=== segment_scheduler ===
Fig. 1: segment_scheduler, the metal 4 layer
Scale: 3 px per µm. Cells faint in the background.
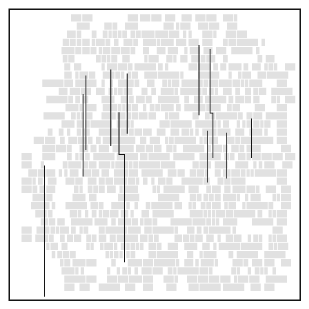

**src/rtl/seg_sched_pkg.sv**
```systemverilog
// Shared types for the segment scheduler: FSM state, request bundle and segment descriptor.
// Struct field widths follow the default build widths of segment_scheduler.
package seg_sched_pkg;

    localparam int SEG_PTR_W     = 15;
    localparam int SEG_FLOW_ID_W = 8;

    typedef enum logic [1:0] {
        IDLE  = 2'd0,
        EMIT  = 2'd1,
        EMPTY = 2'd2
    } state_t;

    typedef struct packed {
        logic [SEG_FLOW_ID_W-1:0] flow_id;
        logic [SEG_PTR_W:0]       trail;
        logic [SEG_PTR_W:0]       lead;
        logic [SEG_PTR_W:0]       window;
    } req_t;

    typedef struct packed {
        logic [SEG_FLOW_ID_W-1:0] flow_id;
        logic [SEG_PTR_W:0]       start_ptr;
        logic [SEG_PTR_W:0]       size;
        logic                     last;
    } seg_desc_t;

endpackage

```
**src/rtl/seg_size_pick.sv**
```systemverilog
// Combinational segment size selection: clamp to MSS, otherwise round down to the alignment
// granule unless the limit is smaller than one granule. Shared with the send pipe.
module seg_size_pick #(
    parameter int PTR_W      = 15,
    parameter int MSS_BYTES  = 1024,
    parameter int ALIGN_LOG2 = 5
) (
    input  logic [PTR_W:0] limit,
    output logic [PTR_W:0] size,
    output logic           last
);
    localparam int             PW         = PTR_W + 1;
    localparam logic [PTR_W:0] MSS        = PW'(MSS_BYTES);
    localparam logic [PTR_W:0] ALIGN      = PW'(1) << ALIGN_LOG2;
    localparam logic [PTR_W:0] ALIGN_MASK = ~(ALIGN - 1'b1);

    function automatic logic [PTR_W:0] pick(input logic [PTR_W:0] lim);
        if (lim >= MSS) begin
            return MSS;
        end else if (lim < ALIGN) begin
            return lim;
        end else begin
            return lim & ALIGN_MASK;
        end
    endfunction

    always_comb begin
        size = pick(limit);
        last = (size == limit);
    end

endmodule

```
**src/rtl/segment_scheduler.sv**
```systemverilog
// Walks the outstanding byte range of one send request and emits registered segment descriptors.
// Optional SEG_SCHED_WINDOW_LIMIT_EN additionally caps the range by the peer window.
module segment_scheduler
    import seg_sched_pkg::*;
#(
    parameter int PTR_W      = SEG_PTR_W,
    parameter int MSS_BYTES  = 1024,
    parameter int ALIGN_LOG2 = 5,
    parameter int FLOW_ID_W  = SEG_FLOW_ID_W
) (
    input  logic                 clk,
    input  logic                 rst_n,
    input  logic                 req_val,
    input  logic [FLOW_ID_W-1:0] req_flow_id,
    input  logic [PTR_W:0]       req_trail_ptr,
    input  logic [PTR_W:0]       req_lead_ptr,
    input  logic [PTR_W:0]       req_window,
    output logic                 req_rdy,
    output logic                 seg_val,
    output logic [FLOW_ID_W-1:0] seg_flow_id,
    output logic [PTR_W:0]       seg_start_ptr,
    output logic [PTR_W:0]       seg_size,
    output logic                 seg_last,
    input  logic                 seg_rdy,
    output logic                 req_empty
);
    state_t         state_q, state_d;
    seg_desc_t      desc_q, desc_d;
    req_t           req_in;
    logic [PTR_W:0] rem_q, rem_d, rem_next;
    logic [PTR_W:0] limit, pick_size;
    logic           pick_last;
    logic           req_fire, load_next;

    assign req_in    = '{flow_id: req_flow_id, trail: req_trail_ptr,
                         lead: req_lead_ptr, window: req_window};
    assign req_fire  = (state_q == IDLE) && req_val;
    assign load_next = (state_q == EMIT) && seg_rdy && !desc_q.last;

    // Bytes left before picking the next segment: fresh range on accept, else minus the accepted one.
    assign rem_next = (state_q == IDLE) ? req_in.lead - req_in.trail : rem_q - desc_q.size;

`ifdef SEG_SCHED_WINDOW_LIMIT_EN
    logic [PTR_W:0] win_q, win_d, win_next;

    assign win_next = (state_q == IDLE) ? req_in.window : win_q - desc_q.size;
    assign limit    = (win_next < rem_next) ? win_next : rem_next;

    always_comb begin
        win_d = win_q;
        if (req_fire || load_next) begin
            win_d = win_next;
        end
    end

    always_ff @(posedge clk) begin
        if (!rst_n) begin
            win_q <= '0;
        end else begin
            win_q <= win_d;
        end
    end
`else
    logic window_unused;

    assign window_unused = ^req_in.window;
    assign limit         = rem_next;
`endif

    seg_size_pick #(
        .PTR_W      (PTR_W),
        .MSS_BYTES  (MSS_BYTES),
        .ALIGN_LOG2 (ALIGN_LOG2)
    ) u_size_pick (
        .limit (limit),
        .size  (pick_size),
        .last  (pick_last)
    );

    always_ff @(posedge clk) begin
        if (!rst_n) begin
            state_q <= IDLE;
            desc_q  <= '0;
            rem_q   <= '0;
        end else begin
            state_q <= state_d;
            desc_q  <= desc_d;
            rem_q   <= rem_d;
        end
    end

    always_comb begin
        state_d = state_q;
        unique case (state_q)
            IDLE:    if (req_val) state_d = (limit == '0) ? EMPTY : EMIT;
            EMIT:    if (seg_rdy && desc_q.last) state_d = IDLE;
            EMPTY:   state_d = IDLE;
            default: state_d = IDLE;
        endcase
    end

    always_comb begin
        desc_d = desc_q;
        rem_d  = rem_q;
        if (req_fire) begin
            desc_d.flow_id   = req_in.flow_id;
            desc_d.start_ptr = req_in.trail;
            desc_d.size      = pick_size;
            desc_d.last      = pick_last;
            rem_d            = rem_next;
        end else if (load_next) begin
            desc_d.start_ptr = desc_q.start_ptr + desc_q.size;
            desc_d.size      = pick_size;
            desc_d.last      = pick_last;
            rem_d            = rem_next;
        end
    end

    always_comb begin
        req_rdy   = (state_q == IDLE);
        seg_val   = (state_q == EMIT);
        req_empty = (state_q == EMPTY);
    end

    assign seg_flow_id   = desc_q.flow_id;
    assign seg_start_ptr = desc_q.start_ptr;
    assign seg_size      = desc_q.size;
    assign seg_last      = desc_q.last;

endmodule

```
**config.mk**
```make
export PLATFORM = sky130hd
export DESIGN_NAME = segment_scheduler
export DESIGN_NICKNAME = d
export VERILOG_FILES = /design/src/rtl/seg_sched_pkg.sv /design/src/rtl/seg_size_pick.sv /design/src/rtl/segment_scheduler.sv
export SDC_FILE = /design/constraint.sdc
export NUM_CORES = 1
export LEC_CHECK = 0
export CORE_UTILIZATION = 51
export CTS_CLUSTER_SIZE = 16
export DETAILED_ROUTE_END_ITERATION = 12
export PLACE_DENSITY = 0.81
export SLEW_MARGIN = 15
export SYNTH_ARGS = -nofsm -noshare
export SYNTH_HDL_FRONTEND = slang
export SYNTH_SLANG_ARGS = --single-unit
```
**constraint.sdc**
```tcl
create_clock -name clk -period 5.75 [get_ports clk]
set_input_delay 1.15 -clock clk [delete_from_list [all_inputs] [get_ports clk]]
set_output_delay 1.15 -clock clk [all_outputs]
set_load 0.05 [all_outputs]
```
=== mdr_datapath ===
===== config.mk =====
export PLATFORM = sky130hd
export DESIGN_NAME = mdr_datapath
export DESIGN_NICKNAME = d
export VERILOG_FILES = /design/src/rtl/mdr_datapath_pkg.sv /design/src/rtl/mdr_iter_counter.sv /design/src/rtl/mdr_datapath.sv
export SDC_FILE = /design/constraint.sdc
export NUM_CORES = 1
export LEC_CHECK = 0
export CAP_MARGIN = 20
export CORE_ASPECT_RATIO = 0.75
export CORE_UTILIZATION = 53
export DETAILED_ROUTE_END_ITERATION = 10
export PLACE_DENSITY_LB_ADDON = 0.25
export SYNTH_ARGS = -nofsm -noshare
export SYNTH_HDL_FRONTEND = slang
export SYNTH_HIERARCHICAL = 1
export SYNTH_SLANG_ARGS = --single-unit

===== constraint.sdc =====
create_clock -name clk -period 3.45 [get_ports clk]
set_clock_uncertainty 0.2 [all_clocks]
set_input_delay 0.5175 -clock clk [delete_from_list [all_inputs] [get_ports clk]]
set_output_delay 0.5175 -clock clk [all_outputs]
set_load 0.01 [all_outputs]

===== src/rtl/mdr_datapath_pkg.sv =====
// Shared types for the multiply/divide/sqrt datapath: control strobe bus, opcodes
// and the per-opcode iteration count.
package mdr_datapath_pkg;

   typedef struct packed {
      logic init;
      logic step;
      logic store;
   } CONTROL_SIGNALS;

   typedef enum logic [1:0] {
      OPC_MUL  = 2'b00,
      OPC_DIV  = 2'b01,
      OPC_SQRT = 2'b10,
      OPC_RSV  = 2'b11
   } opcode_t;

   // Square root consumes two radicand bits per iteration, so it needs half as many.
   function automatic int iter_of(input opcode_t op, input int width);
      return (op == OPC_SQRT) ? width / 2 : width;
   endfunction

endpackage


===== src/rtl/mdr_iter_counter.sv =====
// Saturating iteration counter: counts 0..i_limit, flags the final iteration and completion.
module mdr_iter_counter #(
   parameter int CW = 4
) (
   input  logic          clk,
   input  logic          rst,
   input  logic          i_clear,
   input  logic          i_inc,
   input  logic [CW-1:0] i_limit,
   output logic [CW-1:0] o_cnt,
   output logic          o_last,
   output logic          o_done
);

   logic [CW-1:0] r_cnt;

   always_ff @(posedge clk) begin
      if (!rst) begin
         r_cnt <= '0;
      end else if (i_clear) begin
         r_cnt <= '0;
      end else if (i_inc && (r_cnt != i_limit)) begin
         r_cnt <= r_cnt + CW'(1);
      end
   end

   assign o_cnt  = r_cnt;
   assign o_done = (r_cnt == i_limit);
   assign o_last = (r_cnt == (i_limit - CW'(1)));

endmodule


===== src/rtl/mdr_datapath.sv =====
// Multi-cycle unsigned multiply / restoring divide / restoring sqrt datapath, one
// iteration per step strobe from the control FSM; result registered with a valid pulse.
module mdr_datapath
   import mdr_datapath_pkg::*;
#(
   parameter int WIDTH = 8
) (
   input  logic                 clk,
   input  logic                 rst,
   input  CONTROL_SIGNALS       control,
   input  logic [1:0]           opc_code,
   input  logic [WIDTH-1:0]     data_a,
   input  logic [WIDTH-1:0]     data_b,
   output logic                 last_step,
   output logic [2*WIDTH-1:0]   result,
   output logic [WIDTH-1:0]     remainder,
   output logic                 valid,
   output logic                 error
);

   localparam int CW = $clog2(WIDTH + 1);

   opcode_t              r_op;
   logic [WIDTH-1:0]     r_a;
   logic [WIDTH-1:0]     r_b;
   logic [2*WIDTH-1:0]   r_acc;
   logic [2*WIDTH-1:0]   r_result;
   logic [WIDTH-1:0]     r_remainder;
   logic                 r_valid;
   logic                 r_error;

   opcode_t              w_opIn;
   logic [CW-1:0]        w_cnt;
   logic [CW-1:0]        w_iter;
   logic                 w_last;
   logic                 w_done;
   logic                 w_store;
   logic                 w_step;
   logic [WIDTH-1:0]     w_bShift;
   logic [WIDTH-1:0]     w_aShift;
   logic [WIDTH-1:0]     w_aPair;
   logic [WIDTH:0]       w_divTrial;
   logic [WIDTH:0]       w_divDiff;
   logic [WIDTH+1:0]     w_sqTrial;
   logic [WIDTH+1:0]     w_sqSub;
   logic [WIDTH+1:0]     w_sqDiff;
   logic [2*WIDTH-1:0]   w_accNext;
   logic [2*WIDTH-1:0]   w_resultNext;
   logic [WIDTH-1:0]     w_remNext;

   // init beats store beats step; a step is also dropped on error or once all iterations ran.
   assign w_opIn  = opcode_t'(opc_code);
   assign w_store = control.store && !control.init;
   assign w_step  = control.step && !control.init && !control.store && !r_error && !w_done;
   assign w_iter  = CW'(iter_of(r_op, WIDTH));

   mdr_iter_counter #(.CW(CW)) u_counter (
      .clk     (clk),
      .rst     (rst),
      .i_clear (control.init),
      .i_inc   (w_step),
      .i_limit (w_iter),
      .o_cnt   (w_cnt),
      .o_last  (w_last),
      .o_done  (w_done)
   );

   // For DIV/SQRT, acc holds {partial remainder, quotient/root}; for MUL it is the product.
   assign w_bShift   = r_b >> w_cnt;
   assign w_aShift   = r_a << w_cnt;
   assign w_aPair    = r_a << {w_cnt, 1'b0};
   assign w_divTrial = {r_acc[2*WIDTH-1:WIDTH], w_aShift[WIDTH-1]};
   assign w_divDiff  = w_divTrial - {1'b0, r_b};
   assign w_sqTrial  = {r_acc[2*WIDTH-1:WIDTH], w_aPair[WIDTH-1:WIDTH-2]};
   assign w_sqSub    = {r_acc[WIDTH-1:0], 2'b01};
   assign w_sqDiff   = w_sqTrial - w_sqSub;

   always_comb begin
      w_accNext = r_acc;
      case (r_op)
         OPC_MUL: begin
            if (w_bShift[0]) begin
               w_accNext = r_acc + ({{WIDTH{1'b0}}, r_a} << w_cnt);
            end
         end
         OPC_DIV: begin
            if (w_divTrial >= {1'b0, r_b}) begin
               w_accNext = {w_divDiff[WIDTH-1:0], r_acc[WIDTH-2:0], 1'b1};
            end else begin
               w_accNext = {w_divTrial[WIDTH-1:0], r_acc[WIDTH-2:0], 1'b0};
            end
         end
         OPC_SQRT: begin
            if (w_sqTrial >= w_sqSub) begin
               w_accNext = {w_sqDiff[WIDTH-1:0], r_acc[WIDTH-2:0], 1'b1};
            end else begin
               w_accNext = {w_sqTrial[WIDTH-1:0], r_acc[WIDTH-2:0], 1'b0};
            end
         end
         default: w_accNext = r_acc;
      endcase
   end

   always_comb begin
      w_resultNext = '0;
      w_remNext    = '0;
      case (r_op)
         OPC_MUL: w_resultNext = r_acc;
         OPC_DIV, OPC_SQRT: begin
            w_resultNext = {{WIDTH{1'b0}}, r_acc[WIDTH-1:0]};
            w_remNext    = r_acc[2*WIDTH-1:WIDTH];
         end
         default: begin
            w_resultNext = '0;
            w_remNext    = '0;
         end
      endcase
   end

   always_ff @(posedge clk) begin
      if (!rst) begin
         r_op        <= OPC_MUL;
         r_a         <= '0;
         r_b         <= '0;
         r_acc       <= '0;
         r_result    <= '0;
         r_remainder <= '0;
         r_valid     <= 1'b0;
         r_error     <= 1'b0;
      end else begin
         r_valid <= w_store;
         if (control.init) begin
            r_op    <= w_opIn;
            r_a     <= data_a;
            r_b     <= data_b;
            r_acc   <= '0;
            r_error <= ((w_opIn == OPC_DIV) && (data_b == '0)) || (w_opIn == OPC_RSV);
         end else if (w_store) begin
            r_result    <= r_error ? '0 : w_resultNext;
            r_remainder <= r_error ? '0 : w_remNext;
         end else if (w_step) begin
            r_acc <= w_accNext;
         end
      end
   end

   assign last_step = w_last && !r_error;
   assign result    = r_result;
   assign remainder = r_remainder;
   assign valid     = r_valid;
   assign error     = r_error;

endmodule


=== card_dealer ===
## config.mk

```make
export PLATFORM = sky130hd
export DESIGN_NAME = card_dealer
export DESIGN_NICKNAME = d
export VERILOG_FILES = /design/src/rtl/card_dealer.sv
export SDC_FILE = /design/constraint.sdc
export NUM_CORES = 1
export LEC_CHECK = 0
export CAP_MARGIN = 20
export CORE_UTILIZATION = 35
export CTS_BUF_LIST = sky130_fd_sc_hd__clkbuf_2
export CTS_CLUSTER_DIAMETER = 30
export CTS_CLUSTER_SIZE = 8
export DETAILED_ROUTE_END_ITERATION = 8
export GPL_ROUTABILITY_DRIVEN = 0
export GPL_TIMING_DRIVEN = 0
export PLACE_DENSITY_LB_ADDON = 0.05
export RECOVER_POWER = 50
export SLEW_MARGIN = 15
export SYNTH_ARGS = -nofsm -noshare
export SYNTH_HDL_FRONTEND = slang
export SYNTH_SLANG_ARGS = --single-unit
```

## constraint.sdc

```tcl
create_clock -name clk -period 2.9 [get_ports clk]
set_input_delay 0.725 -clock clk [delete_from_list [all_inputs] [get_ports clk]]
set_output_delay 0.725 -clock clk [all_outputs]
set_load 0.01 [all_outputs]
```

## src/rtl/card_dealer.sv

```systemverilog
// card_dealer: deals unique cards from a 52-card deck, one valid/ready beat per card, on round-advance pulses.
// Optional macro DEALER_BURN_EN: burn one hidden card before the flop, turn and river.
module card_dealer #(
  parameter logic [15:0] SEED      = 16'hACE1,
  parameter int unsigned DECK_SIZE = 52
) (
  input  logic       clk,
  input  logic       reset_d,
  input  logic       round_pulse,
  input  logic [2:0] round,
  input  logic       card_ready,
  output logic       card_valid,
  output logic [5:0] card,
  output logic [2:0] card_slot,
  output logic       busy,
  output logic       round_done
);

  typedef enum logic [1:0] {
    IDLE    = 2'd0,
    DRAW    = 2'd1,
    PRESENT = 2'd2,
    DONE    = 2'd3
  } state_t;

  localparam logic [15:0] SEED_EFF = (SEED == 16'h0000) ? 16'h0001 : SEED;
  localparam logic [15:0] TAPS     = 16'hB400;
`ifdef DEALER_BURN_EN
  localparam logic BURN_EN = 1'b1;
`else
  localparam logic BURN_EN = 1'b0;
`endif

  function automatic logic [15:0] lfsr_next(input logic [15:0] v);
    logic [15:0] r;
    if (v[0]) begin
      r = (v >> 1) ^ TAPS;
    end else begin
      r = v >> 1;
    end
    return r;
  endfunction

  state_t               state_q, state_d;
  logic [15:0]          lfsr_q, lfsr_d;
  logic [DECK_SIZE-1:0] used_q, used_d;
  logic [1:0]           need_q, need_d;
  logic [2:0]           slot_q, slot_d;
  logic                 burn_q, burn_d;
  logic [5:0]           card_q, card_d;
  logic [2:0]           card_slot_q, card_slot_d;
  logic                 card_valid_q, card_valid_d;
  logic                 busy_q, busy_d;
  logic                 round_done_q, round_done_d;

  logic [5:0]           cand_s;
  logic                 cand_ok_s;
  logic [63:0]          used_ext_s;

  // Zero-extended bitmap so out-of-deck candidates can be indexed safely.
  assign used_ext_s = 64'(used_q);

  // Next-state and datapath for the dealing FSM.
  always_comb begin
    state_d      = state_q;
    lfsr_d       = lfsr_next(lfsr_q);
    used_d       = used_q;
    need_d       = need_q;
    slot_d       = slot_q;
    burn_d       = burn_q;
    card_d       = card_q;
    card_slot_d  = card_slot_q;
    card_valid_d = card_valid_q;
    busy_d       = busy_q;
    round_done_d = 1'b0;
    cand_s       = lfsr_q[5:0];
    cand_ok_s    = (32'(cand_s) < DECK_SIZE) && !used_ext_s[cand_s];

    case (state_q)
      IDLE: begin
        if (round_pulse) begin
          case (round)
            3'd0: begin
              used_d  = '0;
              need_d  = 2'd2;
              slot_d  = 3'd0;
              burn_d  = 1'b0;
              busy_d  = 1'b1;
              state_d = DRAW;
            end
            3'd1: begin
              need_d  = 2'd3;
              slot_d  = 3'd2;
              burn_d  = BURN_EN;
              busy_d  = 1'b1;
              state_d = DRAW;
            end
            3'd2: begin
              need_d  = 2'd1;
              slot_d  = 3'd5;
              burn_d  = BURN_EN;
              busy_d  = 1'b1;
              state_d = DRAW;
            end
            3'd3: begin
              need_d  = 2'd1;
              slot_d  = 3'd6;
              burn_d  = BURN_EN;
              busy_d  = 1'b1;
              state_d = DRAW;
            end
            3'd4: begin
              busy_d  = 1'b1;
              state_d = DONE;
            end
            default: begin
              state_d = IDLE;
            end
          endcase
        end else begin
          state_d = IDLE;
        end
      end

      DRAW: begin
        if (cand_ok_s) begin
          for (int i = 0; i < int'(DECK_SIZE); i++) begin
            if (32'(cand_s) == i) begin
              used_d[i] = 1'b1;
            end else begin
              used_d[i] = used_q[i];
            end
          end
          // A burned card is consumed from the deck but never shown.
          if (burn_q) begin
            burn_d  = 1'b0;
            state_d = DRAW;
          end else begin
            card_d       = cand_s;
            card_slot_d  = slot_q;
            card_valid_d = 1'b1;
            state_d      = PRESENT;
          end
        end else begin
          state_d = DRAW;
        end
      end

      PRESENT: begin
        if (card_valid_q && card_ready) begin
          card_valid_d = 1'b0;
          slot_d       = slot_q + 3'd1;
          need_d       = need_q - 2'd1;
          if (need_q == 2'd1) begin
            state_d = DONE;
          end else begin
            state_d = DRAW;
          end
        end else begin
          state_d = PRESENT;
        end
      end

      DONE: begin
        round_done_d = 1'b1;
        busy_d       = 1'b0;
        state_d      = IDLE;
      end

      default: begin
        state_d = IDLE;
      end
    endcase
  end

  // State and output registers; the LFSR free-runs in every state.
  always_ff @(posedge clk or posedge reset_d) begin
    if (reset_d) begin
      state_q      <= IDLE;
      lfsr_q       <= SEED_EFF;
      used_q       <= '0;
      need_q       <= 2'd0;
      slot_q       <= 3'd0;
      burn_q       <= 1'b0;
      card_q       <= 6'd0;
      card_slot_q  <= 3'd0;
      card_valid_q <= 1'b0;
      busy_q       <= 1'b0;
      round_done_q <= 1'b0;
    end else begin
      state_q      <= state_d;
      lfsr_q       <= lfsr_d;
      used_q       <= used_d;
      need_q       <= need_d;
      slot_q       <= slot_d;
      burn_q       <= burn_d;
      card_q       <= card_d;
      card_slot_q  <= card_slot_d;
      card_valid_q <= card_valid_d;
      busy_q       <= busy_d;
      round_done_q <= round_done_d;
    end
  end

  assign card_valid = card_valid_q;
  assign card       = card_q;
  assign card_slot  = card_slot_q;
  assign busy       = busy_q;
  assign round_done = round_done_q;

endmodule

```

Fig. 2: mdr_datapath, the metal 4 layer
Scale: 2 px per µm. Cells faint in the background.
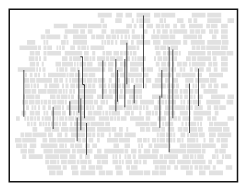
main direction: vertical
wire length on this layer: 445 µm
nets with wire on the layer: 19
share of all routed wire: 2.9%
longest straight run: 52.4 µm

==> flow_summary.json, mdr_datapath <==
{
  "status": "complete, no violations",
  "cts_inserted_buffers": 9,
  "place_worst_setup_slack_ns": -0.0519,
  "n_antenna_cell": 0,
  "warnings": 31,
  "clock_group_total_power_uw": 872,
  "tritoncts": "done",
  "drt_iter0_markers": 493,
  "rsz0062_at_grt": "yes",
  "grt_pass1_wl_um": 24000,
  "core_util_floorplan": 0.545,
  "yosysTopAreaCell": "sky130_fd_sc_hd__dfxtp_1",
  "synth_largest_type_area_fraction": 0.260,
  "multiInputCombCellCount": 481,
  "port_buffers": 49,
  "worst_slew_pin_slew_ns": 0.783,
  "num_vias": 5067,
  "path_class": "register to register",
  "worstSetupPathDepth": 14,
  "layout-drive-gt1-share": 0.175,
  "hold_buffers": 0
}
mdr_datapath: stage by stage:
| step | hold slack (ns) | area, µm² | util | std cells |
|---|---|---|---|---|
| 3_3_place_gp | 0.306 | 5810 | 0.642 | 795 |
| 2_1_floorplan | 0.283 | 5020 | - | 610 |
| 4_1_cts | 0.340 | 6100 | 0.674 | 811 |
| 6_report | 0.333 | 6340 | 0.701 | 821 |
| 5_1_grt | 0.366 | 6340 | 0.701 | 821 |
| 3_5_place_dp | 0.327 | 5810 | 0.642 | 795 |
mdr_datapath: kinds of logic (layout without fill, tap and decap cells):
| kind of cell | Yosys count | count (layout) | share of synthesized area |
|---|---|---|---|
| buffers and inverters | 65 | 148 | 0.0546 |
| flip-flops | 64 | 64 | 0.260 |
| adder cells (fa/ha/maj) | 41 | 41 | 0.107 |
| AND-OR/OR-AND | 158 | 158 | 0.217 |
| AND/OR/NAND/NOR | 209 | 209 | 0.215 |
| multiplexers | 38 | 38 | 0.0888 |
| XOR/XNOR | 29 | 29 | 0.0561 |
| other | 1 | 6 | 0.000760 |
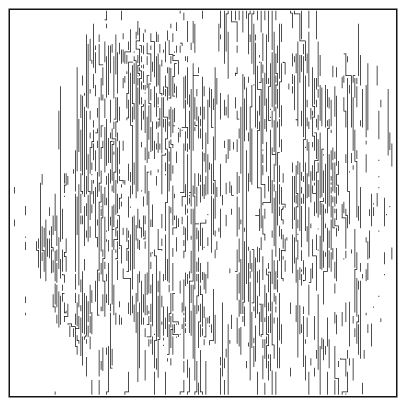
Fig. 3. The metal 2 layer (segment_scheduler).
Scale: 4 px per µm.
main direction: vertical
wire length on this layer: 6030 µm
nets with wire on the layer: 654
longest straight run: 56.4 µm

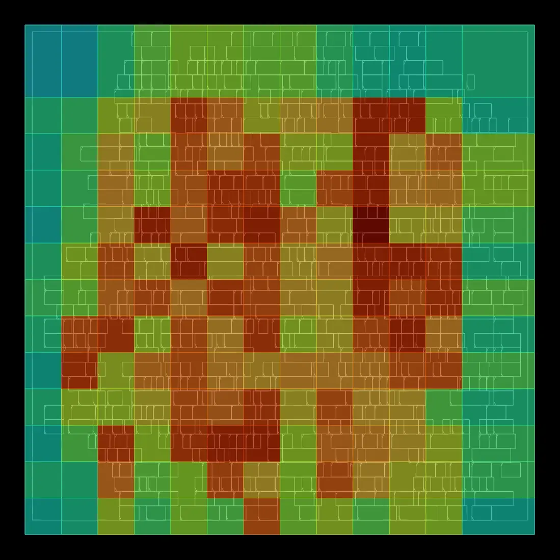
Fig. 4. Routing congestion map (segment_scheduler).
met1 capacity usage during global routing: 0.403
GR met3 Demand/Resource: 0.0344

Notes on Fig. 1 above:
share of all routed wire: 2.3%
main direction: vertical
wire length on this layer: 297 µm

==> flow_summary.json, segment_scheduler <==
{
  "netlist-cell-type-count": 62,
  "syn_inst": 594,
  "fa_ha_area_frac": 0.137,
  "drcViolationCount": 0,
  "die_width_um": 96.5,
  "yosys-dominant-comb-family": "AND-OR/OR-AND gates",
  "firstDrtPassIters": 7,
  "mappedNetlistArea_um2": 4550,
  "synth_largest_type_area_fraction": 0.259,
  "num_io_pins": 104,
  "grt_usage": 0.292,
  "cp-end-kind": "register",
  "ant_nets": 0,
  "total_power_mw": 1.49,
  "layout_top_cells_excl_fill_tap": "sky130_fd_sc_hd__clkdlybuf4s50_1, sky130_fd_sc_hd__nand2_1, sky130_fd_sc_hd__dfxtp_1",
  "path_class": "input port to register",
  "drt_wl_total_um": 13100,
  "cell_at_the_root_of_the_clock_tree": "sky130_fd_sc_hd__clkbuf_8",
  "status": "complete, no violations",
  "yosysTopAreaCell": "sky130_fd_sc_hd__dfxtp_1",
  "well_tap_cell_count": 108,
  "edf_count": 0
}
## segment_scheduler: metrics by stage
step	cells	setup slack, ns	util
floorplan	594	1.37	-
global placement	767	0.559	0.633
detailed placement	767	0.482	0.633
CTS	783	0.775	0.655
global route	783	0.649	0.655
finish	783	0.740	0.655
## segment_scheduler: final timing paths
| kind | slack, ns | cells past startpoint | start | to |
|---|---|---|---|---|
| setup / recovery | 0.74 | 12 | req_trail_ptr[4] | state_q[0]$_SDFFE_PN0P_ |
| hold reg to reg | 0.45 | 2 | seg_flow_id[3]$_SDFFE_PN0P_ | seg_flow_id[3]$_SDFFE_PN0P_ |
| hold / removal | 0.45 | 2 | seg_flow_id[3]$_SDFFE_PN0P_ | seg_flow_id[3]$_SDFFE_PN0P_ |
| setup reg to reg | 1.66 | 11 | seg_size[1]$_SDFFE_PN0P_ | state_q[0]$_SDFFE_PN0P_ |
## segment_scheduler: sequential cells by signal (all words and copies together) (netlist names)
signal         count
rem_q             16
seg_flow_id        8
seg_last           1
seg_size          16
seg_start_ptr     16
state_q            2
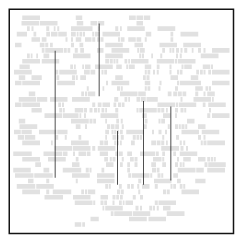
Fig. 5. The metal 4 layer (card_dealer).
Scale: 2 px per µm. Cells faint in the background.
share of all routed wire: 1.7%
longest straight run: 63.2 µm
detailed-route wire length: 11800 µm
Vias: 3217

==> flow_summary.json, card_dealer <==
{
  "timing.final.setup_violations": 0,
  "cell_at_the_root_of_the_clock_tree": "sky130_fd_sc_hd__clkbuf_2",
  "finalMaxSlewViolations": 0,
  "area.share.sequential": 0.465,
  "die_width_um": 111,
  "p_seq_frac": 0.494,
  "ff_count": 87,
  "layout.clock.cell_area_share": 0.0271,
  "f_max_mhz": 366,
  "nets": 466,
  "synth_largest_type_area_fraction": 0.473,
  "reg2reg_slack_ns": 0.17,
  "layout_top_cells_excl_fill_tap": "sky130_fd_sc_hd__nand2_1, sky130_fd_sc_hd__dfrtp_1, sky130_fd_sc_hd__o21ai_1",
  "cts_inserted_buffers": 9,
  "yosys_warnings": 0,
  "pwr.group.combinational_uw": 731,
  "well_tap_cell_count": 143,
  "fa_ha_area_frac": 0.00598,
  "post_cts_buffers": 0,
  "min_delay_path_depth": 0,
  "slew_headroom": 0.0522,
  "timing.final.crit_period_ns": 2.73,
  "wl_per_cell_um": 19.5,
  "critical_path_required_ns": 3.43,
  "final-comb-area_um2": 1820,
  "worstSetupEndpoint": "used_q[45]$_DFFE_PP0P_",
  "drt_iter0_markers": 315,
  "n_all_buffers": 52,
  "power.share.combinational": 0.257,
  "avgSynthCellArea_um2": 9.84,
  "synth_flops": 87,
  "postSynth.asyncResetShare": 1.00,
  "post_synth_and_or_nand_nor_area_fraction": 0.192,
  "regToRegStartpoint": "lfsr_q[5]$_DFF_PP1_",
  "final_hold_viol_count": 0,
  "netlist-cell-type-count": 48,
  "mappedNetlistArea_um2": 4180,
  "status": "complete, no violations",
  "multiInputCombCellCount": 302,
  "cts_buffer_depth": 2,
  "nNonClkInverters": 5
}
-- card_dealer: cell usage after synthesis, drive strengths merged, types with 3 or more instances --
master / number
a211o: 3
a211oi: 3
a21oi: 5
buf: 15
clkbuf: 16
dfrtp: 79
dfstp: 8
inv: 5
mux2: 29
nand2: 84
nand2b: 9
nand3: 33
nand3b: 3
nor2: 15
nor2b: 5
nor3: 11
nor3b: 3
nor4: 4
o21ai: 61
o22ai: 10
o31ai: 3
xor2: 3
-- card_dealer: flip-flops by register name, summed over array words and instances (netlist names) --
name	count
lfsr_q	16
card_valid	1
card	6
state_q	2
used_q	52
round_done	1
slot_q	3
card_slot	3
busy	1
need_q	2
-- card_dealer: layer usage --
| metal | global-route usage | part of all wire | wire, µm |
|---|---|---|---|
| met1 | 0.306 | 0.50 | 5920 |
| met2 | 0.297 | 0.44 | 5230 |
| met3 | 0.0383 | 0.037 | 437 |
| met4 | 0.0856 | 0.017 | 204 |
| met5 | 0 | 0 | 0 |
-- card_dealer: per-stage QoR --
step | std cells | power, mW
2_1_floorplan | 425 | 1.91
3_3_place_gp | 586 | 2.16
3_5_place_dp | 589 | 2.17
4_1_cts | 605 | 2.89
5_1_grt | 605 | 3.02
6_report | 605 | 2.85

=== crc32_stream_arbiter ===
Fig. 6: crc32_stream_arbiter, met1 routing
Scale: 3 px per µm. Cells faint in the background.
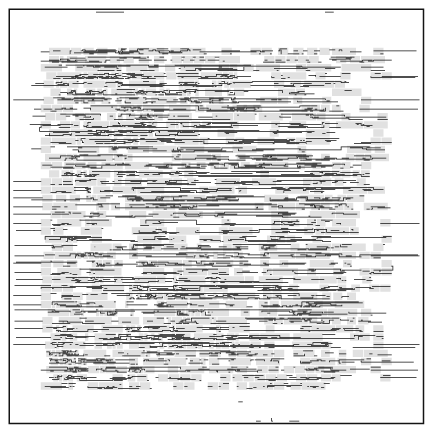

**config.mk**
```make
export PLATFORM = sky130hd
export DESIGN_NAME = crc32_stream_arbiter
export DESIGN_NICKNAME = d
export VERILOG_FILES = /design/src/rtl/crc32_pkg.sv /design/src/rtl/crc32_word_step.sv /design/src/rtl/crc32_stream_arbiter.sv
export SDC_FILE = /design/constraint.sdc
export NUM_CORES = 1
export LEC_CHECK = 0
export CAP_MARGIN = 10
export CORE_MARGIN = 10
export CORE_UTILIZATION = 50
export DETAILED_ROUTE_END_ITERATION = 6
export PLACE_DENSITY = 0.82
export REMOVE_ABC_BUFFERS = 1
export SLEW_MARGIN = 20
export SYNTH_ARGS = -nofsm -noshare
export SYNTH_HDL_FRONTEND = slang
export SYNTH_SLANG_ARGS = --single-unit
```
**constraint.sdc**
```tcl
create_clock -name clk -period 6.1 [get_ports clk]
set_input_delay 1.22 -clock clk [delete_from_list [all_inputs] [get_ports clk]]
set_output_delay 1.22 -clock clk [all_outputs]
set_load 0.02 [all_outputs]
```
**src/rtl/crc32_pkg.sv**
```systemverilog
// Shared CRC-32 constants, arbiter state encoding and the reference word-step function.
package crc32_pkg;

  localparam logic [31:0] CRC32_POLY      = 32'h04C11DB7;
  localparam logic [31:0] CRC32_INIT      = 32'h00000000;
  localparam logic [31:0] CRC32_XOR_MASK  = 32'hFFFFFFFF;

  typedef enum logic [1:0] {
    IDLE,
    STREAM,
    RESULT
  } state_e;

  // MSB-first, non-reflected: fold the word in, then 32 single-bit shifts.
  function automatic logic [31:0] crc32_step(
    input logic [31:0] crc,
    input logic [31:0] word,
    input logic [31:0] poly = CRC32_POLY
  );
    logic [31:0] x;
    x = crc ^ word;
    for (int i = 0; i < 32; i++) begin
      x = x[31] ? ((x << 1) ^ poly) : (x << 1);
    end
    return x;
  endfunction

endpackage

```
**src/rtl/crc32_word_step.sv**
```systemverilog
// Combinational single-cycle CRC-32 engine: crc_out = step(crc_in ^ data_in).
module crc32_word_step
  import crc32_pkg::*;
#(
  parameter logic [31:0] POLY = CRC32_POLY
) (
  input  logic [31:0] crc_in,
  input  logic [31:0] data_in,
  output logic [31:0] crc_out
);

  assign crc_out = crc32_step(crc_in, data_in, POLY);

endmodule

```
**src/rtl/crc32_stream_arbiter.sv**
```systemverilog
// Round-robin sharing of one CRC-32 word engine among N_REQ message streams.
// Optional macro CRC32_FINAL_XOR_EN inverts the reported CRC (running CRC unchanged).
module crc32_stream_arbiter
  import crc32_pkg::*;
#(
  parameter int          N_REQ = 4,
  parameter logic [31:0] POLY  = CRC32_POLY,
  parameter logic [31:0] INIT  = CRC32_INIT,
  localparam int         IDW   = $clog2(N_REQ)
) (
  input  logic                 clk,
  input  logic                 rst,
  input  logic [N_REQ-1:0]     req_valid,
  input  logic [32*N_REQ-1:0]  req_data,
  input  logic [N_REQ-1:0]     req_last,
  output logic [N_REQ-1:0]     req_ready,
  output logic                 res_valid,
  output logic [31:0]          res_crc,
  output logic [IDW-1:0]       res_id,
  input  logic                 res_ready
);

`ifdef CRC32_FINAL_XOR_EN
  localparam logic [31:0] OUT_MASK = CRC32_XOR_MASK;
`else
  localparam logic [31:0] OUT_MASK = 32'h00000000;
`endif

  state_e          state_q, state_d;
  logic [IDW-1:0]  grant_q, grant_d;
  logic [IDW-1:0]  last_grant_q, last_grant_d;
  logic [31:0]     crc_q, crc_d;
  logic [31:0]     res_crc_q, res_crc_d;
  logic [IDW-1:0]  res_id_q, res_id_d;

  logic [31:0]     lane_data [N_REQ];
  logic [31:0]     step_out;
  logic            pick_found;
  logic [IDW-1:0]  pick_idx;
  logic [IDW-1:0]  scan_idx;

  // Ready is decoded from registered state only, so there is no valid-to-ready path.
  for (genvar gi = 0; gi < N_REQ; gi++) begin : g_lane
    assign lane_data[gi] = req_data[32*gi +: 32];
    assign req_ready[gi] = (state_q == STREAM) && (grant_q == IDW'(gi));
  end

  crc32_word_step #(
    .POLY (POLY)
  ) u_step (
    .crc_in  (crc_q),
    .data_in (lane_data[grant_q]),
    .crc_out (step_out)
  );

  // First valid requester after last_grant, wrapping.
  always_comb begin
    pick_found = 1'b0;
    pick_idx   = last_grant_q;
    scan_idx   = last_grant_q;
    for (int k = 1; k <= N_REQ; k++) begin
      scan_idx = IDW'((int'(last_grant_q) + k) % N_REQ);
      if (!pick_found && req_valid[scan_idx]) begin
        pick_found = 1'b1;
        pick_idx   = scan_idx;
      end
    end
  end

  always_comb begin
    state_d      = state_q;
    grant_d      = grant_q;
    last_grant_d = last_grant_q;
    crc_d        = crc_q;
    res_crc_d    = res_crc_q;
    res_id_d     = res_id_q;
    unique case (state_q)
      IDLE: begin
        if (pick_found) begin
          grant_d      = pick_idx;
          last_grant_d = pick_idx;
          crc_d        = INIT;
          state_d      = STREAM;
        end
      end
      STREAM: begin
        if (req_valid[grant_q]) begin
          crc_d = step_out;
          if (req_last[grant_q]) begin
            res_crc_d = step_out ^ OUT_MASK;
            res_id_d  = grant_q;
            state_d   = RESULT;
          end
        end
      end
      RESULT: begin
        if (res_ready) begin
          state_d = IDLE;
        end
      end
      default: state_d = IDLE;
    endcase
  end

  always_ff @(posedge clk) begin
    if (rst) begin
      state_q      <= IDLE;
      grant_q      <= '0;
      last_grant_q <= IDW'(N_REQ - 1);
      crc_q        <= INIT;
      res_crc_q    <= 32'h00000000;
      res_id_q     <= '0;
    end else begin
      state_q      <= state_d;
      grant_q      <= grant_d;
      last_grant_q <= last_grant_d;
      crc_q        <= crc_d;
      res_crc_q    <= res_crc_d;
      res_id_q     <= res_id_d;
    end
  end

  assign res_valid = (state_q == RESULT);
  assign res_crc   = res_crc_q;
  assign res_id    = res_id_q;

endmodule
```
=== hazard_stall_ctrl ===
--- src/rtl/hazard_stall_ctrl.sv ---
// Hazard and stall controller for a 5-stage in-order pipeline.
// Detects RAW hazards between the ID-stage sources and the EX/MEM writers.
// Holds the front end while a branch in ID waits for its outcome from EX, and
// squashes IF/ID for one cycle when the branch is taken.
// A saturating counter tracks cycles spent stalled. A sticky flag records any
// branch that never resolved within BR_LAT cycles.
module hazard_stall_ctrl #(
    parameter int REG_AW  = 5,
    parameter int HAS_FWD = 1,
    parameter int BR_LAT  = 2,
    parameter int CNT_W   = 16
) (
    input  logic              clk,
    input  logic              reset,
    input  logic [REG_AW-1:0] id_reg1,
    input  logic [REG_AW-1:0] id_reg2,
    input  logic              id_use1,
    input  logic              id_use2,
    input  logic [5:0]        id_opcode,
    input  logic [5:0]        id_func,
    input  logic [REG_AW-1:0] ex_dest,
    input  logic [REG_AW-1:0] mem_dest,
    input  logic              ex_wr,
    input  logic              mem_wr,
    input  logic              ex_load,
    input  logic              mem_load,
    input  logic              br_resolved,
    input  logic              br_taken,
    input  logic              cnt_clr,
    output logic              stall,
    output logic              flush,
    output logic              data_hazard,
    output logic              control_hazard,
    output logic              br_timeout,
    output logic [CNT_W-1:0]  stall_cnt
);

    typedef enum logic [1:0] {
        IDLE    = 2'd0,
        BR_WAIT = 2'd1,
        FLUSH   = 2'd2
    } state_e;

    localparam logic [3:0] BR_LAT_V = 4'(BR_LAT);

    state_e            state_q, state_d;
    logic [3:0]        wait_q, wait_d;
    logic              timeout_q, timeout_d;
    logic [CNT_W-1:0]  cnt_q, cnt_d;

    logic              is_branch;
    logic              ex_match;
    logic              mem_match;
    logic              dh_now;

    // Conditional branches plus register jumps (jr/jalr) all need the EX outcome.
    assign is_branch = (id_opcode == 6'h01) || (id_opcode == 6'h04) ||
                       (id_opcode == 6'h05) || (id_opcode == 6'h06) ||
                       (id_opcode == 6'h07) ||
                       ((id_opcode == 6'h00) && ((id_func == 6'h08) || (id_func == 6'h09)));

    // Register 0 is hard-wired, so a write to it never creates a dependence.
    assign ex_match  = ex_wr && (ex_dest != '0) &&
                       ((id_use1 && (id_reg1 == ex_dest)) || (id_use2 && (id_reg2 == ex_dest)));
    assign mem_match = mem_wr && (mem_dest != '0) &&
                       ((id_use1 && (id_reg1 == mem_dest)) || (id_use2 && (id_reg2 == mem_dest)));

    // With forwarding only load results and branch operands read in ID must wait.
    assign dh_now = (HAS_FWD != 0) ?
                    ((ex_match && ex_load) || (is_branch && ex_match) ||
                     (is_branch && mem_match && mem_load)) :
                    (ex_match || mem_match);

    // Next-state logic: a data hazard always holds the FSM in IDLE first.
    always_comb begin
        // NOTE: every always_comb target gets a default first so no path infers a latch.
        state_d   = state_q;
        wait_d    = wait_q;
        timeout_d = timeout_q;
        case (state_q)
            IDLE: begin
                if (is_branch && !dh_now) begin
                    state_d = BR_WAIT;
                    wait_d  = BR_LAT_V;
                end
            end
            BR_WAIT: begin
                if (br_resolved) begin
                    state_d = br_taken ? FLUSH : IDLE;
                    wait_d  = '0;
                end else if (wait_q <= 4'd1) begin
                    state_d   = IDLE;
                    wait_d    = '0;
                    timeout_d = 1'b1;
                end else begin
                    wait_d = wait_q - 4'd1;
                end
            end
            FLUSH: begin
                state_d = IDLE;
            end
            default: begin
                state_d = IDLE;
                wait_d  = '0;
            end
        endcase
    end

    // Combinational outputs, forced low while reset is held.
    always_comb begin
        // NOTE: dh_now and is_branch follow the inputs even in reset, so outputs are gated explicitly.
        stall          = reset && (((state_q == IDLE) && dh_now) || (state_q == BR_WAIT));
        flush          = reset && (state_q == FLUSH);
        data_hazard    = reset && (state_q == IDLE) && dh_now;
        control_hazard = reset && (((state_q == IDLE) && is_branch) ||
                                   (state_q == BR_WAIT) || (state_q == FLUSH));
    end

    // Stall counter: clear wins, otherwise count stalled cycles up to all-ones.
    always_comb begin
        cnt_d = cnt_q;
        if (cnt_clr) begin
            cnt_d = '0;
        end else if (stall && (cnt_q != '1)) begin
            cnt_d = cnt_q + CNT_W'(1);
        end
    end

    // State, wait counter, timeout flag and stall counter registers.
    always_ff @(posedge clk or negedge reset) begin
        if (!reset) begin
            state_q   <= IDLE;
            wait_q    <= '0;
            timeout_q <= 1'b0;
            cnt_q     <= '0;
        end else begin
            // NOTE: non-blocking assignments so all flops update together from pre-edge values.
            state_q   <= state_d;
            wait_q    <= wait_d;
            timeout_q <= timeout_d;
            cnt_q     <= cnt_d;
        end
    end

    assign br_timeout = timeout_q;
    assign stall_cnt  = cnt_q;

endmodule

--- config.mk ---
export PLATFORM = sky130hd
export DESIGN_NAME = hazard_stall_ctrl
export DESIGN_NICKNAME = d
export VERILOG_FILES = /design/src/rtl/hazard_stall_ctrl.sv
export SDC_FILE = /design/constraint.sdc
export NUM_CORES = 1
export LEC_CHECK = 0
export ABC_AREA = 1
export CAP_MARGIN = 0
export CORE_MARGIN = 2
export CORE_UTILIZATION = 42
export CTS_CLUSTER_SIZE = 30
export DETAILED_ROUTE_END_ITERATION = 16
export PLACE_DENSITY_LB_ADDON = 0.3
export SYNTH_ARGS = -nofsm -noshare
export SYNTH_HDL_FRONTEND = slang
export SYNTH_SLANG_ARGS = --single-unit
--- constraint.sdc ---
create_clock -name clk -period 2.1 [get_ports clk]
set_clock_uncertainty 0.05 [all_clocks]
set_input_delay 0.42 -clock clk [delete_from_list [all_inputs] [get_ports clk]]
set_output_delay 0.42 -clock clk [all_outputs]
set_load 0.02 [all_outputs]
=== idex_skid_stage ===
`config.mk`:
```
export PLATFORM = sky130hd
export DESIGN_NAME = idex_skid_stage
export DESIGN_NICKNAME = d
export VERILOG_FILES = /design/src/rtl/idex_skid_stage.sv
export SDC_FILE = /design/constraint.sdc
export NUM_CORES = 1
export LEC_CHECK = 0
export ABC_CLOCK_PERIOD_IN_PS = 19000
export CAP_MARGIN = 20
export CORE_MARGIN = 3
export CORE_UTILIZATION = 50
export CTS_CLUSTER_DIAMETER = 120
export DETAILED_ROUTE_END_ITERATION = 6
export DONT_BUFFER_PORTS = 1
export PLACE_DENSITY = 0.76
export SLEW_MARGIN = 20
export SYNTH_ARGS = -nofsm -noshare
export SYNTH_HDL_FRONTEND = slang
export SYNTH_SLANG_ARGS = --single-unit
```
`constraint.sdc`:
```
create_clock -name clk -period 19 [get_ports clk]
set_clock_uncertainty 0.2 [all_clocks]
set_input_delay 2.85 -clock clk [delete_from_list [all_inputs] [get_ports clk]]
set_output_delay 2.85 -clock clk [all_outputs]
set_load 0.05 [all_outputs]
```
`src/rtl/idex_skid_stage.sv`:
```
// ID/EX pipeline stage: valid/ready handshake with a one-entry skid buffer and flush-to-bubble.
// Optional performance counters are enabled by defining IDEX_PERF_CNT_EN.
module idex_skid_stage #(
  parameter int DATA_W = 32,
  parameter int REG_AW = 5,
  parameter int CTRL_W = 11,
  parameter int CNT_W  = 16
) (
  input  logic              clk,
  input  logic              rst,
  input  logic              flush,
  input  logic              in_valid,
  output logic              in_ready,
  input  logic [CTRL_W-1:0] in_ctrl,
  input  logic [DATA_W-1:0] in_pc4,
  input  logic [DATA_W-1:0] in_rs_data,
  input  logic [DATA_W-1:0] in_rt_data,
  input  logic [DATA_W-1:0] in_imm,
  input  logic [REG_AW-1:0] in_rs,
  input  logic [REG_AW-1:0] in_rt,
  input  logic [REG_AW-1:0] in_rd,
  output logic              out_valid,
  input  logic              out_ready,
  output logic [CTRL_W-1:0] out_ctrl,
  output logic [DATA_W-1:0] out_pc4,
  output logic [DATA_W-1:0] out_rs_data,
  output logic [DATA_W-1:0] out_rt_data,
  output logic [DATA_W-1:0] out_imm,
  output logic [REG_AW-1:0] out_rs,
  output logic [REG_AW-1:0] out_rt,
  output logic [REG_AW-1:0] out_rd,
  output logic [CNT_W-1:0]  stall_cnt,
  output logic [CNT_W-1:0]  bubble_cnt,
  output logic [CNT_W-1:0]  flush_cnt
);

  localparam int BW = CTRL_W + 4*DATA_W + 3*REG_AW;

  logic [BW-1:0]     w_in, r_main, r_skid;
  logic [CTRL_W-1:0] w_main_ctrl;
  logic              r_main_valid, r_skid_valid;
  logic              w_accept, w_drain, w_load_main;

  assign w_in = {in_ctrl, in_pc4, in_rs_data, in_rt_data, in_imm, in_rs, in_rt, in_rd};
  assign {w_main_ctrl, out_pc4, out_rs_data, out_rt_data, out_imm, out_rs, out_rt, out_rd} = r_main;

  // Ready depends only on registered state so EX back-pressure never reaches ID combinationally.
  assign in_ready    = ~r_skid_valid & ~rst;
  assign out_valid   = r_main_valid;
  assign out_ctrl    = r_main_valid ? w_main_ctrl : '0;
  assign w_accept    = in_valid & in_ready;
  assign w_drain     = r_main_valid & out_ready;
  assign w_load_main = ~r_main_valid | w_drain;

  always_ff @(posedge clk) begin
    if (rst) begin
      r_main_valid <= 1'b0;
      r_skid_valid <= 1'b0;
      r_main       <= '0;
    end else if (flush) begin
      r_main_valid <= 1'b0;
      r_skid_valid <= 1'b0;
    end else if (w_load_main) begin
      // A full skid forces in_ready low, so skid and a new beat never compete for main.
      r_main_valid <= r_skid_valid | w_accept;
      r_skid_valid <= 1'b0;
      if (r_skid_valid)  r_main <= r_skid;
      else if (w_accept) r_main <= w_in;
    end else if (w_accept) begin
      r_skid_valid <= 1'b1;
    end
  end

  always_ff @(posedge clk) begin
    if (w_accept && !w_load_main) r_skid <= w_in;
  end

`ifdef IDEX_PERF_CNT_EN
  logic [CNT_W-1:0] r_stall, r_bubble, r_flush;

  always_ff @(posedge clk) begin
    if (rst) begin
      r_stall  <= '0;
      r_bubble <= '0;
      r_flush  <= '0;
    end else begin
      if (r_main_valid && !out_ready && r_stall != '1) r_stall <= r_stall + CNT_W'(1);
      if (!r_main_valid && r_bubble != '1)             r_bubble <= r_bubble + CNT_W'(1);
      if (flush && (r_main_valid || r_skid_valid) && r_flush != '1)
        r_flush <= r_flush + CNT_W'(1);
    end
  end

  assign stall_cnt  = r_stall;
  assign bubble_cnt = r_bubble;
  assign flush_cnt  = r_flush;
`else
  assign stall_cnt  = '0;
  assign bubble_cnt = '0;
  assign flush_cnt  = '0;
`endif

endmodule

```
=== keynsham_vic ===
--- src/rtl/keynsham_vic.sv ---
// keynsham_vic: vectored IRQ controller on the 30-bit word-addressed Keynsham bus, single registered irq_req.
// Build option KEYNSHAM_VIC_PRIORITY_EN adds the ACTIVE priority encoder at address 6 (reads 0 otherwise).
module keynsham_vic #(
   parameter int nr_irqs     = 4,
   parameter int sync_stages = 2
) (
   input  logic               clk,
   input  logic               rst,
   input  logic               bus_access,
   input  logic               bus_cs,
   input  logic [29:0]        bus_addr,
   input  logic [31:0]        bus_wr_val,
   input  logic               bus_wr_en,
   input  logic [3:0]         bus_bytesel,
   output logic               bus_error,
   output logic               bus_ack,
   output logic [31:0]        bus_data,
   input  logic [nr_irqs-1:0] irq_in,
   output logic               irq_req
);

   logic [sync_stages-1:0][nr_irqs-1:0] chain;
   logic [nr_irqs-1:0] sync, sync_d, enable, test, mode, pending;
   logic [nr_irqs-1:0] enable_n, test_n, mode_n, pending_n;
   logic [nr_irqs-1:0] edge_set, src, status, wbits, keep;
   logic [31:0]        wmask, wfull, status32, active, rdata;
   logic [2:0]         addr;
   logic               ctrl_access, do_wr, ro_addr;
   logic               unused_ok;

   assign ctrl_access = bus_access & bus_cs;
   assign addr        = bus_addr[2:0];
   assign wmask       = {{8{bus_bytesel[3]}}, {8{bus_bytesel[2]}},
                         {8{bus_bytesel[1]}}, {8{bus_bytesel[0]}}};
   assign wfull       = bus_wr_val & wmask;
   assign wbits       = wfull[nr_irqs-1:0];
   assign keep        = ~wmask[nr_irqs-1:0];
   assign ro_addr     = (addr == 3'd0) || (addr == 3'd6) || (addr == 3'd7);
   assign do_wr       = ctrl_access & bus_wr_en & ~ro_addr;
   assign unused_ok   = &{1'b0, bus_addr[29:3], wfull, wmask};

   assign sync     = chain[sync_stages-1];
   assign src      = (mode & pending) | (~mode & sync);
   assign status   = (src | test) & enable;
   assign status32 = 32'(status);
   assign edge_set = sync & ~sync_d & mode;

   always_comb begin
      enable_n  = enable;
      test_n    = test;
      mode_n    = mode;
      pending_n = pending;
      if (do_wr) begin
         case (addr)
            3'd1:    enable_n  = enable | wbits;
            3'd2:    enable_n  = enable & ~wbits;
            3'd3:    test_n    = (test & keep) | wbits;
            3'd4:    mode_n    = (mode & keep) | wbits;
            3'd5:    pending_n = pending & ~wbits;
            default: ;
         endcase
      end
      // A fresh edge beats a same-cycle CLEAR; leaving edge mode drops the bit.
      pending_n = (pending_n | edge_set) & mode_n;
   end

`ifdef KEYNSHAM_VIC_PRIORITY_EN
   logic       act_vld;
   logic [4:0] act_idx;

   always_comb begin
      act_vld = 1'b0;
      act_idx = 5'd0;
      for (int i = 31; i >= 0; i--) begin
         if (status32[i]) begin
            act_vld = 1'b1;
            act_idx = 5'(i);
         end
      end
   end

   assign active = {act_vld, 26'd0, act_idx};
`else
   assign active = 32'd0;
`endif

   always_comb begin
      rdata = 32'd0;
      case (addr)
         3'd0:    rdata = status32;
         3'd1:    rdata = 32'(enable);
         3'd3:    rdata = 32'(test);
         3'd4:    rdata = 32'(mode);
         3'd6:    rdata = active;
         3'd7:    rdata = 32'(sync);
         default: rdata = 32'd0;
      endcase
   end

   always_ff @(posedge clk) begin
      if (rst) begin
         chain     <= '0;
         sync_d    <= '0;
         enable    <= '0;
         test      <= '0;
         mode      <= '0;
         pending   <= '0;
         irq_req   <= 1'b0;
         bus_ack   <= 1'b0;
         bus_error <= 1'b0;
         bus_data  <= 32'd0;
      end else begin
         chain[0] <= irq_in;
         for (int s = 1; s < sync_stages; s++) chain[s] <= chain[s-1];
         sync_d    <= sync;
         enable    <= enable_n;
         test      <= test_n;
         mode      <= mode_n;
         pending   <= pending_n;
         irq_req   <= |status;
         bus_ack   <= ctrl_access;
         bus_error <= ctrl_access & bus_wr_en & ro_addr;
         bus_data  <= (ctrl_access & ~bus_wr_en) ? rdata : 32'd0;
      end
   end

endmodule
--- config.mk ---
export PLATFORM = sky130hd
export DESIGN_NAME = keynsham_vic
export DESIGN_NICKNAME = d
export VERILOG_FILES = /design/src/rtl/keynsham_vic.sv
export SDC_FILE = /design/constraint.sdc
export NUM_CORES = 1
export LEC_CHECK = 0
export CORE_UTILIZATION = 25
export CTS_CLUSTER_SIZE = 8
export DETAILED_ROUTE_END_ITERATION = 10
export GPL_TIMING_DRIVEN = 1
export HOLD_SLACK_MARGIN = 0.12
export PLACE_DENSITY = 0.66
export SLEW_MARGIN = 20
export SYNTH_ARGS = -nofsm -noshare
export SYNTH_HDL_FRONTEND = slang
export SYNTH_SLANG_ARGS = --single-unit
export TNS_END_PERCENT = 5
--- constraint.sdc ---
create_clock -name clk -period 1.9 [get_ports clk]
set_input_delay 0.285 -clock clk [delete_from_list [all_inputs] [get_ports clk]]
set_output_delay 0.285 -clock clk [all_outputs]
set_load 0.005 [all_outputs]
Fig. 7: idex_skid_stage, signal wires on met3
Scale: 1.5 px per µm. Cells faint in the background.
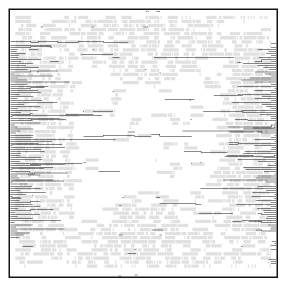
main direction: horizontal
longest straight run: 69.7 µm
share of all routed wire: 12%
wire length on this layer: 3350 µm
nets with wire on the layer: 211

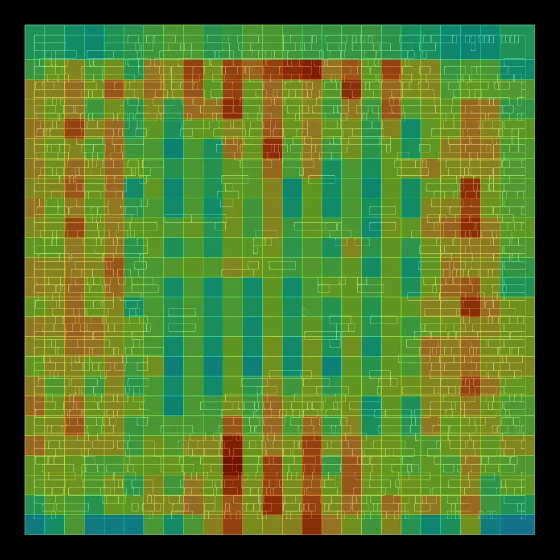
Fig. 8. Routing congestion map (idex_skid_stage).
global-route total usage across every layer: 0.168
routed wire length per instance: 19.4 µm
GR met3 Demand/Resource: 0.0852
GR Layer Usage met2: 0.276
GR peak layer: met2

==> flow_summary.json, idex_skid_stage <==
{
  "gp_congestion": 0.711,
  "yosys_warnings": 0,
  "worst_path_max_delay_cell": "sky130_fd_sc_hd__nor2_1",
  "mostFrequentLayoutCell": "sky130_fd_sc_hd__nor2_1",
  "synth.top_cells.by_count": "sky130_fd_sc_hd__buf_4, sky130_fd_sc_hd__nor2_1, sky130_fd_sc_hd__dfxtp_1",
  "cp-end-kind": "primary output",
  "synth_largest_type_area_fraction": 0.314,
  "yosysSeqAreaShare": 0.526,
  "avgSynthCellArea_um2": 12.2,
  "core_util_floorplan": 0.510,
  "status": "complete, no violations",
  "final_core_utilization": 0.511,
  "yosysTopAreaCell": "sky130_fd_sc_hd__edfxtp_1",
  "mux_share": 0.238,
  "edf_count": 154,
  "tritoncts": "done",
  "compound_area_frac": 0.00102,
  "slew_headroom": 0.280,
  "path_class": "input port to primary output",
  "critical_path.top_delay_family": "simple AND/OR/NAND/NOR gates",
  "fin_hold_ws_ns": 0.398,
  "hold_class": "register to register",
  "num_io_pins": 363,
  "postSynth.asyncResetShare": 0,
  "placed_cells": 1386,
  "cts_inserted_buffers": 35,
  "place_worst_setup_slack_ns": 12.37,
  "num_vias": 7471,
  "die_h_um": 178,
  "yosys-dominant-comb-family": "multiplexers",
  "critical_path_buffer_and_inverter_count": 0,
  "area.growth.synth_to_final_pct": 0.136
}
-- idex_skid_stage: state kept, by name, summed over array words and instances (netlist names) --
name,count
r_main,154
out_valid,1
r_skid_valid,1
r_skid,154
-- idex_skid_stage: metal layers --
layer / part of all wire / global-route usage
met1: 0.39 / 0.194
met2: 0.47 / 0.276
met3: 0.12 / 0.0852
met4: 0.023 / 0.0458
met5: 0 / 0
-- idex_skid_stage: final cells by class --
cell class              instances  area (µm²)  share of cell area
clock inverters                 7        40.0             0.00272
repair buffers                  7        65.1             0.00441
multi-input cells             684        5350               0.363
flip-flops and latches        310        7750               0.526
clock buffers                  56        1060              0.0717
inverters                       1        3.75            0.000255
well taps                     384         480              0.0326
-- idex_skid_stage: path summary, 6_finish.rpt --
kind                                    to  slack (ns)  depth (start not counted)
setup reg to reg   r_main[64]$_SDFFE_PP0P_       15.84                          4
hold reg to reg   r_main[152]$_SDFFE_PP0P_        0.40                          2
setup / recovery                  in_ready       12.38                          1
hold / removal    r_main[152]$_SDFFE_PP0P_        0.40                          2
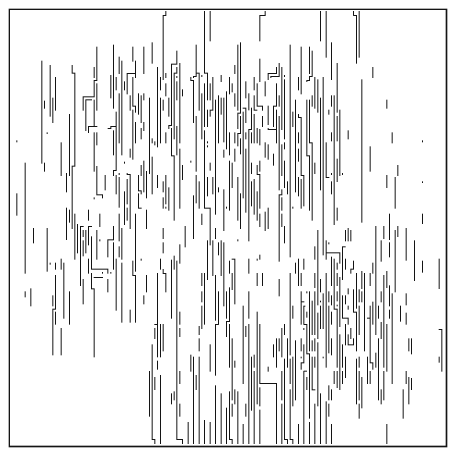
Fig. 9. The metal 2 layer (hazard_stall_ctrl).
Scale: 6 px per µm.
wire length on this layer: 2620 µm
main direction: vertical
GR Layer Usage met2: 0.353
detailed-route wire length: 5560 µm
Vias: 2300

==> flow_summary.json, hazard_stall_ctrl <==
{
  "syn_inst": 322,
  "clock_transition_at_path_regs_ns": 0.08,
  "holdCritStartpoint": "br_timeout$_DFFE_PN0P_",
  "area.share.sequential": 0.205,
  "met3_usage": 0.0373,
  "core_util_floorplan": 0.445,
  "gp_congestion": 0.928,
  "status": "complete, no violations",
  "final-comb-area_um2": 1200,
  "cts_inserted_buffers": 3,
  "n_all_buffers": 86,
  "synth_flops": 23,
  "yosysTopAreaCell": "sky130_fd_sc_hd__dfrtp_1",
  "worst_setup_slack_final_ns": 0.0940,
  "firstDrtPassIters": 5,
  "drcViolationCount": 0,
  "antenna_violations_before_repair": 0,
  "layout.clock_buffers": 3,
  "min_delay_path_depth": 1,
  "ys_dominant_reg_cell": "sky130_fd_sc_hd__dfrtp_1",
  "synth.top_cells.by_count": "sky130_fd_sc_hd__nand2_1, sky130_fd_sc_hd__inv_1, sky130_fd_sc_hd__nor2_1",
  "die_width_um": 72.6,
  "netlist_top_cells_area": "sky130_fd_sc_hd__dfrtp_1, sky130_fd_sc_hd__nand2_1, sky130_fd_sc_hd__inv_1",
  "synth_largest_type_area_fraction": 0.291,
  "yosys_warnings": 0,
  "finalMaxSlewViolations": 0
}
hazard_stall_ctrl: per-layer routing:
| metal | routed length [µm] | vias up |
|---|---|---|
| li1 | - | 1184 |
| met1 | 2540 | 1029 |
| met2 | 2620 | 81 |
| met3 | 360 | 6 |
| met4 | 34 | 0 |
| met5 | 0 | - |
hazard_stall_ctrl: through the flow:
step / area [µm²] / util
after floorplan: 1980 / -
after global placement: 2740 / 0.617
after detailed placement: 2740 / 0.617
after CTS: 2800 / 0.629
after global routing: 2820 / 0.634
final: 2820 / 0.634
hazard_stall_ctrl: flip-flops by register name, indices dropped and copies added, names as in the netlist:
register and count:
wait_q 4, br_timeout 1, state_q 2, stall_cnt 16
hazard_stall_ctrl: kinds of logic after synthesis:
group | share of synthesized area
compound gates | 0.0247
xor+xnor | 0.0664
fa+ha+maj | 0.0190
buf+inv | 0.129
flops | 0.291
simple gates | 0.470
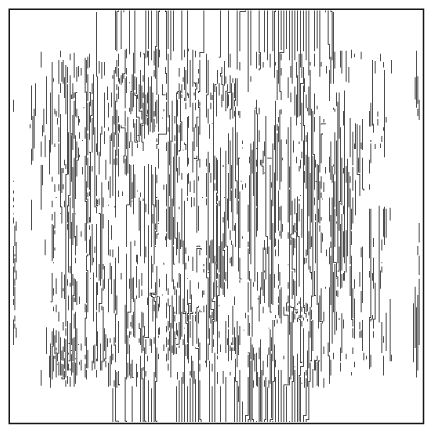
Fig. 10. The metal 2 layer (crc32_stream_arbiter).
Scale: 3 px per µm.
wire length on this layer: 11000 µm
share of all routed wire: 50%
nets with wire on the layer: 807
main direction: vertical
Vias: 5260
detailed-route wire length: 22000 µm
GR Layer Usage met2: 0.398

## Picture notes: Fig. 6
nets with wire on the layer: 860
main direction: horizontal
longest straight run: 65.8 µm
wire length on this layer: 8900 µm
met1 capacity usage during global routing: 0.294

==> flow_summary.json, crc32_stream_arbiter <==
{
  "status": "complete, no violations",
  "yosys.area_share.xor_xnor": 0.516,
  "worst_setup_slack_final_ns": 0.778,
  "post_synth_and_or_nand_nor_area_fraction": 0.0563,
  "met3_usage": 0.0605,
  "mappedNetlistArea_um2": 6910,
  "worst_path_max_delay_cell": "sky130_fd_sc_hd__xnor3_2",
  "fraction_of_area_in_multi_input_gates": 0.581,
  "fin_skew_ns": 0.00407,
  "n_antenna_cell": 0,
  "setup_tns_ns": 0,
  "tritoncts": "done",
  "regToRegStartpoint": "grant_q[0]$_SDFFE_PP0P_",
  "crit_path_frequent_cell": "sky130_fd_sc_hd__xnor3_2",
  "avgSynthCellArea_um2": 11.4,
  "cts-htree-levels": 3,
  "grt_usage": 0.236,
  "ff_count": 72,
  "wl_per_cell_um": 23.0,
  "warnings": 25,
  "reg2reg_slack_ns": 0.95,
  "synth_largest_type_area_fraction": 0.209,
  "mux_share": 0.122,
  "f_max_mhz": 188,
  "n_fill_cell": 1035,
  "fp-row-count": 42,
  "core_util_floorplan": 0.516,
  "drt_iter0_markers": 333,
  "compound_area_frac": 0.0717,
  "fin_hold_ws_ns": 0.466,
  "nNonClkInverters": 5,
  "drv.max_cap_violation_count": 0,
  "edf_count": 0,
  "yosysTopAreaCell": "sky130_fd_sc_hd__dfxtp_1",
  "final_core_utilization": 0.681,
  "yosys_warnings": 0,
  "tritoncts_num_sinks": 72
}
-- crc32_stream_arbiter: placed cells by master, fill, tap and decap left out, types with 4 or more instances in the layout --
master                            count
sky130_fd_sc_hd__xnor2_1            138
sky130_fd_sc_hd__clkdlybuf4s50_1    177
sky130_fd_sc_hd__mux2i_1             12
sky130_fd_sc_hd__dfxtp_1             70
sky130_fd_sc_hd__mux4_2              32
sky130_fd_sc_hd__nor2_1              30
sky130_fd_sc_hd__a211oi_1            11
sky130_fd_sc_hd__o21ai_1             13
sky130_fd_sc_hd__xor2_1              51
sky130_fd_sc_hd__inv_1                5
sky130_fd_sc_hd__nor3_1               5
sky130_fd_sc_hd__xnor2_4             12
sky130_fd_sc_hd__clkinv_2             4
sky130_fd_sc_hd__xor3_1               7
sky130_fd_sc_hd__o21a_1               4
sky130_fd_sc_hd__clkbuf_16            9
sky130_fd_sc_hd__a21oi_1             28
sky130_fd_sc_hd__xnor3_1             40
sky130_fd_sc_hd__xnor2_2             17
sky130_fd_sc_hd__nand2_1             35
sky130_fd_sc_hd__xnor3_2              7
sky130_fd_sc_hd__buf_4               11
sky130_fd_sc_hd__nand3_1             11
sky130_fd_sc_hd__o21ai_0             29
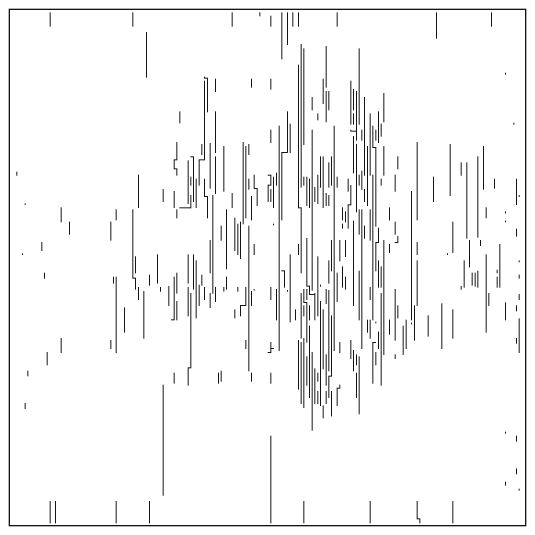
Fig. 11. The metal 2 layer (keynsham_vic).
Scale: 6 px per µm.
share of all routed wire: 45%
wire length on this layer: 1560 µm
GR Layer Usage met2: 0.159
detailed-route wire length: 3440 µm
Vias: 1353

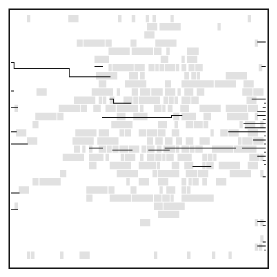
Fig. 12. Signal wires on met3 (keynsham_vic).
Scale: 3 px per µm. Cells faint in the background.
longest straight run: 23.5 µm
share of all routed wire: 5.8%
main direction: horizontal
wire length on this layer: 201 µm
nets with wire on the layer: 37

==> flow_summary.json, keynsham_vic <==
{
  "grt-ovfl-total": 0,
  "met2_length_um": 1560,
  "reg_to_reg_end": "bus_data[2]$_SDFF_PP0_",
  "f_max_mhz": 609,
  "register_area_um2": 701,
  "post-dp-hpwl_um": 2590,
  "status": "complete, no violations",
  "ys_dominant_reg_cell": "sky130_fd_sc_hd__dfxtp_1",
  "detailed_place.area_um2": 2070,
  "firstDrtPassIters": 4,
  "yosysSeqAreaShare": 0.399,
  "postSynth.asyncResetShare": 0,
  "via_per_inst": 4.15,
  "setup.worst_path.start_class": "input port",
  "finalMaxSlewViolations": 0
}
==> keynsham_vic: through the flow <==
stage	TNS (ns)	cells	hold slack, ns	utilization	setup slack (ns)
3_3_place_gp	-0.136	318	0.418	0.305	-0.0253
2_1_floorplan	0	220	0.376	-	0.592
3_5_place_dp	-0.163	318	0.422	0.305	-0.0379
4_1_cts	0	326	0.440	0.325	0.259
6_report	0	326	0.435	0.325	0.257
5_1_grt	0	326	0.453	0.325	0.0906
==> keynsham_vic: area by class of cell <==
class	instances	area share
Multi-Input combinational cell	138	0.385
Sequential cell	35	0.317
Timing Repair Buffer	39	0.164
Tap cell	96	0.0544
Clock buffer	6	0.0329
Clock inverter	2	0.0272
Inverter	10	0.0181
==> keynsham_vic: placed cells by master (no fill, tap or decap), drive strengths merged, types with 2 or more instances in the layout <==
cell	Yosys	final
a211oi	7	7
a21oi	11	11
a221oi	3	3
a31o	3	3
a31oi	4	4
buf	34	16
bufinv	0	2
clkbuf	3	6
clkdlybuf4s50	0	23
conb	1	28
dfxtp	35	35
inv	10	10
mux2	3	3
mux2i	12	12
nand2	4	4
nand2b	4	4
nand3b	4	4
nor2	18	18
nor2b	13	13
nor3	3	3
o21ai	11	11

=== ssds_scan_controller ===
Fig. 13: ssds_scan_controller, pin placement
Scale: 6 px per µm. Pins as bars across the die edge, other pins in gray.
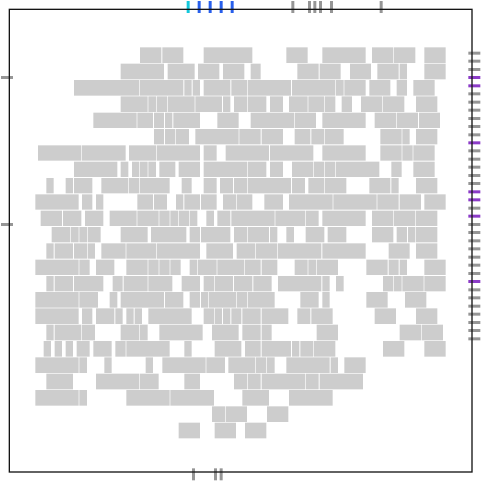

==> src/rtl/ssds_scan_controller.sv <==
// Four-digit 7-segment scan controller: shared segment bus, one-hot digit select,
// anti-ghosting blank before each digit slot and 16-level PWM brightness.
module ssds_scan_controller #(
    parameter int SUB_DIV      = 3125,
    parameter int BLANK_CYCLES = 500,
    parameter bit ACTIVE_LOW   = 1'b1
) (
    input  logic       clk,
    input  logic       rst,
    input  logic       en,
    input  logic [6:0] digit_0,
    input  logic [6:0] digit_1,
    input  logic [6:0] digit_2,
    input  logic [6:0] digit_3,
    input  logic [3:0] dots,
    input  logic [3:0] brightness,
    output logic [6:0] seg,
    output logic       dp,
    output logic [3:0] digit_sel,
    output logic       frame_start
);

    localparam int CNT_MAX = (SUB_DIV > BLANK_CYCLES) ? SUB_DIV : BLANK_CYCLES;
    localparam int CNT_W   = (CNT_MAX > 1) ? $clog2(CNT_MAX) : 1;
    localparam logic [CNT_W-1:0] BLANK_LAST = CNT_W'(BLANK_CYCLES - 1);
    localparam logic [CNT_W-1:0] SUB_LAST   = CNT_W'(SUB_DIV - 1);

    typedef enum logic [1:0] {
        IDLE   = 2'd0,
        BLANK  = 2'd1,
        ACTIVE = 2'd2
    } state_t;

    state_t           state;
    logic [1:0]       idx;
    logic [CNT_W-1:0] cnt;
    logic [3:0]       sub;
    logic [6:0]       seg_snap;
    logic             dp_snap;
    logic [3:0]       bright_snap;
    logic [6:0]       digit_pick;

    // Logical-to-physical conversion; "on" low forces the inactive level.
    function automatic logic [6:0] seg_phys(input logic [6:0] pattern, input logic on);
        logic [6:0] p;
        p = on ? pattern : 7'h00;
        return ACTIVE_LOW ? ~p : p;
    endfunction

    function automatic logic dp_phys(input logic dot, input logic on);
        logic p;
        p = on & dot;
        return ACTIVE_LOW ? ~p : p;
    endfunction

    function automatic logic [3:0] sel_phys(input logic [1:0] which, input logic on);
        logic [3:0] p;
        p = on ? (4'b0001 << which) : 4'b0000;
        return ACTIVE_LOW ? ~p : p;
    endfunction

    always_comb begin
        digit_pick = digit_0;
        case (idx)
            2'd0: digit_pick = digit_0;
            2'd1: digit_pick = digit_1;
            2'd2: digit_pick = digit_2;
            2'd3: digit_pick = digit_3;
            default: digit_pick = digit_0;
        endcase
    end

    // Outputs are computed from the values the state registers take at the same
    // edge, so what leaves the pins always matches the current state.
    always_ff @(posedge clk) begin
        if (!rst) begin
            state       <= IDLE;
            idx         <= 2'd0;
            cnt         <= '0;
            sub         <= 4'd0;
            seg_snap    <= 7'h00;
            dp_snap     <= 1'b0;
            bright_snap <= 4'd0;
            seg         <= seg_phys(7'h00, 1'b0);
            dp          <= dp_phys(1'b0, 1'b0);
            digit_sel   <= sel_phys(2'd0, 1'b0);
            frame_start <= 1'b0;
        end else if (!en) begin
            state       <= IDLE;
            idx         <= 2'd0;
            cnt         <= '0;
            sub         <= 4'd0;
            seg         <= seg_phys(seg_snap, 1'b0);
            dp          <= dp_phys(dp_snap, 1'b0);
            digit_sel   <= sel_phys(idx, 1'b0);
            frame_start <= 1'b0;
        end else begin
            case (state)
                IDLE: begin
                    state       <= BLANK;
                    idx         <= 2'd0;
                    cnt         <= '0;
                    sub         <= 4'd0;
                    seg         <= seg_phys(seg_snap, 1'b0);
                    dp          <= dp_phys(dp_snap, 1'b0);
                    digit_sel   <= sel_phys(2'd0, 1'b0);
                    frame_start <= 1'b1;
                end
                BLANK: begin
                    frame_start <= 1'b0;
                    sub         <= 4'd0;
                    if (cnt == BLANK_LAST) begin
                        // Latch the slot's content so mid-slot input changes cannot tear it.
                        state       <= ACTIVE;
                        cnt         <= '0;
                        seg_snap    <= digit_pick;
                        dp_snap     <= dots[idx];
                        bright_snap <= brightness;
                        seg         <= seg_phys(digit_pick, 1'b1);
                        dp          <= dp_phys(dots[idx], 1'b1);
                        digit_sel   <= sel_phys(idx, 1'b1);
                    end else begin
                        cnt       <= cnt + 1'b1;
                        seg       <= seg_phys(seg_snap, 1'b0);
                        dp        <= dp_phys(dp_snap, 1'b0);
                        digit_sel <= sel_phys(idx, 1'b0);
                    end
                end
                ACTIVE: begin
                    frame_start <= 1'b0;
                    if (cnt == SUB_LAST) begin
                        cnt <= '0;
                        if (sub == 4'd15) begin
                            state       <= BLANK;
                            idx         <= idx + 2'd1;
                            sub         <= 4'd0;
                            seg         <= seg_phys(seg_snap, 1'b0);
                            dp          <= dp_phys(dp_snap, 1'b0);
                            digit_sel   <= sel_phys(idx, 1'b0);
                            frame_start <= (idx == 2'd3);
                        end else begin
                            sub       <= sub + 4'd1;
                            seg       <= seg_phys(seg_snap, (sub + 4'd1) <= bright_snap);
                            dp        <= dp_phys(dp_snap, (sub + 4'd1) <= bright_snap);
                            digit_sel <= sel_phys(idx, (sub + 4'd1) <= bright_snap);
                        end
                    end else begin
                        cnt       <= cnt + 1'b1;
                        seg       <= seg_phys(seg_snap, sub <= bright_snap);
                        dp        <= dp_phys(dp_snap, sub <= bright_snap);
                        digit_sel <= sel_phys(idx, sub <= bright_snap);
                    end
                end
                default: begin
                    state       <= IDLE;
                    idx         <= 2'd0;
                    cnt         <= '0;
                    sub         <= 4'd0;
                    seg         <= seg_phys(seg_snap, 1'b0);
                    dp          <= dp_phys(dp_snap, 1'b0);
                    digit_sel   <= sel_phys(2'd0, 1'b0);
                    frame_start <= 1'b0;
                end
            endcase
        end
    end

endmodule

==> config.mk <==
export PLATFORM = sky130hd
export DESIGN_NAME = ssds_scan_controller
export DESIGN_NICKNAME = d
export VERILOG_FILES = /design/src/rtl/ssds_scan_controller.sv
export SDC_FILE = /design/constraint.sdc
export NUM_CORES = 1
export LEC_CHECK = 0
export CAP_MARGIN = 0
export CORE_MARGIN = 4
export CORE_UTILIZATION = 51
export DETAILED_ROUTE_END_ITERATION = 8
export PLACE_DENSITY = 0.89
export SLEW_MARGIN = 20
export SYNTH_ARGS = -nofsm -noshare
export SYNTH_HDL_FRONTEND = slang
export SYNTH_SLANG_ARGS = --single-unit
==> constraint.sdc <==
create_clock -name clk -period 3.2 [get_ports clk]
set_clock_uncertainty 0.15 [all_clocks]
set_input_delay 0.96 -clock clk [delete_from_list [all_inputs] [get_ports clk]]
set_output_delay 0.96 -clock clk [all_outputs]
set_load 0.01 [all_outputs]
=== ft_tx_arbiter ===
`src/rtl/ft_tx_pkg.sv`:
```
// Shared types and constants for the FT600 TX arbiter and its helpers.
package ft_tx_pkg;

  // Arbiter FSM states.
  typedef enum logic [1:0] {
    IDLE    = 2'd0,
    HEADER  = 2'd1,
    PAYLOAD = 2'd2,
    PAD     = 2'd3
  } state_e;

  // Width of the channel field in the header word.
  localparam int CH_W = 4;

  // The length field sits at the bottom of the header word.
  // The channel field sits directly above it, starting at bit LEN_W.
  localparam int HDR_LEN_LSB = 0;

  // Filler used to complete a packet whose source stalled out.
  localparam logic [15:0] DEFAULT_PAD_WORD = 16'hDEAD;

endpackage

```
`src/rtl/rr_pick.sv`:
```
// Stateless round-robin selector: finds the first set request bit after
// the given pointer, wrapping at N. The caller owns the pointer register.
module rr_pick #(
  parameter int N  = 4,
  parameter int IW = $clog2(N)
) (
  input  logic [N-1:0]  req_i,
  input  logic [IW-1:0] ptr_i,
  output logic          found_o,
  output logic [IW-1:0] idx_o
);

  // Scan from farthest to nearest so the nearest candidate after ptr wins.
  always_comb begin
    found_o = 1'b0;
    idx_o   = '0;
    for (int i = N; i >= 1; i--) begin
      if (req_i[IW'((int'(ptr_i) + i) % N)]) begin
        found_o = 1'b1;
        idx_o   = IW'((int'(ptr_i) + i) % N);
      end
    end
  end

endmodule

```
`src/rtl/ft_tx_arbiter.sv`:
```
// Round-robin arbiter sharing the FT600 TX path between packet sources.
// Each packet goes out as a header word followed by its payload words; a
// source that stalls too long has its packet completed with pad words.
module ft_tx_arbiter
  import ft_tx_pkg::*;
#(
  parameter int                    NUM_REQ    = 4,
  parameter int                    DATA_WIDTH = 16,
  parameter int                    LEN_W      = 12,
  parameter int                    TIMEOUT    = 1024,
  parameter logic [DATA_WIDTH-1:0] PAD_WORD   = DATA_WIDTH'(DEFAULT_PAD_WORD)
) (
  input  logic                          clk,
  input  logic                          rst,
  input  logic [NUM_REQ-1:0]            req_valid,
  input  logic [NUM_REQ*LEN_W-1:0]      req_len,
  input  logic [NUM_REQ*DATA_WIDTH-1:0] src_data,
  input  logic [NUM_REQ-1:0]            src_valid,
  output logic [NUM_REQ-1:0]            src_ready,
  output logic                          tx_en,
  output logic [DATA_WIDTH-1:0]         tx_data,
  input  logic                          tx_full,
  output logic [NUM_REQ-1:0]            req_done,
  output logic [NUM_REQ-1:0]            timeout_err,
  output logic                          busy
);

  localparam int IDX_W   = $clog2(NUM_REQ);
  localparam int STALL_W = $clog2(TIMEOUT);

  state_e             state_q;
  logic [IDX_W-1:0]   grant_q;
  logic [IDX_W-1:0]   rrPtr_q;
  logic [LEN_W-1:0]   len_q;
  logic [LEN_W-1:0]   cnt_q;
  logic [STALL_W-1:0] stall_q;

  logic                  pickFound;
  logic [IDX_W-1:0]      pickIdx;
  logic [LEN_W-1:0]      pickLen;
  logic                  srcValidG;
  logic [DATA_WIDTH-1:0] srcDataG;
  logic                  writeHeader;
  logic                  xferPayload;
  logic                  writePad;
  logic                  stallCycle;
  logic                  stallHit;
  logic                  lastWord;

  rr_pick #(
    .N (NUM_REQ),
    .IW(IDX_W)
  ) u_pick (
    .req_i  (req_valid),
    .ptr_i  (rrPtr_q),
    .found_o(pickFound),
    .idx_o  (pickIdx)
  );

  // Select the length of the candidate and the data/valid of the granted source.
  always_comb begin
    pickLen   = '0;
    srcValidG = 1'b0;
    srcDataG  = '0;
    for (int i = 0; i < NUM_REQ; i++) begin
      if (pickIdx == IDX_W'(i)) pickLen = req_len[i*LEN_W +: LEN_W];
      if (grant_q == IDX_W'(i)) begin
        srcValidG = src_valid[i];
        srcDataG  = src_data[i*DATA_WIDTH +: DATA_WIDTH];
      end
    end
  end

  // Per-cycle events; back-pressure never counts as a source stall.
  always_comb begin
    writeHeader = (state_q == HEADER) && !tx_full;
    xferPayload = (state_q == PAYLOAD) && srcValidG && !tx_full;
    writePad    = (state_q == PAD) && !tx_full;
    stallCycle  = (state_q == PAYLOAD) && !srcValidG && !tx_full;
    stallHit    = stallCycle && (stall_q == STALL_W'(TIMEOUT - 1));
    lastWord    = (writeHeader && (len_q == '0)) ||
                  ((xferPayload || writePad) && (cnt_q == LEN_W'(1)));
  end

  // Drive the TX port, source handshake and event pulses from the current state.
  always_comb begin
    tx_en       = writeHeader || xferPayload || writePad;
    tx_data     = '0;
    src_ready   = '0;
    req_done    = '0;
    timeout_err = '0;
    busy        = (state_q != IDLE);
    case (state_q)
      HEADER: begin
        tx_data[HDR_LEN_LSB +: LEN_W] = len_q;
        tx_data[LEN_W +: CH_W]        = CH_W'(grant_q);
      end
      PAYLOAD: begin
        tx_data            = srcDataG;
        src_ready[grant_q] = !tx_full;
      end
      PAD:     tx_data = PAD_WORD;
      default: tx_data = '0;
    endcase
    if (lastWord) req_done[grant_q] = 1'b1;
    if (stallHit) timeout_err[grant_q] = 1'b1;
  end

  // Packet framing state machine with round-robin grant bookkeeping.
  always_ff @(posedge clk or posedge rst) begin
    if (rst) begin
      state_q <= IDLE;
      grant_q <= '0;
      rrPtr_q <= IDX_W'(NUM_REQ - 1);
      len_q   <= '0;
      cnt_q   <= '0;
      stall_q <= '0;
    end else begin
      case (state_q)
        IDLE: begin
          if (pickFound) begin
            grant_q <= pickIdx;
            len_q   <= pickLen;
            rrPtr_q <= pickIdx;
            state_q <= HEADER;
          end
        end
        HEADER: begin
          if (writeHeader) begin
            if (len_q == '0) begin
              state_q <= IDLE;
            end else begin
              cnt_q   <= len_q;
              stall_q <= '0;
              state_q <= PAYLOAD;
            end
          end
        end
        PAYLOAD: begin
          if (xferPayload) begin
            cnt_q   <= cnt_q - LEN_W'(1);
            stall_q <= '0;
            if (cnt_q == LEN_W'(1)) state_q <= IDLE;
          end else if (stallHit) begin
            state_q <= PAD;
          end else if (stallCycle) begin
            stall_q <= stall_q + STALL_W'(1);
          end
        end
        PAD: begin
          if (writePad) begin
            cnt_q <= cnt_q - LEN_W'(1);
            if (cnt_q == LEN_W'(1)) state_q <= IDLE;
          end
        end
        default: state_q <= IDLE;
      endcase
    end
  end

endmodule
```
`config.mk`:
```
export PLATFORM = sky130hd
export DESIGN_NAME = ft_tx_arbiter
export DESIGN_NICKNAME = d
export VERILOG_FILES = /design/src/rtl/ft_tx_pkg.sv /design/src/rtl/rr_pick.sv /design/src/rtl/ft_tx_arbiter.sv
export SDC_FILE = /design/constraint.sdc
export NUM_CORES = 1
export LEC_CHECK = 0
export CORE_UTILIZATION = 30
export CTS_CLUSTER_DIAMETER = 40
export CTS_CLUSTER_SIZE = 24
export DETAILED_ROUTE_END_ITERATION = 8
export PLACE_DENSITY = 0.73
export SYNTH_ARGS = -nofsm -noshare
export SYNTH_HDL_FRONTEND = slang
export SYNTH_SLANG_ARGS = --single-unit
```
`constraint.sdc`:
```
create_clock -name clk -period 2 [get_ports clk]
set_input_delay 0.3 -clock clk [delete_from_list [all_inputs] [get_ports clk]]
set_output_delay 0.3 -clock clk [all_outputs]
set_load 0.02 [all_outputs]
```
=== sincos_quadrant_seq_flat ===
## src/rtl/sincos_quadrant_seq_if.sv

```systemverilog
// Request/response bundle for the sin/cos quadrant sequencer.
// The master side issues angles and consumes results. The slave side is the sequencer.
interface sincos_quadrant_seq_if;
  logic        in_valid;
  logic        in_ready;
  logic [15:0] angle;
  logic        out_valid;
  logic        out_ready;
  logic [15:0] sin_out;
  logic [15:0] cos_out;

  modport master (
    output in_valid,
    output angle,
    output out_ready,
    input  in_ready,
    input  out_valid,
    input  sin_out,
    input  cos_out
  );

  modport slave (
    input  in_valid,
    input  angle,
    input  out_ready,
    output in_ready,
    output out_valid,
    output sin_out,
    output cos_out
  );
endinterface

```

## src/rtl/sincos_quadrant_seq.sv

```systemverilog
// sin/cos sequencer in front of a quarter-wave sine table.
// Each accepted angle makes two serial table lookups: the first for sin, the second for cos (angle + 90 deg).
// Every lookup angle is folded into the first quadrant, and the result gets a mirror and sign correction.
//
// state    | meaning
// ---------+-----------------------------------------------------
// IDLE     | ready for a new angle (in_ready=1)
// SIN_WAIT | sin table address driven, waiting ROM_LAT clocks
// SIN_CAP  | table data valid: capture signed sin, drive cos addr
// COS_WAIT | cos table address driven, waiting ROM_LAT clocks
// COS_CAP  | table data valid: capture signed cos, raise out_valid
// HOLD     | result presented until the consumer takes it
module sincos_quadrant_seq #(
  parameter int N       = 4,
  parameter int ROM_LAT = 1
) (
  input  logic                 sys_clk,
  input  logic                 rst_n,
  sincos_quadrant_seq_if.slave bus,
  output logic [N-1:0]         rom_addr,
  input  logic [15:0]          rom_data
);

  localparam int             CW        = (ROM_LAT > 1) ? $clog2(ROM_LAT) : 1;
  localparam logic [CW-1:0]  WAIT_LOAD = CW'(ROM_LAT - 1);
  // 2^N at N+1 bits: the mirror point of the quarter wave.
  localparam logic [N:0]     QUARTER   = {1'b1, {N{1'b0}}};
  // +90 deg expressed on the quadrant+index bits only; the lower bits never carry into them.
  localparam logic [N+1:0]   COS_SHIFT = {2'b01, {N{1'b0}}};
  localparam logic [15:0]    FULL_SCALE = 16'h7FFF;

  typedef enum logic [2:0] {
    IDLE     = 3'd0,
    SIN_WAIT = 3'd1,
    SIN_CAP  = 3'd2,
    COS_WAIT = 3'd3,
    COS_CAP  = 3'd4,
    HOLD     = 3'd5
  } state_t;

  typedef struct packed {
    logic [N-1:0] addr;
    logic         ovr;   // exact 90/270 deg: the table is not read, and full scale is used
    logic         neg;
  } fold_t;

  // Fold a quadrant+index into a table address plus mirror/sign flags.
  function automatic fold_t fold(input logic [N+1:0] top);
    fold_t r;
    r.neg  = top[N+1];
    r.ovr  = 1'b0;
    r.addr = top[N-1:0];
    if (top[N]) begin
      if (top[N-1:0] == '0) begin
        // 2^N - 0 would fall outside the table, so park the address at 0 instead.
        r.addr = '0;
        r.ovr  = 1'b1;
      end else begin
        r.addr = N'(QUARTER - {1'b0, top[N-1:0]});
      end
    end
    return r;
  endfunction

  // Magnitude never exceeds 0x7FFF, so the two's complement cannot overflow.
  function automatic logic [15:0] apply_sign(input logic ovr, input logic neg,
                                             input logic [15:0] data);
    logic [15:0] mag;
    mag = ovr ? FULL_SCALE : data;
    return neg ? (~mag + 16'd1) : mag;
  endfunction

  state_t        state;
  logic [CW-1:0] wait_cnt;
  logic          cur_ovr;
  logic          cur_neg;
  fold_t         cos_fold;

  logic [N+1:0]  angle_top;
  fold_t         sin_f;
  fold_t         cos_f;
  logic          unused_angle_lsbs;

  // Only the quadrant and table-index bits of the angle take part in the lookup.
  assign angle_top         = bus.angle[15:14-N];
  assign unused_angle_lsbs = ^bus.angle[13-N:0];
  assign sin_f             = fold(angle_top);
  assign cos_f             = fold(angle_top + COS_SHIFT);

  // Lookup sequencer: accept, two serial table reads, hold result for handshake.
  always_ff @(posedge sys_clk or negedge rst_n) begin
    if (!rst_n) begin
      state         <= IDLE;
      bus.in_ready  <= 1'b0;
      bus.out_valid <= 1'b0;
      bus.sin_out   <= '0;
      bus.cos_out   <= '0;
      rom_addr      <= '0;
      wait_cnt      <= '0;
      cur_ovr       <= 1'b0;
      cur_neg       <= 1'b0;
      cos_fold      <= '0;
    end else begin
      case (state)
        IDLE: begin
          if (bus.in_valid && bus.in_ready) begin
            rom_addr     <= sin_f.addr;
            cur_ovr      <= sin_f.ovr;
            cur_neg      <= sin_f.neg;
            cos_fold     <= cos_f;
            wait_cnt     <= WAIT_LOAD;
            bus.in_ready <= 1'b0;
            state        <= SIN_WAIT;
          end else begin
            bus.in_ready <= 1'b1;
          end
        end
        SIN_WAIT: begin
          if (wait_cnt == '0) state <= SIN_CAP;
          else                wait_cnt <= wait_cnt - 1'b1;
        end
        SIN_CAP: begin
          bus.sin_out <= apply_sign(cur_ovr, cur_neg, rom_data);
          rom_addr    <= cos_fold.addr;
          cur_ovr     <= cos_fold.ovr;
          cur_neg     <= cos_fold.neg;
          wait_cnt    <= WAIT_LOAD;
          state       <= COS_WAIT;
        end
        COS_WAIT: begin
          if (wait_cnt == '0) state <= COS_CAP;
          else                wait_cnt <= wait_cnt - 1'b1;
        end
        COS_CAP: begin
          bus.cos_out   <= apply_sign(cur_ovr, cur_neg, rom_data);
          bus.out_valid <= 1'b1;
          state         <= HOLD;
        end
        HOLD: begin
          if (bus.out_ready) begin
            bus.out_valid <= 1'b0;
            bus.in_ready  <= 1'b1;
            state         <= IDLE;
          end
        end
        default: state <= IDLE;
      endcase
    end
  end

endmodule

```

## src/flat_wrapper.sv

```systemverilog
// flat-port wrapper written by rule: the top's interface ports become plain ports
module sincos_quadrant_seq_flat 
#(
  parameter int N       = 4,
  parameter int ROM_LAT = 1
)
  (sys_clk, rst_n, rom_addr, rom_data, bus_in_valid, bus_angle, bus_out_ready, bus_in_ready, bus_out_valid, bus_sin_out, bus_cos_out);
  sincos_quadrant_seq_if bus_i ();
  input  logic sys_clk;
  input  logic rst_n;
  output logic [N-1:0] rom_addr;
  input  logic [15:0] rom_data;
  input wire logic [$bits(bus_i.in_valid)-1:0] bus_in_valid;
  input wire logic [$bits(bus_i.angle)-1:0] bus_angle;
  input wire logic [$bits(bus_i.out_ready)-1:0] bus_out_ready;
  output wire logic [$bits(bus_i.in_ready)-1:0] bus_in_ready;
  output wire logic [$bits(bus_i.out_valid)-1:0] bus_out_valid;
  output wire logic [$bits(bus_i.sin_out)-1:0] bus_sin_out;
  output wire logic [$bits(bus_i.cos_out)-1:0] bus_cos_out;
  assign bus_i.in_valid = bus_in_valid;
  assign bus_i.angle = bus_angle;
  assign bus_i.out_ready = bus_out_ready;
  assign bus_in_ready = bus_i.in_ready;
  assign bus_out_valid = bus_i.out_valid;
  assign bus_sin_out = bus_i.sin_out;
  assign bus_cos_out = bus_i.cos_out;
  sincos_quadrant_seq #(.N(N), .ROM_LAT(ROM_LAT)) u_core (.sys_clk(sys_clk), .rst_n(rst_n), .bus(bus_i), .rom_addr(rom_addr), .rom_data(rom_data));
endmodule
```

## config.mk

```make
export PLATFORM = sky130hd
export DESIGN_NAME = sincos_quadrant_seq_flat
export DESIGN_NICKNAME = d
export VERILOG_FILES = /design/src/rtl/sincos_quadrant_seq_if.sv /design/src/rtl/sincos_quadrant_seq.sv /design/src/flat_wrapper.sv
export SDC_FILE = /design/constraint.sdc
export NUM_CORES = 1
export LEC_CHECK = 0
export CAP_MARGIN = 15
export CELL_PAD_IN_SITES_DETAIL_PLACEMENT = 2
export CELL_PAD_IN_SITES_GLOBAL_PLACEMENT = 2
export CORE_MARGIN = 2
export CORE_UTILIZATION = 28
export CTS_CLUSTER_SIZE = 28
export DETAILED_ROUTE_END_ITERATION = 12
export GPL_ROUTABILITY_DRIVEN = 0
export PLACE_DENSITY_LB_ADDON = 0.1
export SLEW_MARGIN = 20
export SYNTH_ARGS = -nofsm -noshare
export SYNTH_HDL_FRONTEND = slang
export SYNTH_SLANG_ARGS = --single-unit
```

## constraint.sdc

```tcl
create_clock -name sys_clk -period 3.1 [get_ports sys_clk]
set_input_delay 0.775 -clock sys_clk [delete_from_list [all_inputs] [get_ports sys_clk]]
set_output_delay 0.775 -clock sys_clk [all_outputs]
set_load 0.02 [all_outputs]
```


==> gallery <==
Met1 routing.
Scale: 4 px per µm. Cells faint in the background.
Plate I
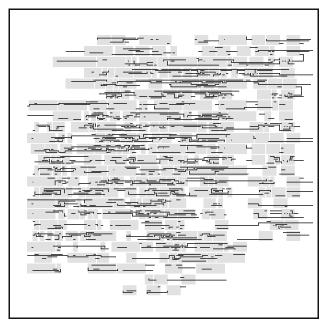
Plate II
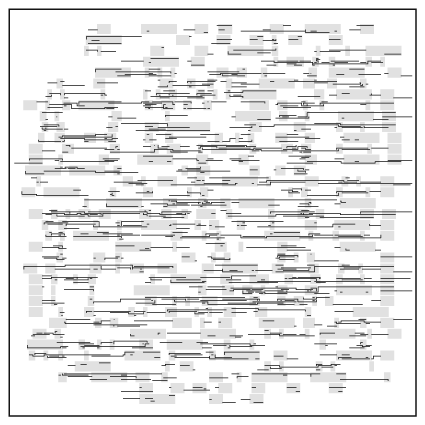
Plate III
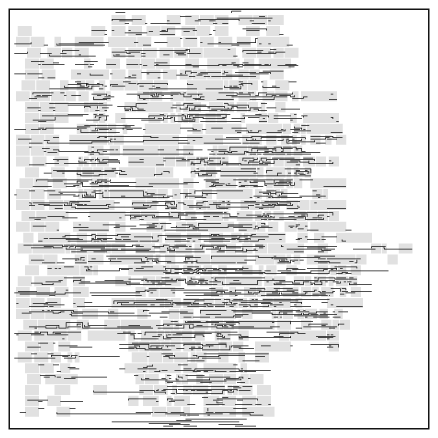
Plate II is sincos_quadrant_seq_flat.
Plate I is ssds_scan_controller.
Plate III is ft_tx_arbiter.
The one with the smallest die is Plate I.

Key to Plate I:
longest straight run: 31.7 µm
share of all routed wire: 43%
wire length on this layer: 2260 µm
nets with wire on the layer: 332

Fig. 14: ft_tx_arbiter, signal wires on met3
Scale: 3 px per µm. Cells faint in the background.
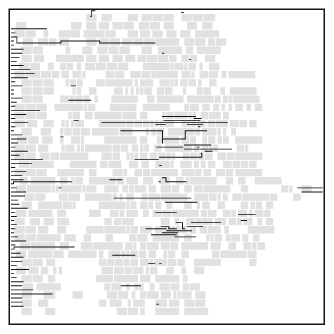
wire length on this layer: 662 µm
main direction: horizontal
share of all routed wire: 5.4%
longest straight run: 41.9 µm
nets with wire on the layer: 106

==> flow_summary.json, ft_tx_arbiter <==
{
  "highest_metal_layer_with_signal_wires": "met4",
  "timing.final.setup_violations": 36,
  "hold_class": "input port to async pin",
  "warnings": 30,
  "status": "finished, violations left",
  "final-comb-area_um2": 2190,
  "failed_checks": "setup timing",
  "n_fill_cell": 888,
  "fp-row-count": 37,
  "mux_share": 0.207,
  "met1_routed_wirelength_after_detailed_routing_um": 5060,
  "worst_slew_pin_slew_ns": 0.516,
  "fraction_of_area_in_multi_input_gates": 0.376,
  "tritoncts_num_sinks": 40,
  "startpoint": "grant_q[0]$_DFFE_PP0P_",
  "worst_setup_slack_final_ns": -0.347,
  "placed_cells": 698
}
[ft_tx_arbiter: repair_timing]
action                                  in CTS  in global routing
endpoints found under the setup margin      43                 52
pin swaps                                   13                  8
gates cloned                                 3                  1
gates resized                              168                 25
setup buffers                                6                  9
[ft_tx_arbiter: where the power goes]
group	internal (mW)	switching [mW]
Sequential	1.15	0.241
Combinational	2.56	2.42
Clock	0.371	0.295
Total	4.08	2.95
[ft_tx_arbiter: worst reg2reg max path, cell delays in order, from the launching register on]
cell and delay [ns]:
sky130_fd_sc_hd__dfrtp_2 0.40, sky130_fd_sc_hd__mux4_2 0.55, sky130_fd_sc_hd__or4_4 0.51, sky130_fd_sc_hd__buf_4 0.17, sky130_fd_sc_hd__buf_6 0.11, sky130_fd_sc_hd__or3b_4 0.28, sky130_fd_sc_hd__mux2i_1 0.20
[ft_tx_arbiter: per-layer routing]
metal	GRT usage	vias to the layer above
li1	-	1803
met1	0.260	1906
met2	0.395	155
met3	0.0445	19
met4	0.0704	0
met5	0	-
[ft_tx_arbiter: registers in the layout (all words and copies together) (netlist names)]
register,flops
state_q,2
stall_q,10
cnt_q,12
grant_q,2
rrPtr_q,2
len_q,12
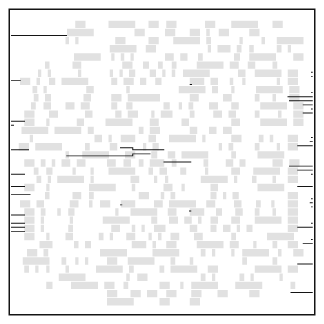
Fig. 15. Signal wires on met3 (sincos_quadrant_seq_flat).
Scale: 3 px per µm. Cells faint in the background.
longest straight run: 22.1 µm
nets with wire on the layer: 37
wire length on this layer: 185 µm

==> flow_summary.json, sincos_quadrant_seq_flat <==
{
  "status": "complete, no violations",
  "drcViolationCount": 0,
  "worst_slew_pin_slew_ns": 0.987,
  "mappedNetlistArea_um2": 2650,
  "num_io_pins": 74,
  "timing.final.crit_period_ns": 2.88,
  "yosys.area_share.xor_xnor": 0.0363,
  "final_cycle_share": 0.928,
  "hold_class": "input port to async pin",
  "cts_inserted_buffers": 5,
  "globalRouteMet1Util": 0.203,
  "hold_buffers": 0,
  "post-dp-hpwl_um": 5490,
  "cp-end-kind": "register",
  "tritoncts_num_sinks": 49,
  "syn-num-nets": 341,
  "netlist_top_cells_area": "sky130_fd_sc_hd__dfrtp_1, sky130_fd_sc_hd__nand2_1, sky130_fd_sc_hd__o21ai_0",
  "timing.critical_path.arrival_ns": 3.12,
  "cell_total_in_the_yosys_stat_output": 303,
  "worstSetupPathDepth": 7,
  "post_synth_and_or_nand_nor_area_fraction": 0.248,
  "synth.top_cells.by_count": "sky130_fd_sc_hd__nand2_1, sky130_fd_sc_hd__dfrtp_1, sky130_fd_sc_hd__o21ai_0",
  "drt_wl_total_um": 7650,
  "compound_area_frac": 0.186,
  "drv.max_cap_violation_count": 0,
  "ir_worst_vdd_uv": 338,
  "n_antenna_cell": 0,
  "timing.final.setup_violations": 0,
  "cts-htree-levels": 2,
  "setup.worst_path.start_class": "input port",
  "yosysSeqAreaShare": 0.462,
  "grtUsageMet2": 0.269,
  "grt_pass1_wl_um": 12700
}
[sincos_quadrant_seq_flat: stage by stage]
stage	setup slack, ns	cell area, µm²	power [mW]	hold slack [ns]	instances
final	0.223	3500	3.59	0.416	470
after global routing	0.134	3500	3.90	0.433	470
after CTS	0.202	3500	3.66	0.425	470
after detailed placement	-0.118	3380	3.15	0.470	462
after global placement	-0.0197	3380	3.09	0.452	462
after floorplan	0.386	2650	2.32	0.439	303
[sincos_quadrant_seq_flat: sequential cells by signal, indices dropped and copies added, names as in the netlist]
name,flops
u_core.bus.cos_out,16
u_core.bus.in_ready,1
u_core.bus.out_valid,1
u_core.bus.sin_out,16
u_core.cos_fold,6
u_core.cur_neg,1
u_core.cur_ovr,1
u_core.rom_addr,4
u_core.state,3
[sincos_quadrant_seq_flat: layout make-up]
cell class              instances  area (µm²)  area share
clock inverters                 1        30.0     0.00858
flip-flops and latches         49        1230       0.350
multi-input cells             225        1300       0.372
clock buffers                   7        86.3      0.0247
inverters                       4        15.0     0.00429
well taps                     111         139      0.0397
repair buffers                 73         701       0.200
[sincos_quadrant_seq_flat: report_power, final]
group | switching, mW | internal, mW
registers | 0.267 | 0.959
logic | 1.01 | 0.861
clock network | 0.230 | 0.264
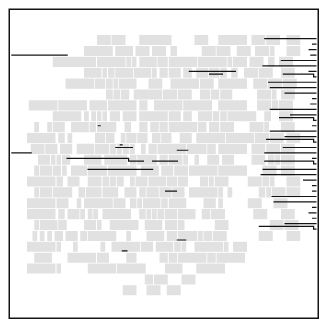
Fig. 16. Signal wires on met3 (ssds_scan_controller).
Scale: 4 px per µm. Cells faint in the background.
nets with wire on the layer: 44
wire length on this layer: 345 µm
main direction: horizontal
detailed-route wire length: 5250 µm
GR met3 Demand/Resource: 0.0527
Vias: 2046

About Fig. 13:
legend:
  frame_start:
    color: cyan
    pins: 1
    direction: output
    edge: north
  digit_1:
    color: purple
    pins: 7
    direction: input
    edge: east
  dots:
    color: blue
    pins: 4
    direction: input
    edge: north
all pins by edge: 36 east, 11 north, 3 south, 2 west

==> flow_summary.json, ssds_scan_controller <==
{
  "total_leakage_power_nw": 1.04,
  "cts_inserted_buffers": 5,
  "multiInputCombCellCount": 187,
  "final_core_utilization": 0.683,
  "final-comb-area_um2": 1380,
  "layout.clock.cell_area_share": 0.0364,
  "layout.clock_buffers": 6,
  "via_per_inst": 5.64,
  "placeableCoreArea_um2": 4470,
  "seq_cell_power_uw": 566,
  "detailed_place.area_um2": 2950,
  "worstPathCellList": "ha_1, xor2_1, ha_1, and3b_1, a2111oi_0, o211ai_1, o211ai_1, o2111ai_1",
  "reg2reg_slack_ns": 0.42,
  "finalMaxSlewViolations": 0,
  "fp-row-count": 24,
  "drv.max_cap_violation_count": 0,
  "timing.final.setup_violations": 0,
  "cell_at_the_root_of_the_clock_tree": "sky130_fd_sc_hd__clkbuf_8",
  "drt_iter0_markers": 94,
  "status": "complete, no violations",
  "final_hold_viol_count": 0,
  "synth.top_cells.by_count": "sky130_fd_sc_hd__dfxtp_1, sky130_fd_sc_hd__nor2_1, sky130_fd_sc_hd__ha_1",
  "crit_path_max_incr_delay_ns": 0.44,
  "final_cycle_share": 0.869,
  "timing.critical_path.arrival_ns": 2.77,
  "n_fill_cell": 339,
  "cp-end-kind": "register",
  "layout-drive-gt1-share": 0.0547,
  "dominant_cells": "combinational gates",
  "worst_slew_pin_slew_ns": 0.903,
  "avgSynthCellArea_um2": 9.24,
  "yosysTopAreaCell": "sky130_fd_sc_hd__dfxtp_1",
  "syn-num-nets": 321,
  "setup.worst_path.start_class": "register",
  "postSynth.asyncResetShare": 0,
  "worst_path_max_delay_cell": "sky130_fd_sc_hd__o211ai_1"
}
==> ssds_scan_controller: sequential cells by signal (all words and copies together) (netlist names) <==
| signal | count |
|---|---|
| idx | 2 |
| state | 2 |
| seg | 7 |
| digit_sel | 4 |
| frame_start | 1 |
| seg_snap | 7 |
| dp | 1 |
| bright_snap | 4 |
| cnt | 12 |
| sub | 4 |
| dp_snap | 1 |
==> ssds_scan_controller: metrics by stage <==
stage	total power, mW	std cells
finish	1.08	363
floorplan	0.606	262
global route	1.12	363
detailed placement	0.671	355
global placement	0.669	355
CTS	1.08	363
==> ssds_scan_controller: per-layer routing <==
metal,vias up,global-route usage,part of all wire
met3,9,0.0527,0.066
met5,-,0,0
met2,54,0.322,0.49
li1,1022,-,-
met4,0,0.0616,0.016
met1,961,0.214,0.43
==> ssds_scan_controller: logic make-up after synthesis <==
kind of cell    count (synthesis)  share of synthesized area
simple gates                   95                      0.215
buf+inv                        30                     0.0564
compound gates                 43                      0.135
fa+ha+maj                      20                      0.103
xor+xnor                       15                     0.0543
mux                            14                     0.0631
flops                          45                      0.372

=== ntt_ctrl ===
Fig. 17: ntt_ctrl, pin placement
Scale: 4 px per µm. Pins as bars across the die edge, other pins in gray.
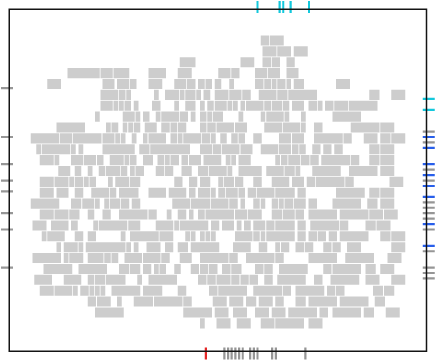

===== src/rtl/ntt_pkg.sv =====
// ntt_pkg: shared constants and types for the Kyber forward-NTT sequencer.
//   - Kyber transform geometry (N, LOG_N, NUM_LAYERS, BFLY_PER_LAYER, KYBER_Q)
//   - sequencer state enum
//   - width typedefs for coefficient addresses, zeta indices, layer and
//     butterfly counters
package ntt_pkg;

    localparam int N              = 256;
    localparam int LOG_N          = 8;
    localparam int NUM_LAYERS     = 7;
    localparam int BFLY_PER_LAYER = 128;
    localparam int KYBER_Q        = 3329;

    typedef enum logic [1:0] {
        IDLE   = 2'd0,
        ISSUE  = 2'd1,
        DRAIN  = 2'd2,
        FINISH = 2'd3
    } state_t;

    typedef logic [LOG_N-1:0] addr_t;   // coefficient RAM address, 0..255
    typedef logic [6:0]       zeta_t;   // zeta ROM index, 0..127
    typedef logic [2:0]       layer_t;  // layer 0..6
    typedef logic [6:0]       bfly_t;   // butterfly within a layer, 0..127

endpackage


===== src/rtl/ntt_addr_gen.sv =====
// ntt_addr_gen: combinational butterfly address generator.
//   layer     in  : current NTT layer L (0..6)
//   bfly      in  : butterfly index b within the layer (0..127)
//   addr_a    out : upper coefficient address j
//   addr_b    out : lower coefficient address j+len
//   zeta_addr out : zeta ROM index k
// With len = 128>>L, the butterfly index splits into a group number (high
// bits) and an offset inside the group (low bits); each group spans 2*len
// coefficients and consumes one zeta.
module ntt_addr_gen
    import ntt_pkg::*;
(
    input  logic [2:0] layer,
    input  logic [6:0] bfly,
    output logic [7:0] addr_a,
    output logic [7:0] addr_b,
    output logic [6:0] zeta_addr
);

    logic [7:0] len;
    logic [6:0] group;
    logic [6:0] offset;
    logic [8:0] base;

    always_comb begin
        len       = 8'd128 >> layer;
        group     = bfly >> (3'd7 - layer);
        offset    = bfly & 7'(len - 8'd1);
        // group * 2 * len == group << (8 - L); always below 256
        base      = {2'b00, group} << (4'd8 - {1'b0, layer});
        addr_a    = base[7:0] + {1'b0, offset};
        addr_b    = addr_a + len;
        zeta_addr = (7'd1 << layer) + group;
    end

endmodule


===== src/rtl/ntt_ctrl.sv =====
// ntt_ctrl: sequencer for one forward Kyber NTT on a single shared butterfly.
//   clk        in  : system clock (rising edge)
//   rst_n      in  : synchronous active-low reset
//   start      in  : one-cycle run request, honoured only in IDLE
//   busy       out : high while reads are issued or drained
//   done       out : one-cycle pulse after the final write
//   rd_en      out : read strobe for coefficient pair and zeta
//   rd_addr_a  out : upper coefficient address j
//   rd_addr_b  out : lower coefficient address j+len
//   zeta_addr  out : zeta ROM index
//   wr_en      out : write strobe, rd_en delayed PIPE_LAT cycles
//   wr_addr_a  out : destination of a+bw
//   wr_addr_b  out : destination of a-bw
//   layer      out : current layer 0..6
// PIPE_LAT (1..4) is the read-to-writeback latency of the datapath.
module ntt_ctrl
    import ntt_pkg::*;
#(
    parameter int PIPE_LAT = 2,
    parameter int N        = 256
) (
    input  logic       clk,
    input  logic       rst_n,
    input  logic       start,
    output logic       busy,
    output logic       done,
    output logic       rd_en,
    output logic [7:0] rd_addr_a,
    output logic [7:0] rd_addr_b,
    output logic [6:0] zeta_addr,
    output logic       wr_en,
    output logic [7:0] wr_addr_a,
    output logic [7:0] wr_addr_b,
    output logic [2:0] layer
);

    localparam int LAST_BFLY = N / 2 - 1;

    state_t     state_reg, state_next;
    logic [6:0] bfly_reg, bfly_next;
    logic [2:0] layer_reg, layer_next;
    logic [1:0] drain_reg, drain_next;

    logic [7:0] gen_a, gen_b;
    logic [6:0] gen_z;

    logic                     rd_en_int;
    logic [PIPE_LAT-1:0]      valid_pipe;
    logic [PIPE_LAT-1:0][7:0] a_pipe;
    logic [PIPE_LAT-1:0][7:0] b_pipe;

    always_ff @(posedge clk) begin
        if (!rst_n) begin
            state_reg <= IDLE;
            bfly_reg  <= '0;
            layer_reg <= '0;
            drain_reg <= '0;
        end else begin
            state_reg <= state_next;
            bfly_reg  <= bfly_next;
            layer_reg <= layer_next;
            drain_reg <= drain_next;
        end
    end

    always_comb begin
        state_next = state_reg;
        bfly_next  = bfly_reg;
        layer_next = layer_reg;
        drain_next = drain_reg;
        rd_en_int  = 1'b0;
        busy       = 1'b0;
        done       = 1'b0;
        case (state_reg)
            IDLE: begin
                if (start) begin
                    state_next = ISSUE;
                    bfly_next  = '0;
                    layer_next = '0;
                    drain_next = '0;
                end
            end
            ISSUE: begin
                rd_en_int = 1'b1;
                busy      = 1'b1;
                if (bfly_reg == 7'(LAST_BFLY)) begin
                    bfly_next  = '0;
                    drain_next = '0;
                    state_next = DRAIN;
                end else begin
                    bfly_next = bfly_reg + 7'd1;
                end
            end
            DRAIN: begin
                // Hold off reads until every write of this layer has landed.
                busy = 1'b1;
                if (drain_reg == 2'(PIPE_LAT - 1)) begin
                    drain_next = '0;
                    if (layer_reg == 3'(NUM_LAYERS - 1)) begin
                        state_next = FINISH;
                    end else begin
                        layer_next = layer_reg + 3'd1;
                        state_next = ISSUE;
                    end
                end else begin
                    drain_next = drain_reg + 2'd1;
                end
            end
            FINISH: begin
                // start is deliberately not looked at here.
                done       = 1'b1;
                layer_next = '0;
                state_next = IDLE;
            end
            default: state_next = IDLE;
        endcase
    end

    ntt_addr_gen u_addr_gen (
        .layer     (layer_reg),
        .bfly      (bfly_reg),
        .addr_a    (gen_a),
        .addr_b    (gen_b),
        .zeta_addr (gen_z)
    );

    // Addresses are forced to zero when no read is issued so idle outputs
    // are quiet and the delay line carries zeros with its invalid slots.
    assign rd_en     = rd_en_int;
    assign rd_addr_a = rd_en_int ? gen_a : '0;
    assign rd_addr_b = rd_en_int ? gen_b : '0;
    assign zeta_addr = rd_en_int ? gen_z : '0;
    assign layer     = layer_reg;

    genvar gi;
    generate
        for (gi = 0; gi < PIPE_LAT; gi++) begin : g_pipe
            if (gi == 0) begin : g_head
                always_ff @(posedge clk) begin
                    if (!rst_n) begin
                        valid_pipe[0] <= 1'b0;
                        a_pipe[0]     <= '0;
                        b_pipe[0]     <= '0;
                    end else begin
                        valid_pipe[0] <= rd_en_int;
                        a_pipe[0]     <= rd_addr_a;
                        b_pipe[0]     <= rd_addr_b;
                    end
                end
            end else begin : g_tail
                always_ff @(posedge clk) begin
                    if (!rst_n) begin
                        valid_pipe[gi] <= 1'b0;
                        a_pipe[gi]     <= '0;
                        b_pipe[gi]     <= '0;
                    end else begin
                        valid_pipe[gi] <= valid_pipe[gi-1];
                        a_pipe[gi]     <= a_pipe[gi-1];
                        b_pipe[gi]     <= b_pipe[gi-1];
                    end
                end
            end
        end
    endgenerate

    assign wr_en     = valid_pipe[PIPE_LAT-1];
    assign wr_addr_a = a_pipe[PIPE_LAT-1];
    assign wr_addr_b = b_pipe[PIPE_LAT-1];

endmodule


===== config.mk =====
export PLATFORM = sky130hd
export DESIGN_NAME = ntt_ctrl
export DESIGN_NICKNAME = d
export VERILOG_FILES = /design/src/rtl/ntt_pkg.sv /design/src/rtl/ntt_addr_gen.sv /design/src/rtl/ntt_ctrl.sv
export SDC_FILE = /design/constraint.sdc
export NUM_CORES = 1
export LEC_CHECK = 0
export ABC_CLOCK_PERIOD_IN_PS = 9800
export CORE_ASPECT_RATIO = 0.8
export CORE_MARGIN = 5
export CORE_UTILIZATION = 50
export DETAILED_ROUTE_END_ITERATION = 8
export GPL_ROUTABILITY_DRIVEN = 0
export GPL_TIMING_DRIVEN = 0
export PLACE_DENSITY = 0.85
export SLEW_MARGIN = 20
export SYNTH_ARGS = -nofsm -noshare
export SYNTH_HDL_FRONTEND = slang
export SYNTH_HIERARCHICAL = 1
export SYNTH_SLANG_ARGS = --single-unit
export TNS_END_PERCENT = 20

===== constraint.sdc =====
create_clock -name clk -period 9.8 [get_ports clk]
set_clock_uncertainty 0.05 [all_clocks]
set_input_delay 1.96 -clock clk [delete_from_list [all_inputs] [get_ports clk]]
set_output_delay 1.96 -clock clk [all_outputs]
set_load 0.1 [all_outputs]

=== rx_pause_detect ===
<file path="src/rtl/rx_pause_detect.sv">
// Receive-side 802.3x PAUSE detector: parses MAC Control frames on the RX byte
// stream and runs the quanta timer that holds the local transmitter off.
`timescale 1ns/1ps

module rx_pause_detect #(
    parameter logic [47:0] PAUSE_DA      = 48'h0180C2000001,
    parameter logic [47:0] STATION_ADDR  = 48'h000000000000,
    parameter int          QUANTA_CYCLES = 64
) (
    input  logic        rx_clk,
    input  logic        rx_rst_n,
    input  logic [7:0]  rx_data,
    input  logic        rx_valid,
    input  logic        rx_last,
    input  logic        rx_error,
    output logic        pause_active,
    output logic [15:0] pause_quanta,
    output logic [47:0] pause_source_addr,
    output logic        pause_frame_stb,
    output logic [15:0] pause_quanta_left
);

    localparam int                PRE_W      = $clog2(QUANTA_CYCLES);
    localparam logic [PRE_W-1:0]  PRE_RELOAD = PRE_W'(QUANTA_CYCLES - 1);

    typedef enum logic [1:0] {IDLE, HDR, WAIT_END, DROP} state_t;

    state_t       state_q, state_d;
    logic [4:0]   cnt_q, cnt_d;
    logic         daPause_q, daPause_d;
    logic         daStation_q, daStation_d;
    logic         errFlag_q, errFlag_d;
    logic         resync_q, resync_d;
    logic         firstCycle_q;
    logic [47:0]  saShadow_q, saShadow_d;
    logic [15:0]  quantaShadow_q, quantaShadow_d;
    logic         commit;

    logic         stb_q;
    logic [15:0]  quanta_q;
    logic [47:0]  srcAddr_q;
    logic [15:0]  quantaCnt_q;
    logic [PRE_W-1:0] presc_q;

    logic [4:0]   idx;
    logic         daPauseHit, daStationHit, fieldOk, byteOk;

    function automatic logic [7:0] addrByte(input logic [47:0] a, input logic [4:0] i);
        case (i)
            5'd0:    return a[47:40];
            5'd1:    return a[39:32];
            5'd2:    return a[31:24];
            5'd3:    return a[23:16];
            5'd4:    return a[15:8];
            5'd5:    return a[7:0];
            default: return 8'h00;
        endcase
    endfunction

    // The byte arriving in IDLE is always byte 0 of a new frame.
    always_comb begin
        idx          = (state_q == IDLE) ? 5'd0 : cnt_q;
        daPauseHit   = ((idx == 5'd0) || daPause_q) &&
                       ((idx > 5'd5) || (rx_data == addrByte(PAUSE_DA, idx)));
        daStationHit = ((idx == 5'd0) || daStation_q) &&
                       ((idx > 5'd5) || (rx_data == addrByte(STATION_ADDR, idx)));
        case (idx)
            5'd12:   fieldOk = (rx_data == 8'h88);
            5'd13:   fieldOk = (rx_data == 8'h08);
            5'd14:   fieldOk = (rx_data == 8'h00);
            5'd15:   fieldOk = (rx_data == 8'h01);
            default: fieldOk = 1'b1;
        endcase
        byteOk = (daPauseHit || daStationHit) && fieldOk && !rx_error;
    end

    always_comb begin
        state_d        = state_q;
        cnt_d          = cnt_q;
        daPause_d      = daPause_q;
        daStation_d    = daStation_q;
        errFlag_d      = errFlag_q;
        resync_d       = resync_q;
        saShadow_d     = saShadow_q;
        quantaShadow_d = quantaShadow_q;
        commit         = 1'b0;

        // Valid data on the very first cycle after reset means a frame was cut in half.
        if (resync_q) begin
            if ((firstCycle_q && !rx_valid) || (rx_valid && rx_last)) begin
                resync_d = 1'b0;
            end
        end else if (rx_valid) begin
            case (state_q)
                IDLE, HDR: begin
                    daPause_d   = daPauseHit;
                    daStation_d = daStationHit;
                    if (idx >= 5'd6 && idx <= 5'd11) begin
                        saShadow_d = {saShadow_q[39:0], rx_data};
                    end
                    if (idx >= 5'd16 && idx <= 5'd17) begin
                        quantaShadow_d = {quantaShadow_q[7:0], rx_data};
                    end
                    cnt_d = idx + 5'd1;
                    if (rx_last) begin
                        commit  = (idx == 5'd17) && byteOk;
                        state_d = IDLE;
                        cnt_d   = 5'd0;
                    end else if (!byteOk) begin
                        state_d = DROP;
                    end else if (idx == 5'd17) begin
                        state_d = WAIT_END;
                    end else begin
                        state_d = HDR;
                    end
                end
                WAIT_END: begin
                    if (cnt_q != 5'd18) cnt_d = cnt_q + 5'd1;
                    errFlag_d = errFlag_q | rx_error;
                    if (rx_last) begin
                        commit    = !(errFlag_q | rx_error);
                        state_d   = IDLE;
                        cnt_d     = 5'd0;
                        errFlag_d = 1'b0;
                    end
                end
                DROP: begin
                    if (cnt_q != 5'd18) cnt_d = cnt_q + 5'd1;
                    if (rx_last) begin
                        state_d = IDLE;
                        cnt_d   = 5'd0;
                    end
                end
                default: state_d = IDLE;
            endcase
        end
    end

    always_ff @(posedge rx_clk or negedge rx_rst_n) begin
        if (!rx_rst_n) begin
            state_q        <= IDLE;
            cnt_q          <= 5'd0;
            daPause_q      <= 1'b0;
            daStation_q    <= 1'b0;
            errFlag_q      <= 1'b0;
            resync_q       <= 1'b1;
            firstCycle_q   <= 1'b1;
            saShadow_q     <= 48'h0;
            quantaShadow_q <= 16'h0;
        end else begin
            state_q        <= state_d;
            cnt_q          <= cnt_d;
            daPause_q      <= daPause_d;
            daStation_q    <= daStation_d;
            errFlag_q      <= errFlag_d;
            resync_q       <= resync_d;
            firstCycle_q   <= 1'b0;
            saShadow_q     <= saShadow_d;
            quantaShadow_q <= quantaShadow_d;
        end
    end

    // A new commit overrides any remaining pause time rather than adding to it.
    always_ff @(posedge rx_clk or negedge rx_rst_n) begin
        if (!rx_rst_n) begin
            stb_q       <= 1'b0;
            quanta_q    <= 16'h0;
            srcAddr_q   <= 48'h0;
            quantaCnt_q <= 16'h0;
            presc_q     <= '0;
        end else begin
            stb_q <= commit;
            if (commit) begin
                quanta_q    <= quantaShadow_d;
                srcAddr_q   <= saShadow_d;
                quantaCnt_q <= quantaShadow_d;
                presc_q     <= PRE_RELOAD;
            end else if (quantaCnt_q != 16'h0) begin
                if (presc_q == '0) begin
                    presc_q     <= PRE_RELOAD;
                    quantaCnt_q <= quantaCnt_q - 16'h1;
                end else begin
                    presc_q <= presc_q - 1'b1;
                end
            end
        end
    end

    assign pause_active      = (quantaCnt_q != 16'h0);
    assign pause_quanta      = quanta_q;
    assign pause_source_addr = srcAddr_q;
    assign pause_frame_stb   = stb_q;
    assign pause_quanta_left = quantaCnt_q;

endmodule

</file>
<file path="config.mk">
export PLATFORM = sky130hd
export DESIGN_NAME = rx_pause_detect
export DESIGN_NICKNAME = d
export VERILOG_FILES = /design/src/rtl/rx_pause_detect.sv
export SDC_FILE = /design/constraint.sdc
export NUM_CORES = 1
export LEC_CHECK = 0
export CORE_UTILIZATION = 45
export CTS_CLUSTER_DIAMETER = 120
export DETAILED_ROUTE_END_ITERATION = 8
export PLACE_DENSITY = 0.7
export RECOVER_POWER = 25
export SKIP_CTS_REPAIR_TIMING = 1
export SYNTH_ARGS = -nofsm -noshare
export SYNTH_HDL_FRONTEND = slang
export SYNTH_SLANG_ARGS = --single-unit
</file>
<file path="constraint.sdc">
create_clock -name rx_clk -period 3.2 [get_ports rx_clk]
set_input_delay 0.64 -clock rx_clk [delete_from_list [all_inputs] [get_ports rx_clk]]
set_output_delay 0.64 -clock rx_clk [all_outputs]
set_load 0.05 [all_outputs]
</file>
Fig. 18: rx_pause_detect, the metal 4 layer
Scale: 2 px per µm. Cells faint in the background.
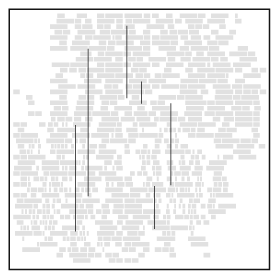
longest straight run: 73.4 µm
nets with wire on the layer: 3
share of all routed wire: 1.5%

==> flow_summary.json, rx_pause_detect <==
{
  "timing.final.crit_period_ns": 3.21,
  "drv.max_cap_violation_count": 1,
  "area.growth.synth_to_final_pct": 30.3,
  "worstSetupEndpoint": "pause_source_addr[5]$_DFFE_PN0P_",
  "worst_slew_pin_slew_ns": 1.79,
  "n_antenna_cell": 0,
  "power_density_nw_per_um2": 614,
  "finalMaxSlewViolations": 77,
  "cts_inserted_buffers": 17,
  "worst_setup_slack_final_ns": -0.0118,
  "worst-r2r-cell-count": 15,
  "die_h_um": 129,
  "critical_path_required_ns": 3.50,
  "firstDrtPassIters": 4,
  "place_worst_setup_slack_ns": -0.0881,
  "syn-num-nets": 585,
  "failed_checks": "capacitance limit, slew limit, setup timing",
  "synth.most_common_cell": "sky130_fd_sc_hd__dfrtp_1",
  "num_vias": 4805,
  "final_core_utilization": 0.598,
  "timing.critical_path.arrival_ns": 3.51,
  "grt_usage": 0.195,
  "whs_endpoint": "resync_q$_DFF_PN1_",
  "grt_most_used_layer": "met2",
  "cell_total_in_the_yosys_stat_output": 562,
  "status": "finished, violations left",
  "synth.yosys.chip_area_um2": 7300,
  "ys_dominant_reg_cell": "sky130_fd_sc_hd__dfrtp_1",
  "grt-ovfl-total": 0,
  "layout-drive-gt1-share": 0.323,
  "nets": 726,
  "clkLatencyLatePin_ns": 0.42,
  "layout.clock.cell_area_share": 0.0603,
  "regToRegStartpoint": "state_q[1]$_DFFE_PN0P_",
  "switching_share": 0.329,
  "fin_skew_ns": 0.00782,
  "gp_congestion": 0.855,
  "ff_count": 163,
  "synth.top_cells.by_count": "sky130_fd_sc_hd__dfrtp_1, sky130_fd_sc_hd__mux2_2, sky130_fd_sc_hd__a21oi_1",
  "timing.final.setup_violations": 5
}
rx_pause_detect: cell families (layout without fill, tap and decap cells):
group | count (synthesis) | in the layout | synth area share
simple gates | 110 | 110 | 0.0777
flops | 163 | 163 | 0.559
xor+xnor | 17 | 17 | 0.0204
other cells | 1 | 1 | 0.000514
compound gates | 78 | 78 | 0.0696
buf+inv | 52 | 206 | 0.0396
mux | 131 | 131 | 0.216
fa+ha+maj | 10 | 10 | 0.0171
rx_pause_detect: metrics by stage:
stage | TNS [ns] | hold WS [ns] | std cells
after floorplan | 0 | 0.344 | 562
after global placement | -0.193 | 0.480 | 891
after detailed placement | -3.42 | 0.487 | 891
after CTS | 0 | 0.257 | 923
after global routing | -7.16 | 0.509 | 932
final | -0.0284 | 0.498 | 932
rx_pause_detect: registers in the layout, indices dropped and copies added (netlist names), 2 cells and up:
register	flops
pause_quanta_left	16
quantaShadow_q	16
state_q	2
cnt_q	5
presc_q	6
saShadow_q	48
pause_source_addr	48
pause_quanta	16
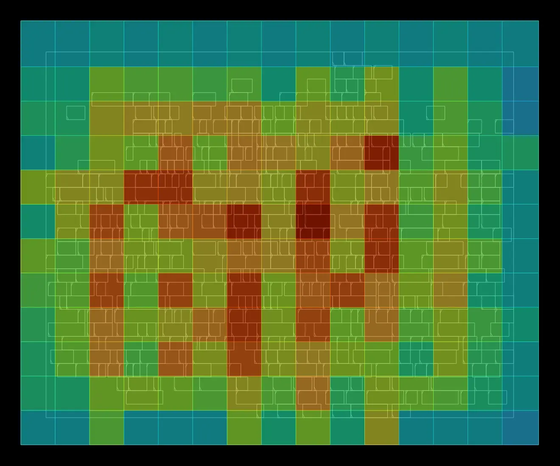
Fig. 19. Routing congestion map (ntt_ctrl).
global-route total usage across every layer: 0.181
met1 capacity usage during global routing: 0.229
GR peak layer: met2
Util after Layout: 0.609
GR met3 Demand/Resource: 0.0357

About Fig. 17:
legend:
  rst_n:
    color: red
    pins: 1
    direction: input
    edge: south
  wr_addr_b:
    color: blue
    pins: 8
    direction: output
    edge: east
  zeta_addr:
    color: cyan
    pins: 7
    direction: output
    edge: 5 north, 2 east

==> flow_summary.json, ntt_ctrl <==
{
  "status": "complete, no violations",
  "timing.final.crit_period_ns": 8.36,
  "f_max_mhz": 120,
  "ir_worst_vdd_uv": 219,
  "placed_cells": 547,
  "startpoint": "layer[0]$_SDFFE_PN0P_",
  "worst-r2r-cell-count": 19,
  "finalMaxSlewViolations": 0,
  "post_cts_resized": 0,
  "layout_top_cells_excl_fill_tap": "sky130_fd_sc_hd__and2_1, sky130_fd_sc_hd__dfxtp_1, sky130_fd_sc_hd__clkdlybuf4s50_1",
  "worst_slew_pin_slew_ns": 0.988,
  "area.growth.synth_to_final_pct": 19.0,
  "final_design_instance_area_without_fill_um2": 4200,
  "final_hold_viol_count": 0,
  "critical_path_required_ns": 7.79,
  "worst_path_max_delay_cell": "sky130_fd_sc_hd__clkdlybuf4s50_1",
  "post_cts_buffers": 0,
  "cell_total_in_the_yosys_stat_output": 413
}
==> ntt_ctrl: routing by layer <==
layer,GRT usage,up-vias
li1,-,1477
met1,0.229,1404
met2,0.320,92
met3,0.0357,8
met4,0.0400,0
met5,0,-
==> ntt_ctrl: Yosys cell counts, drive strengths merged, types with 3 or more instances <==
cell type | instances | share of area
a211oi | 4 | 0.0099
a21oi | 17 | 0.025
a22oi | 3 | 0.0064
and2 | 51 | 0.090
and3 | 18 | 0.033
buf | 24 | 0.046
clkbuf | 12 | 0.013
dfxtp | 48 | 0.27
fa | 3 | 0.017
ha | 32 | 0.11
inv | 22 | 0.023
mux2i | 9 | 0.026
nand2 | 25 | 0.027
nand2b | 9 | 0.018
nand3 | 6 | 0.0085
nor2 | 26 | 0.029
nor2b | 10 | 0.018
nor3 | 8 | 0.011
o21ai | 12 | 0.017
o21bai | 4 | 0.0085
xnor2 | 22 | 0.057
xor2 | 8 | 0.020
==> ntt_ctrl: cell type report <==
cell class              count  area, µm²
fillers                   615       2690
clock inverters             1       8.76
clock buffers               6       82.6
well taps                  87        109
repair buffers             47        470
multi-input cells         306       2270
inverters                  23       86.3
flip-flops and latches     48        961
plain buffers              36        206


==> layout pictures side by side <==
Routing congestion map.
(a)
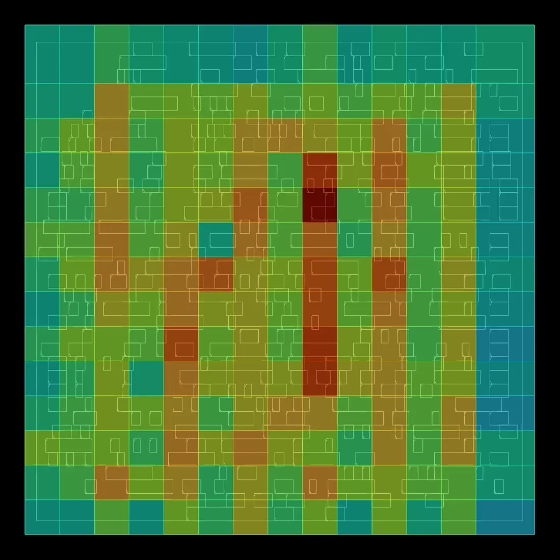
(b)
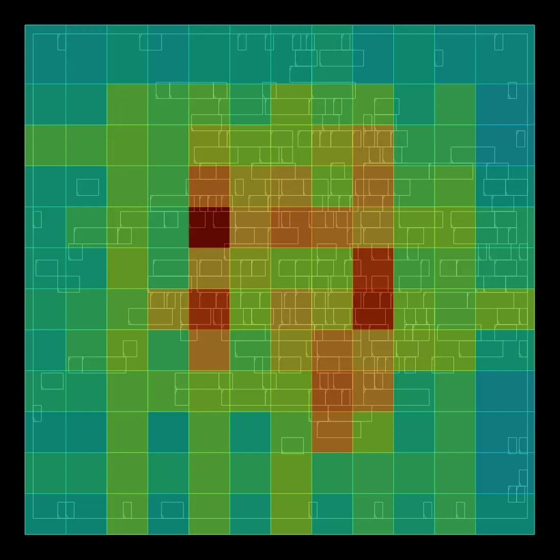
(c)
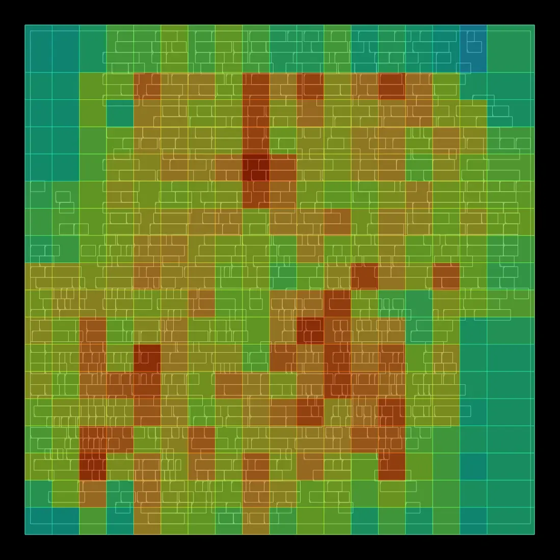
(d)
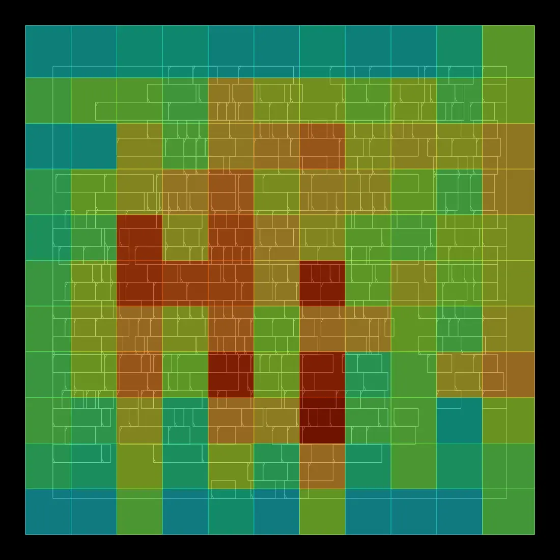
(e)
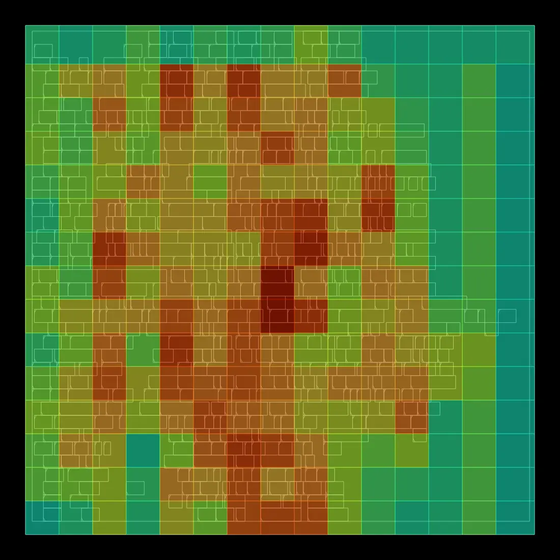
(f)
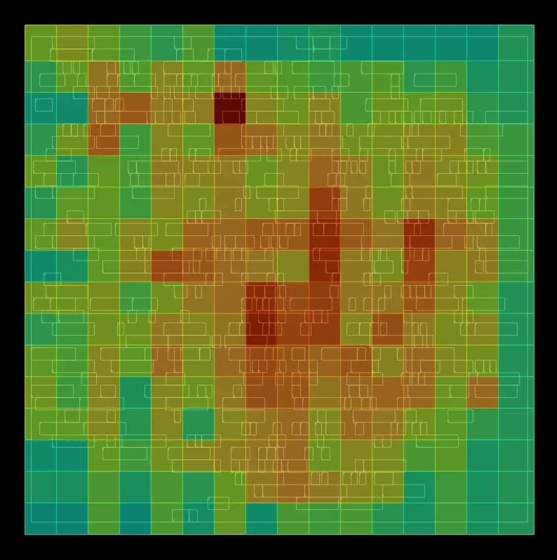
For sincos_quadrant_seq_flat, see (a).
For card_dealer, see (f).
For ft_tx_arbiter, see (e).
For ssds_scan_controller, see (d).
For rx_pause_detect, see (c).
For keynsham_vic, see (b).
- lowest track usage: (b)
- lowest utilization: (b)


==> layout pictures side by side <==
Routing congestion map.
panel A
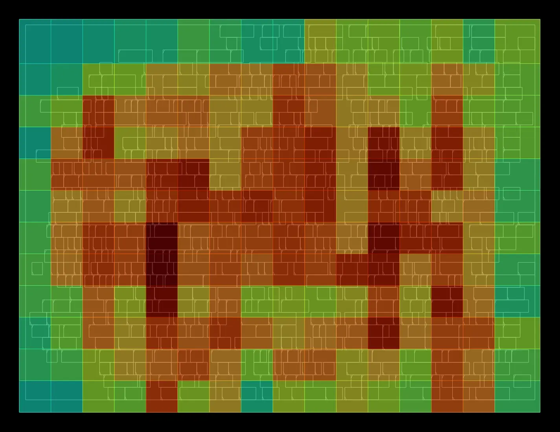
panel B
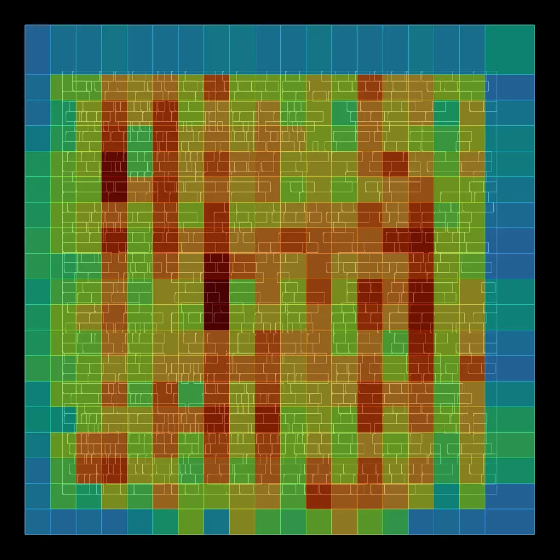
panel C
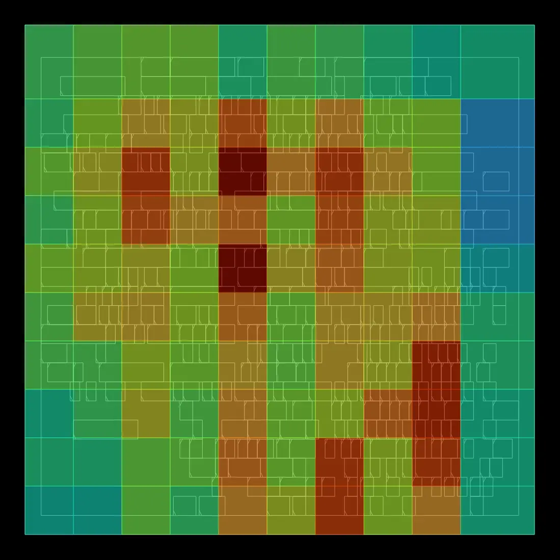
The one with the most wire per cell is panel B.
- hazard_stall_ctrl = panel C
- mdr_datapath = panel A
- crc32_stream_arbiter = panel B

Power is estimated from default activity; no workload was simulated.
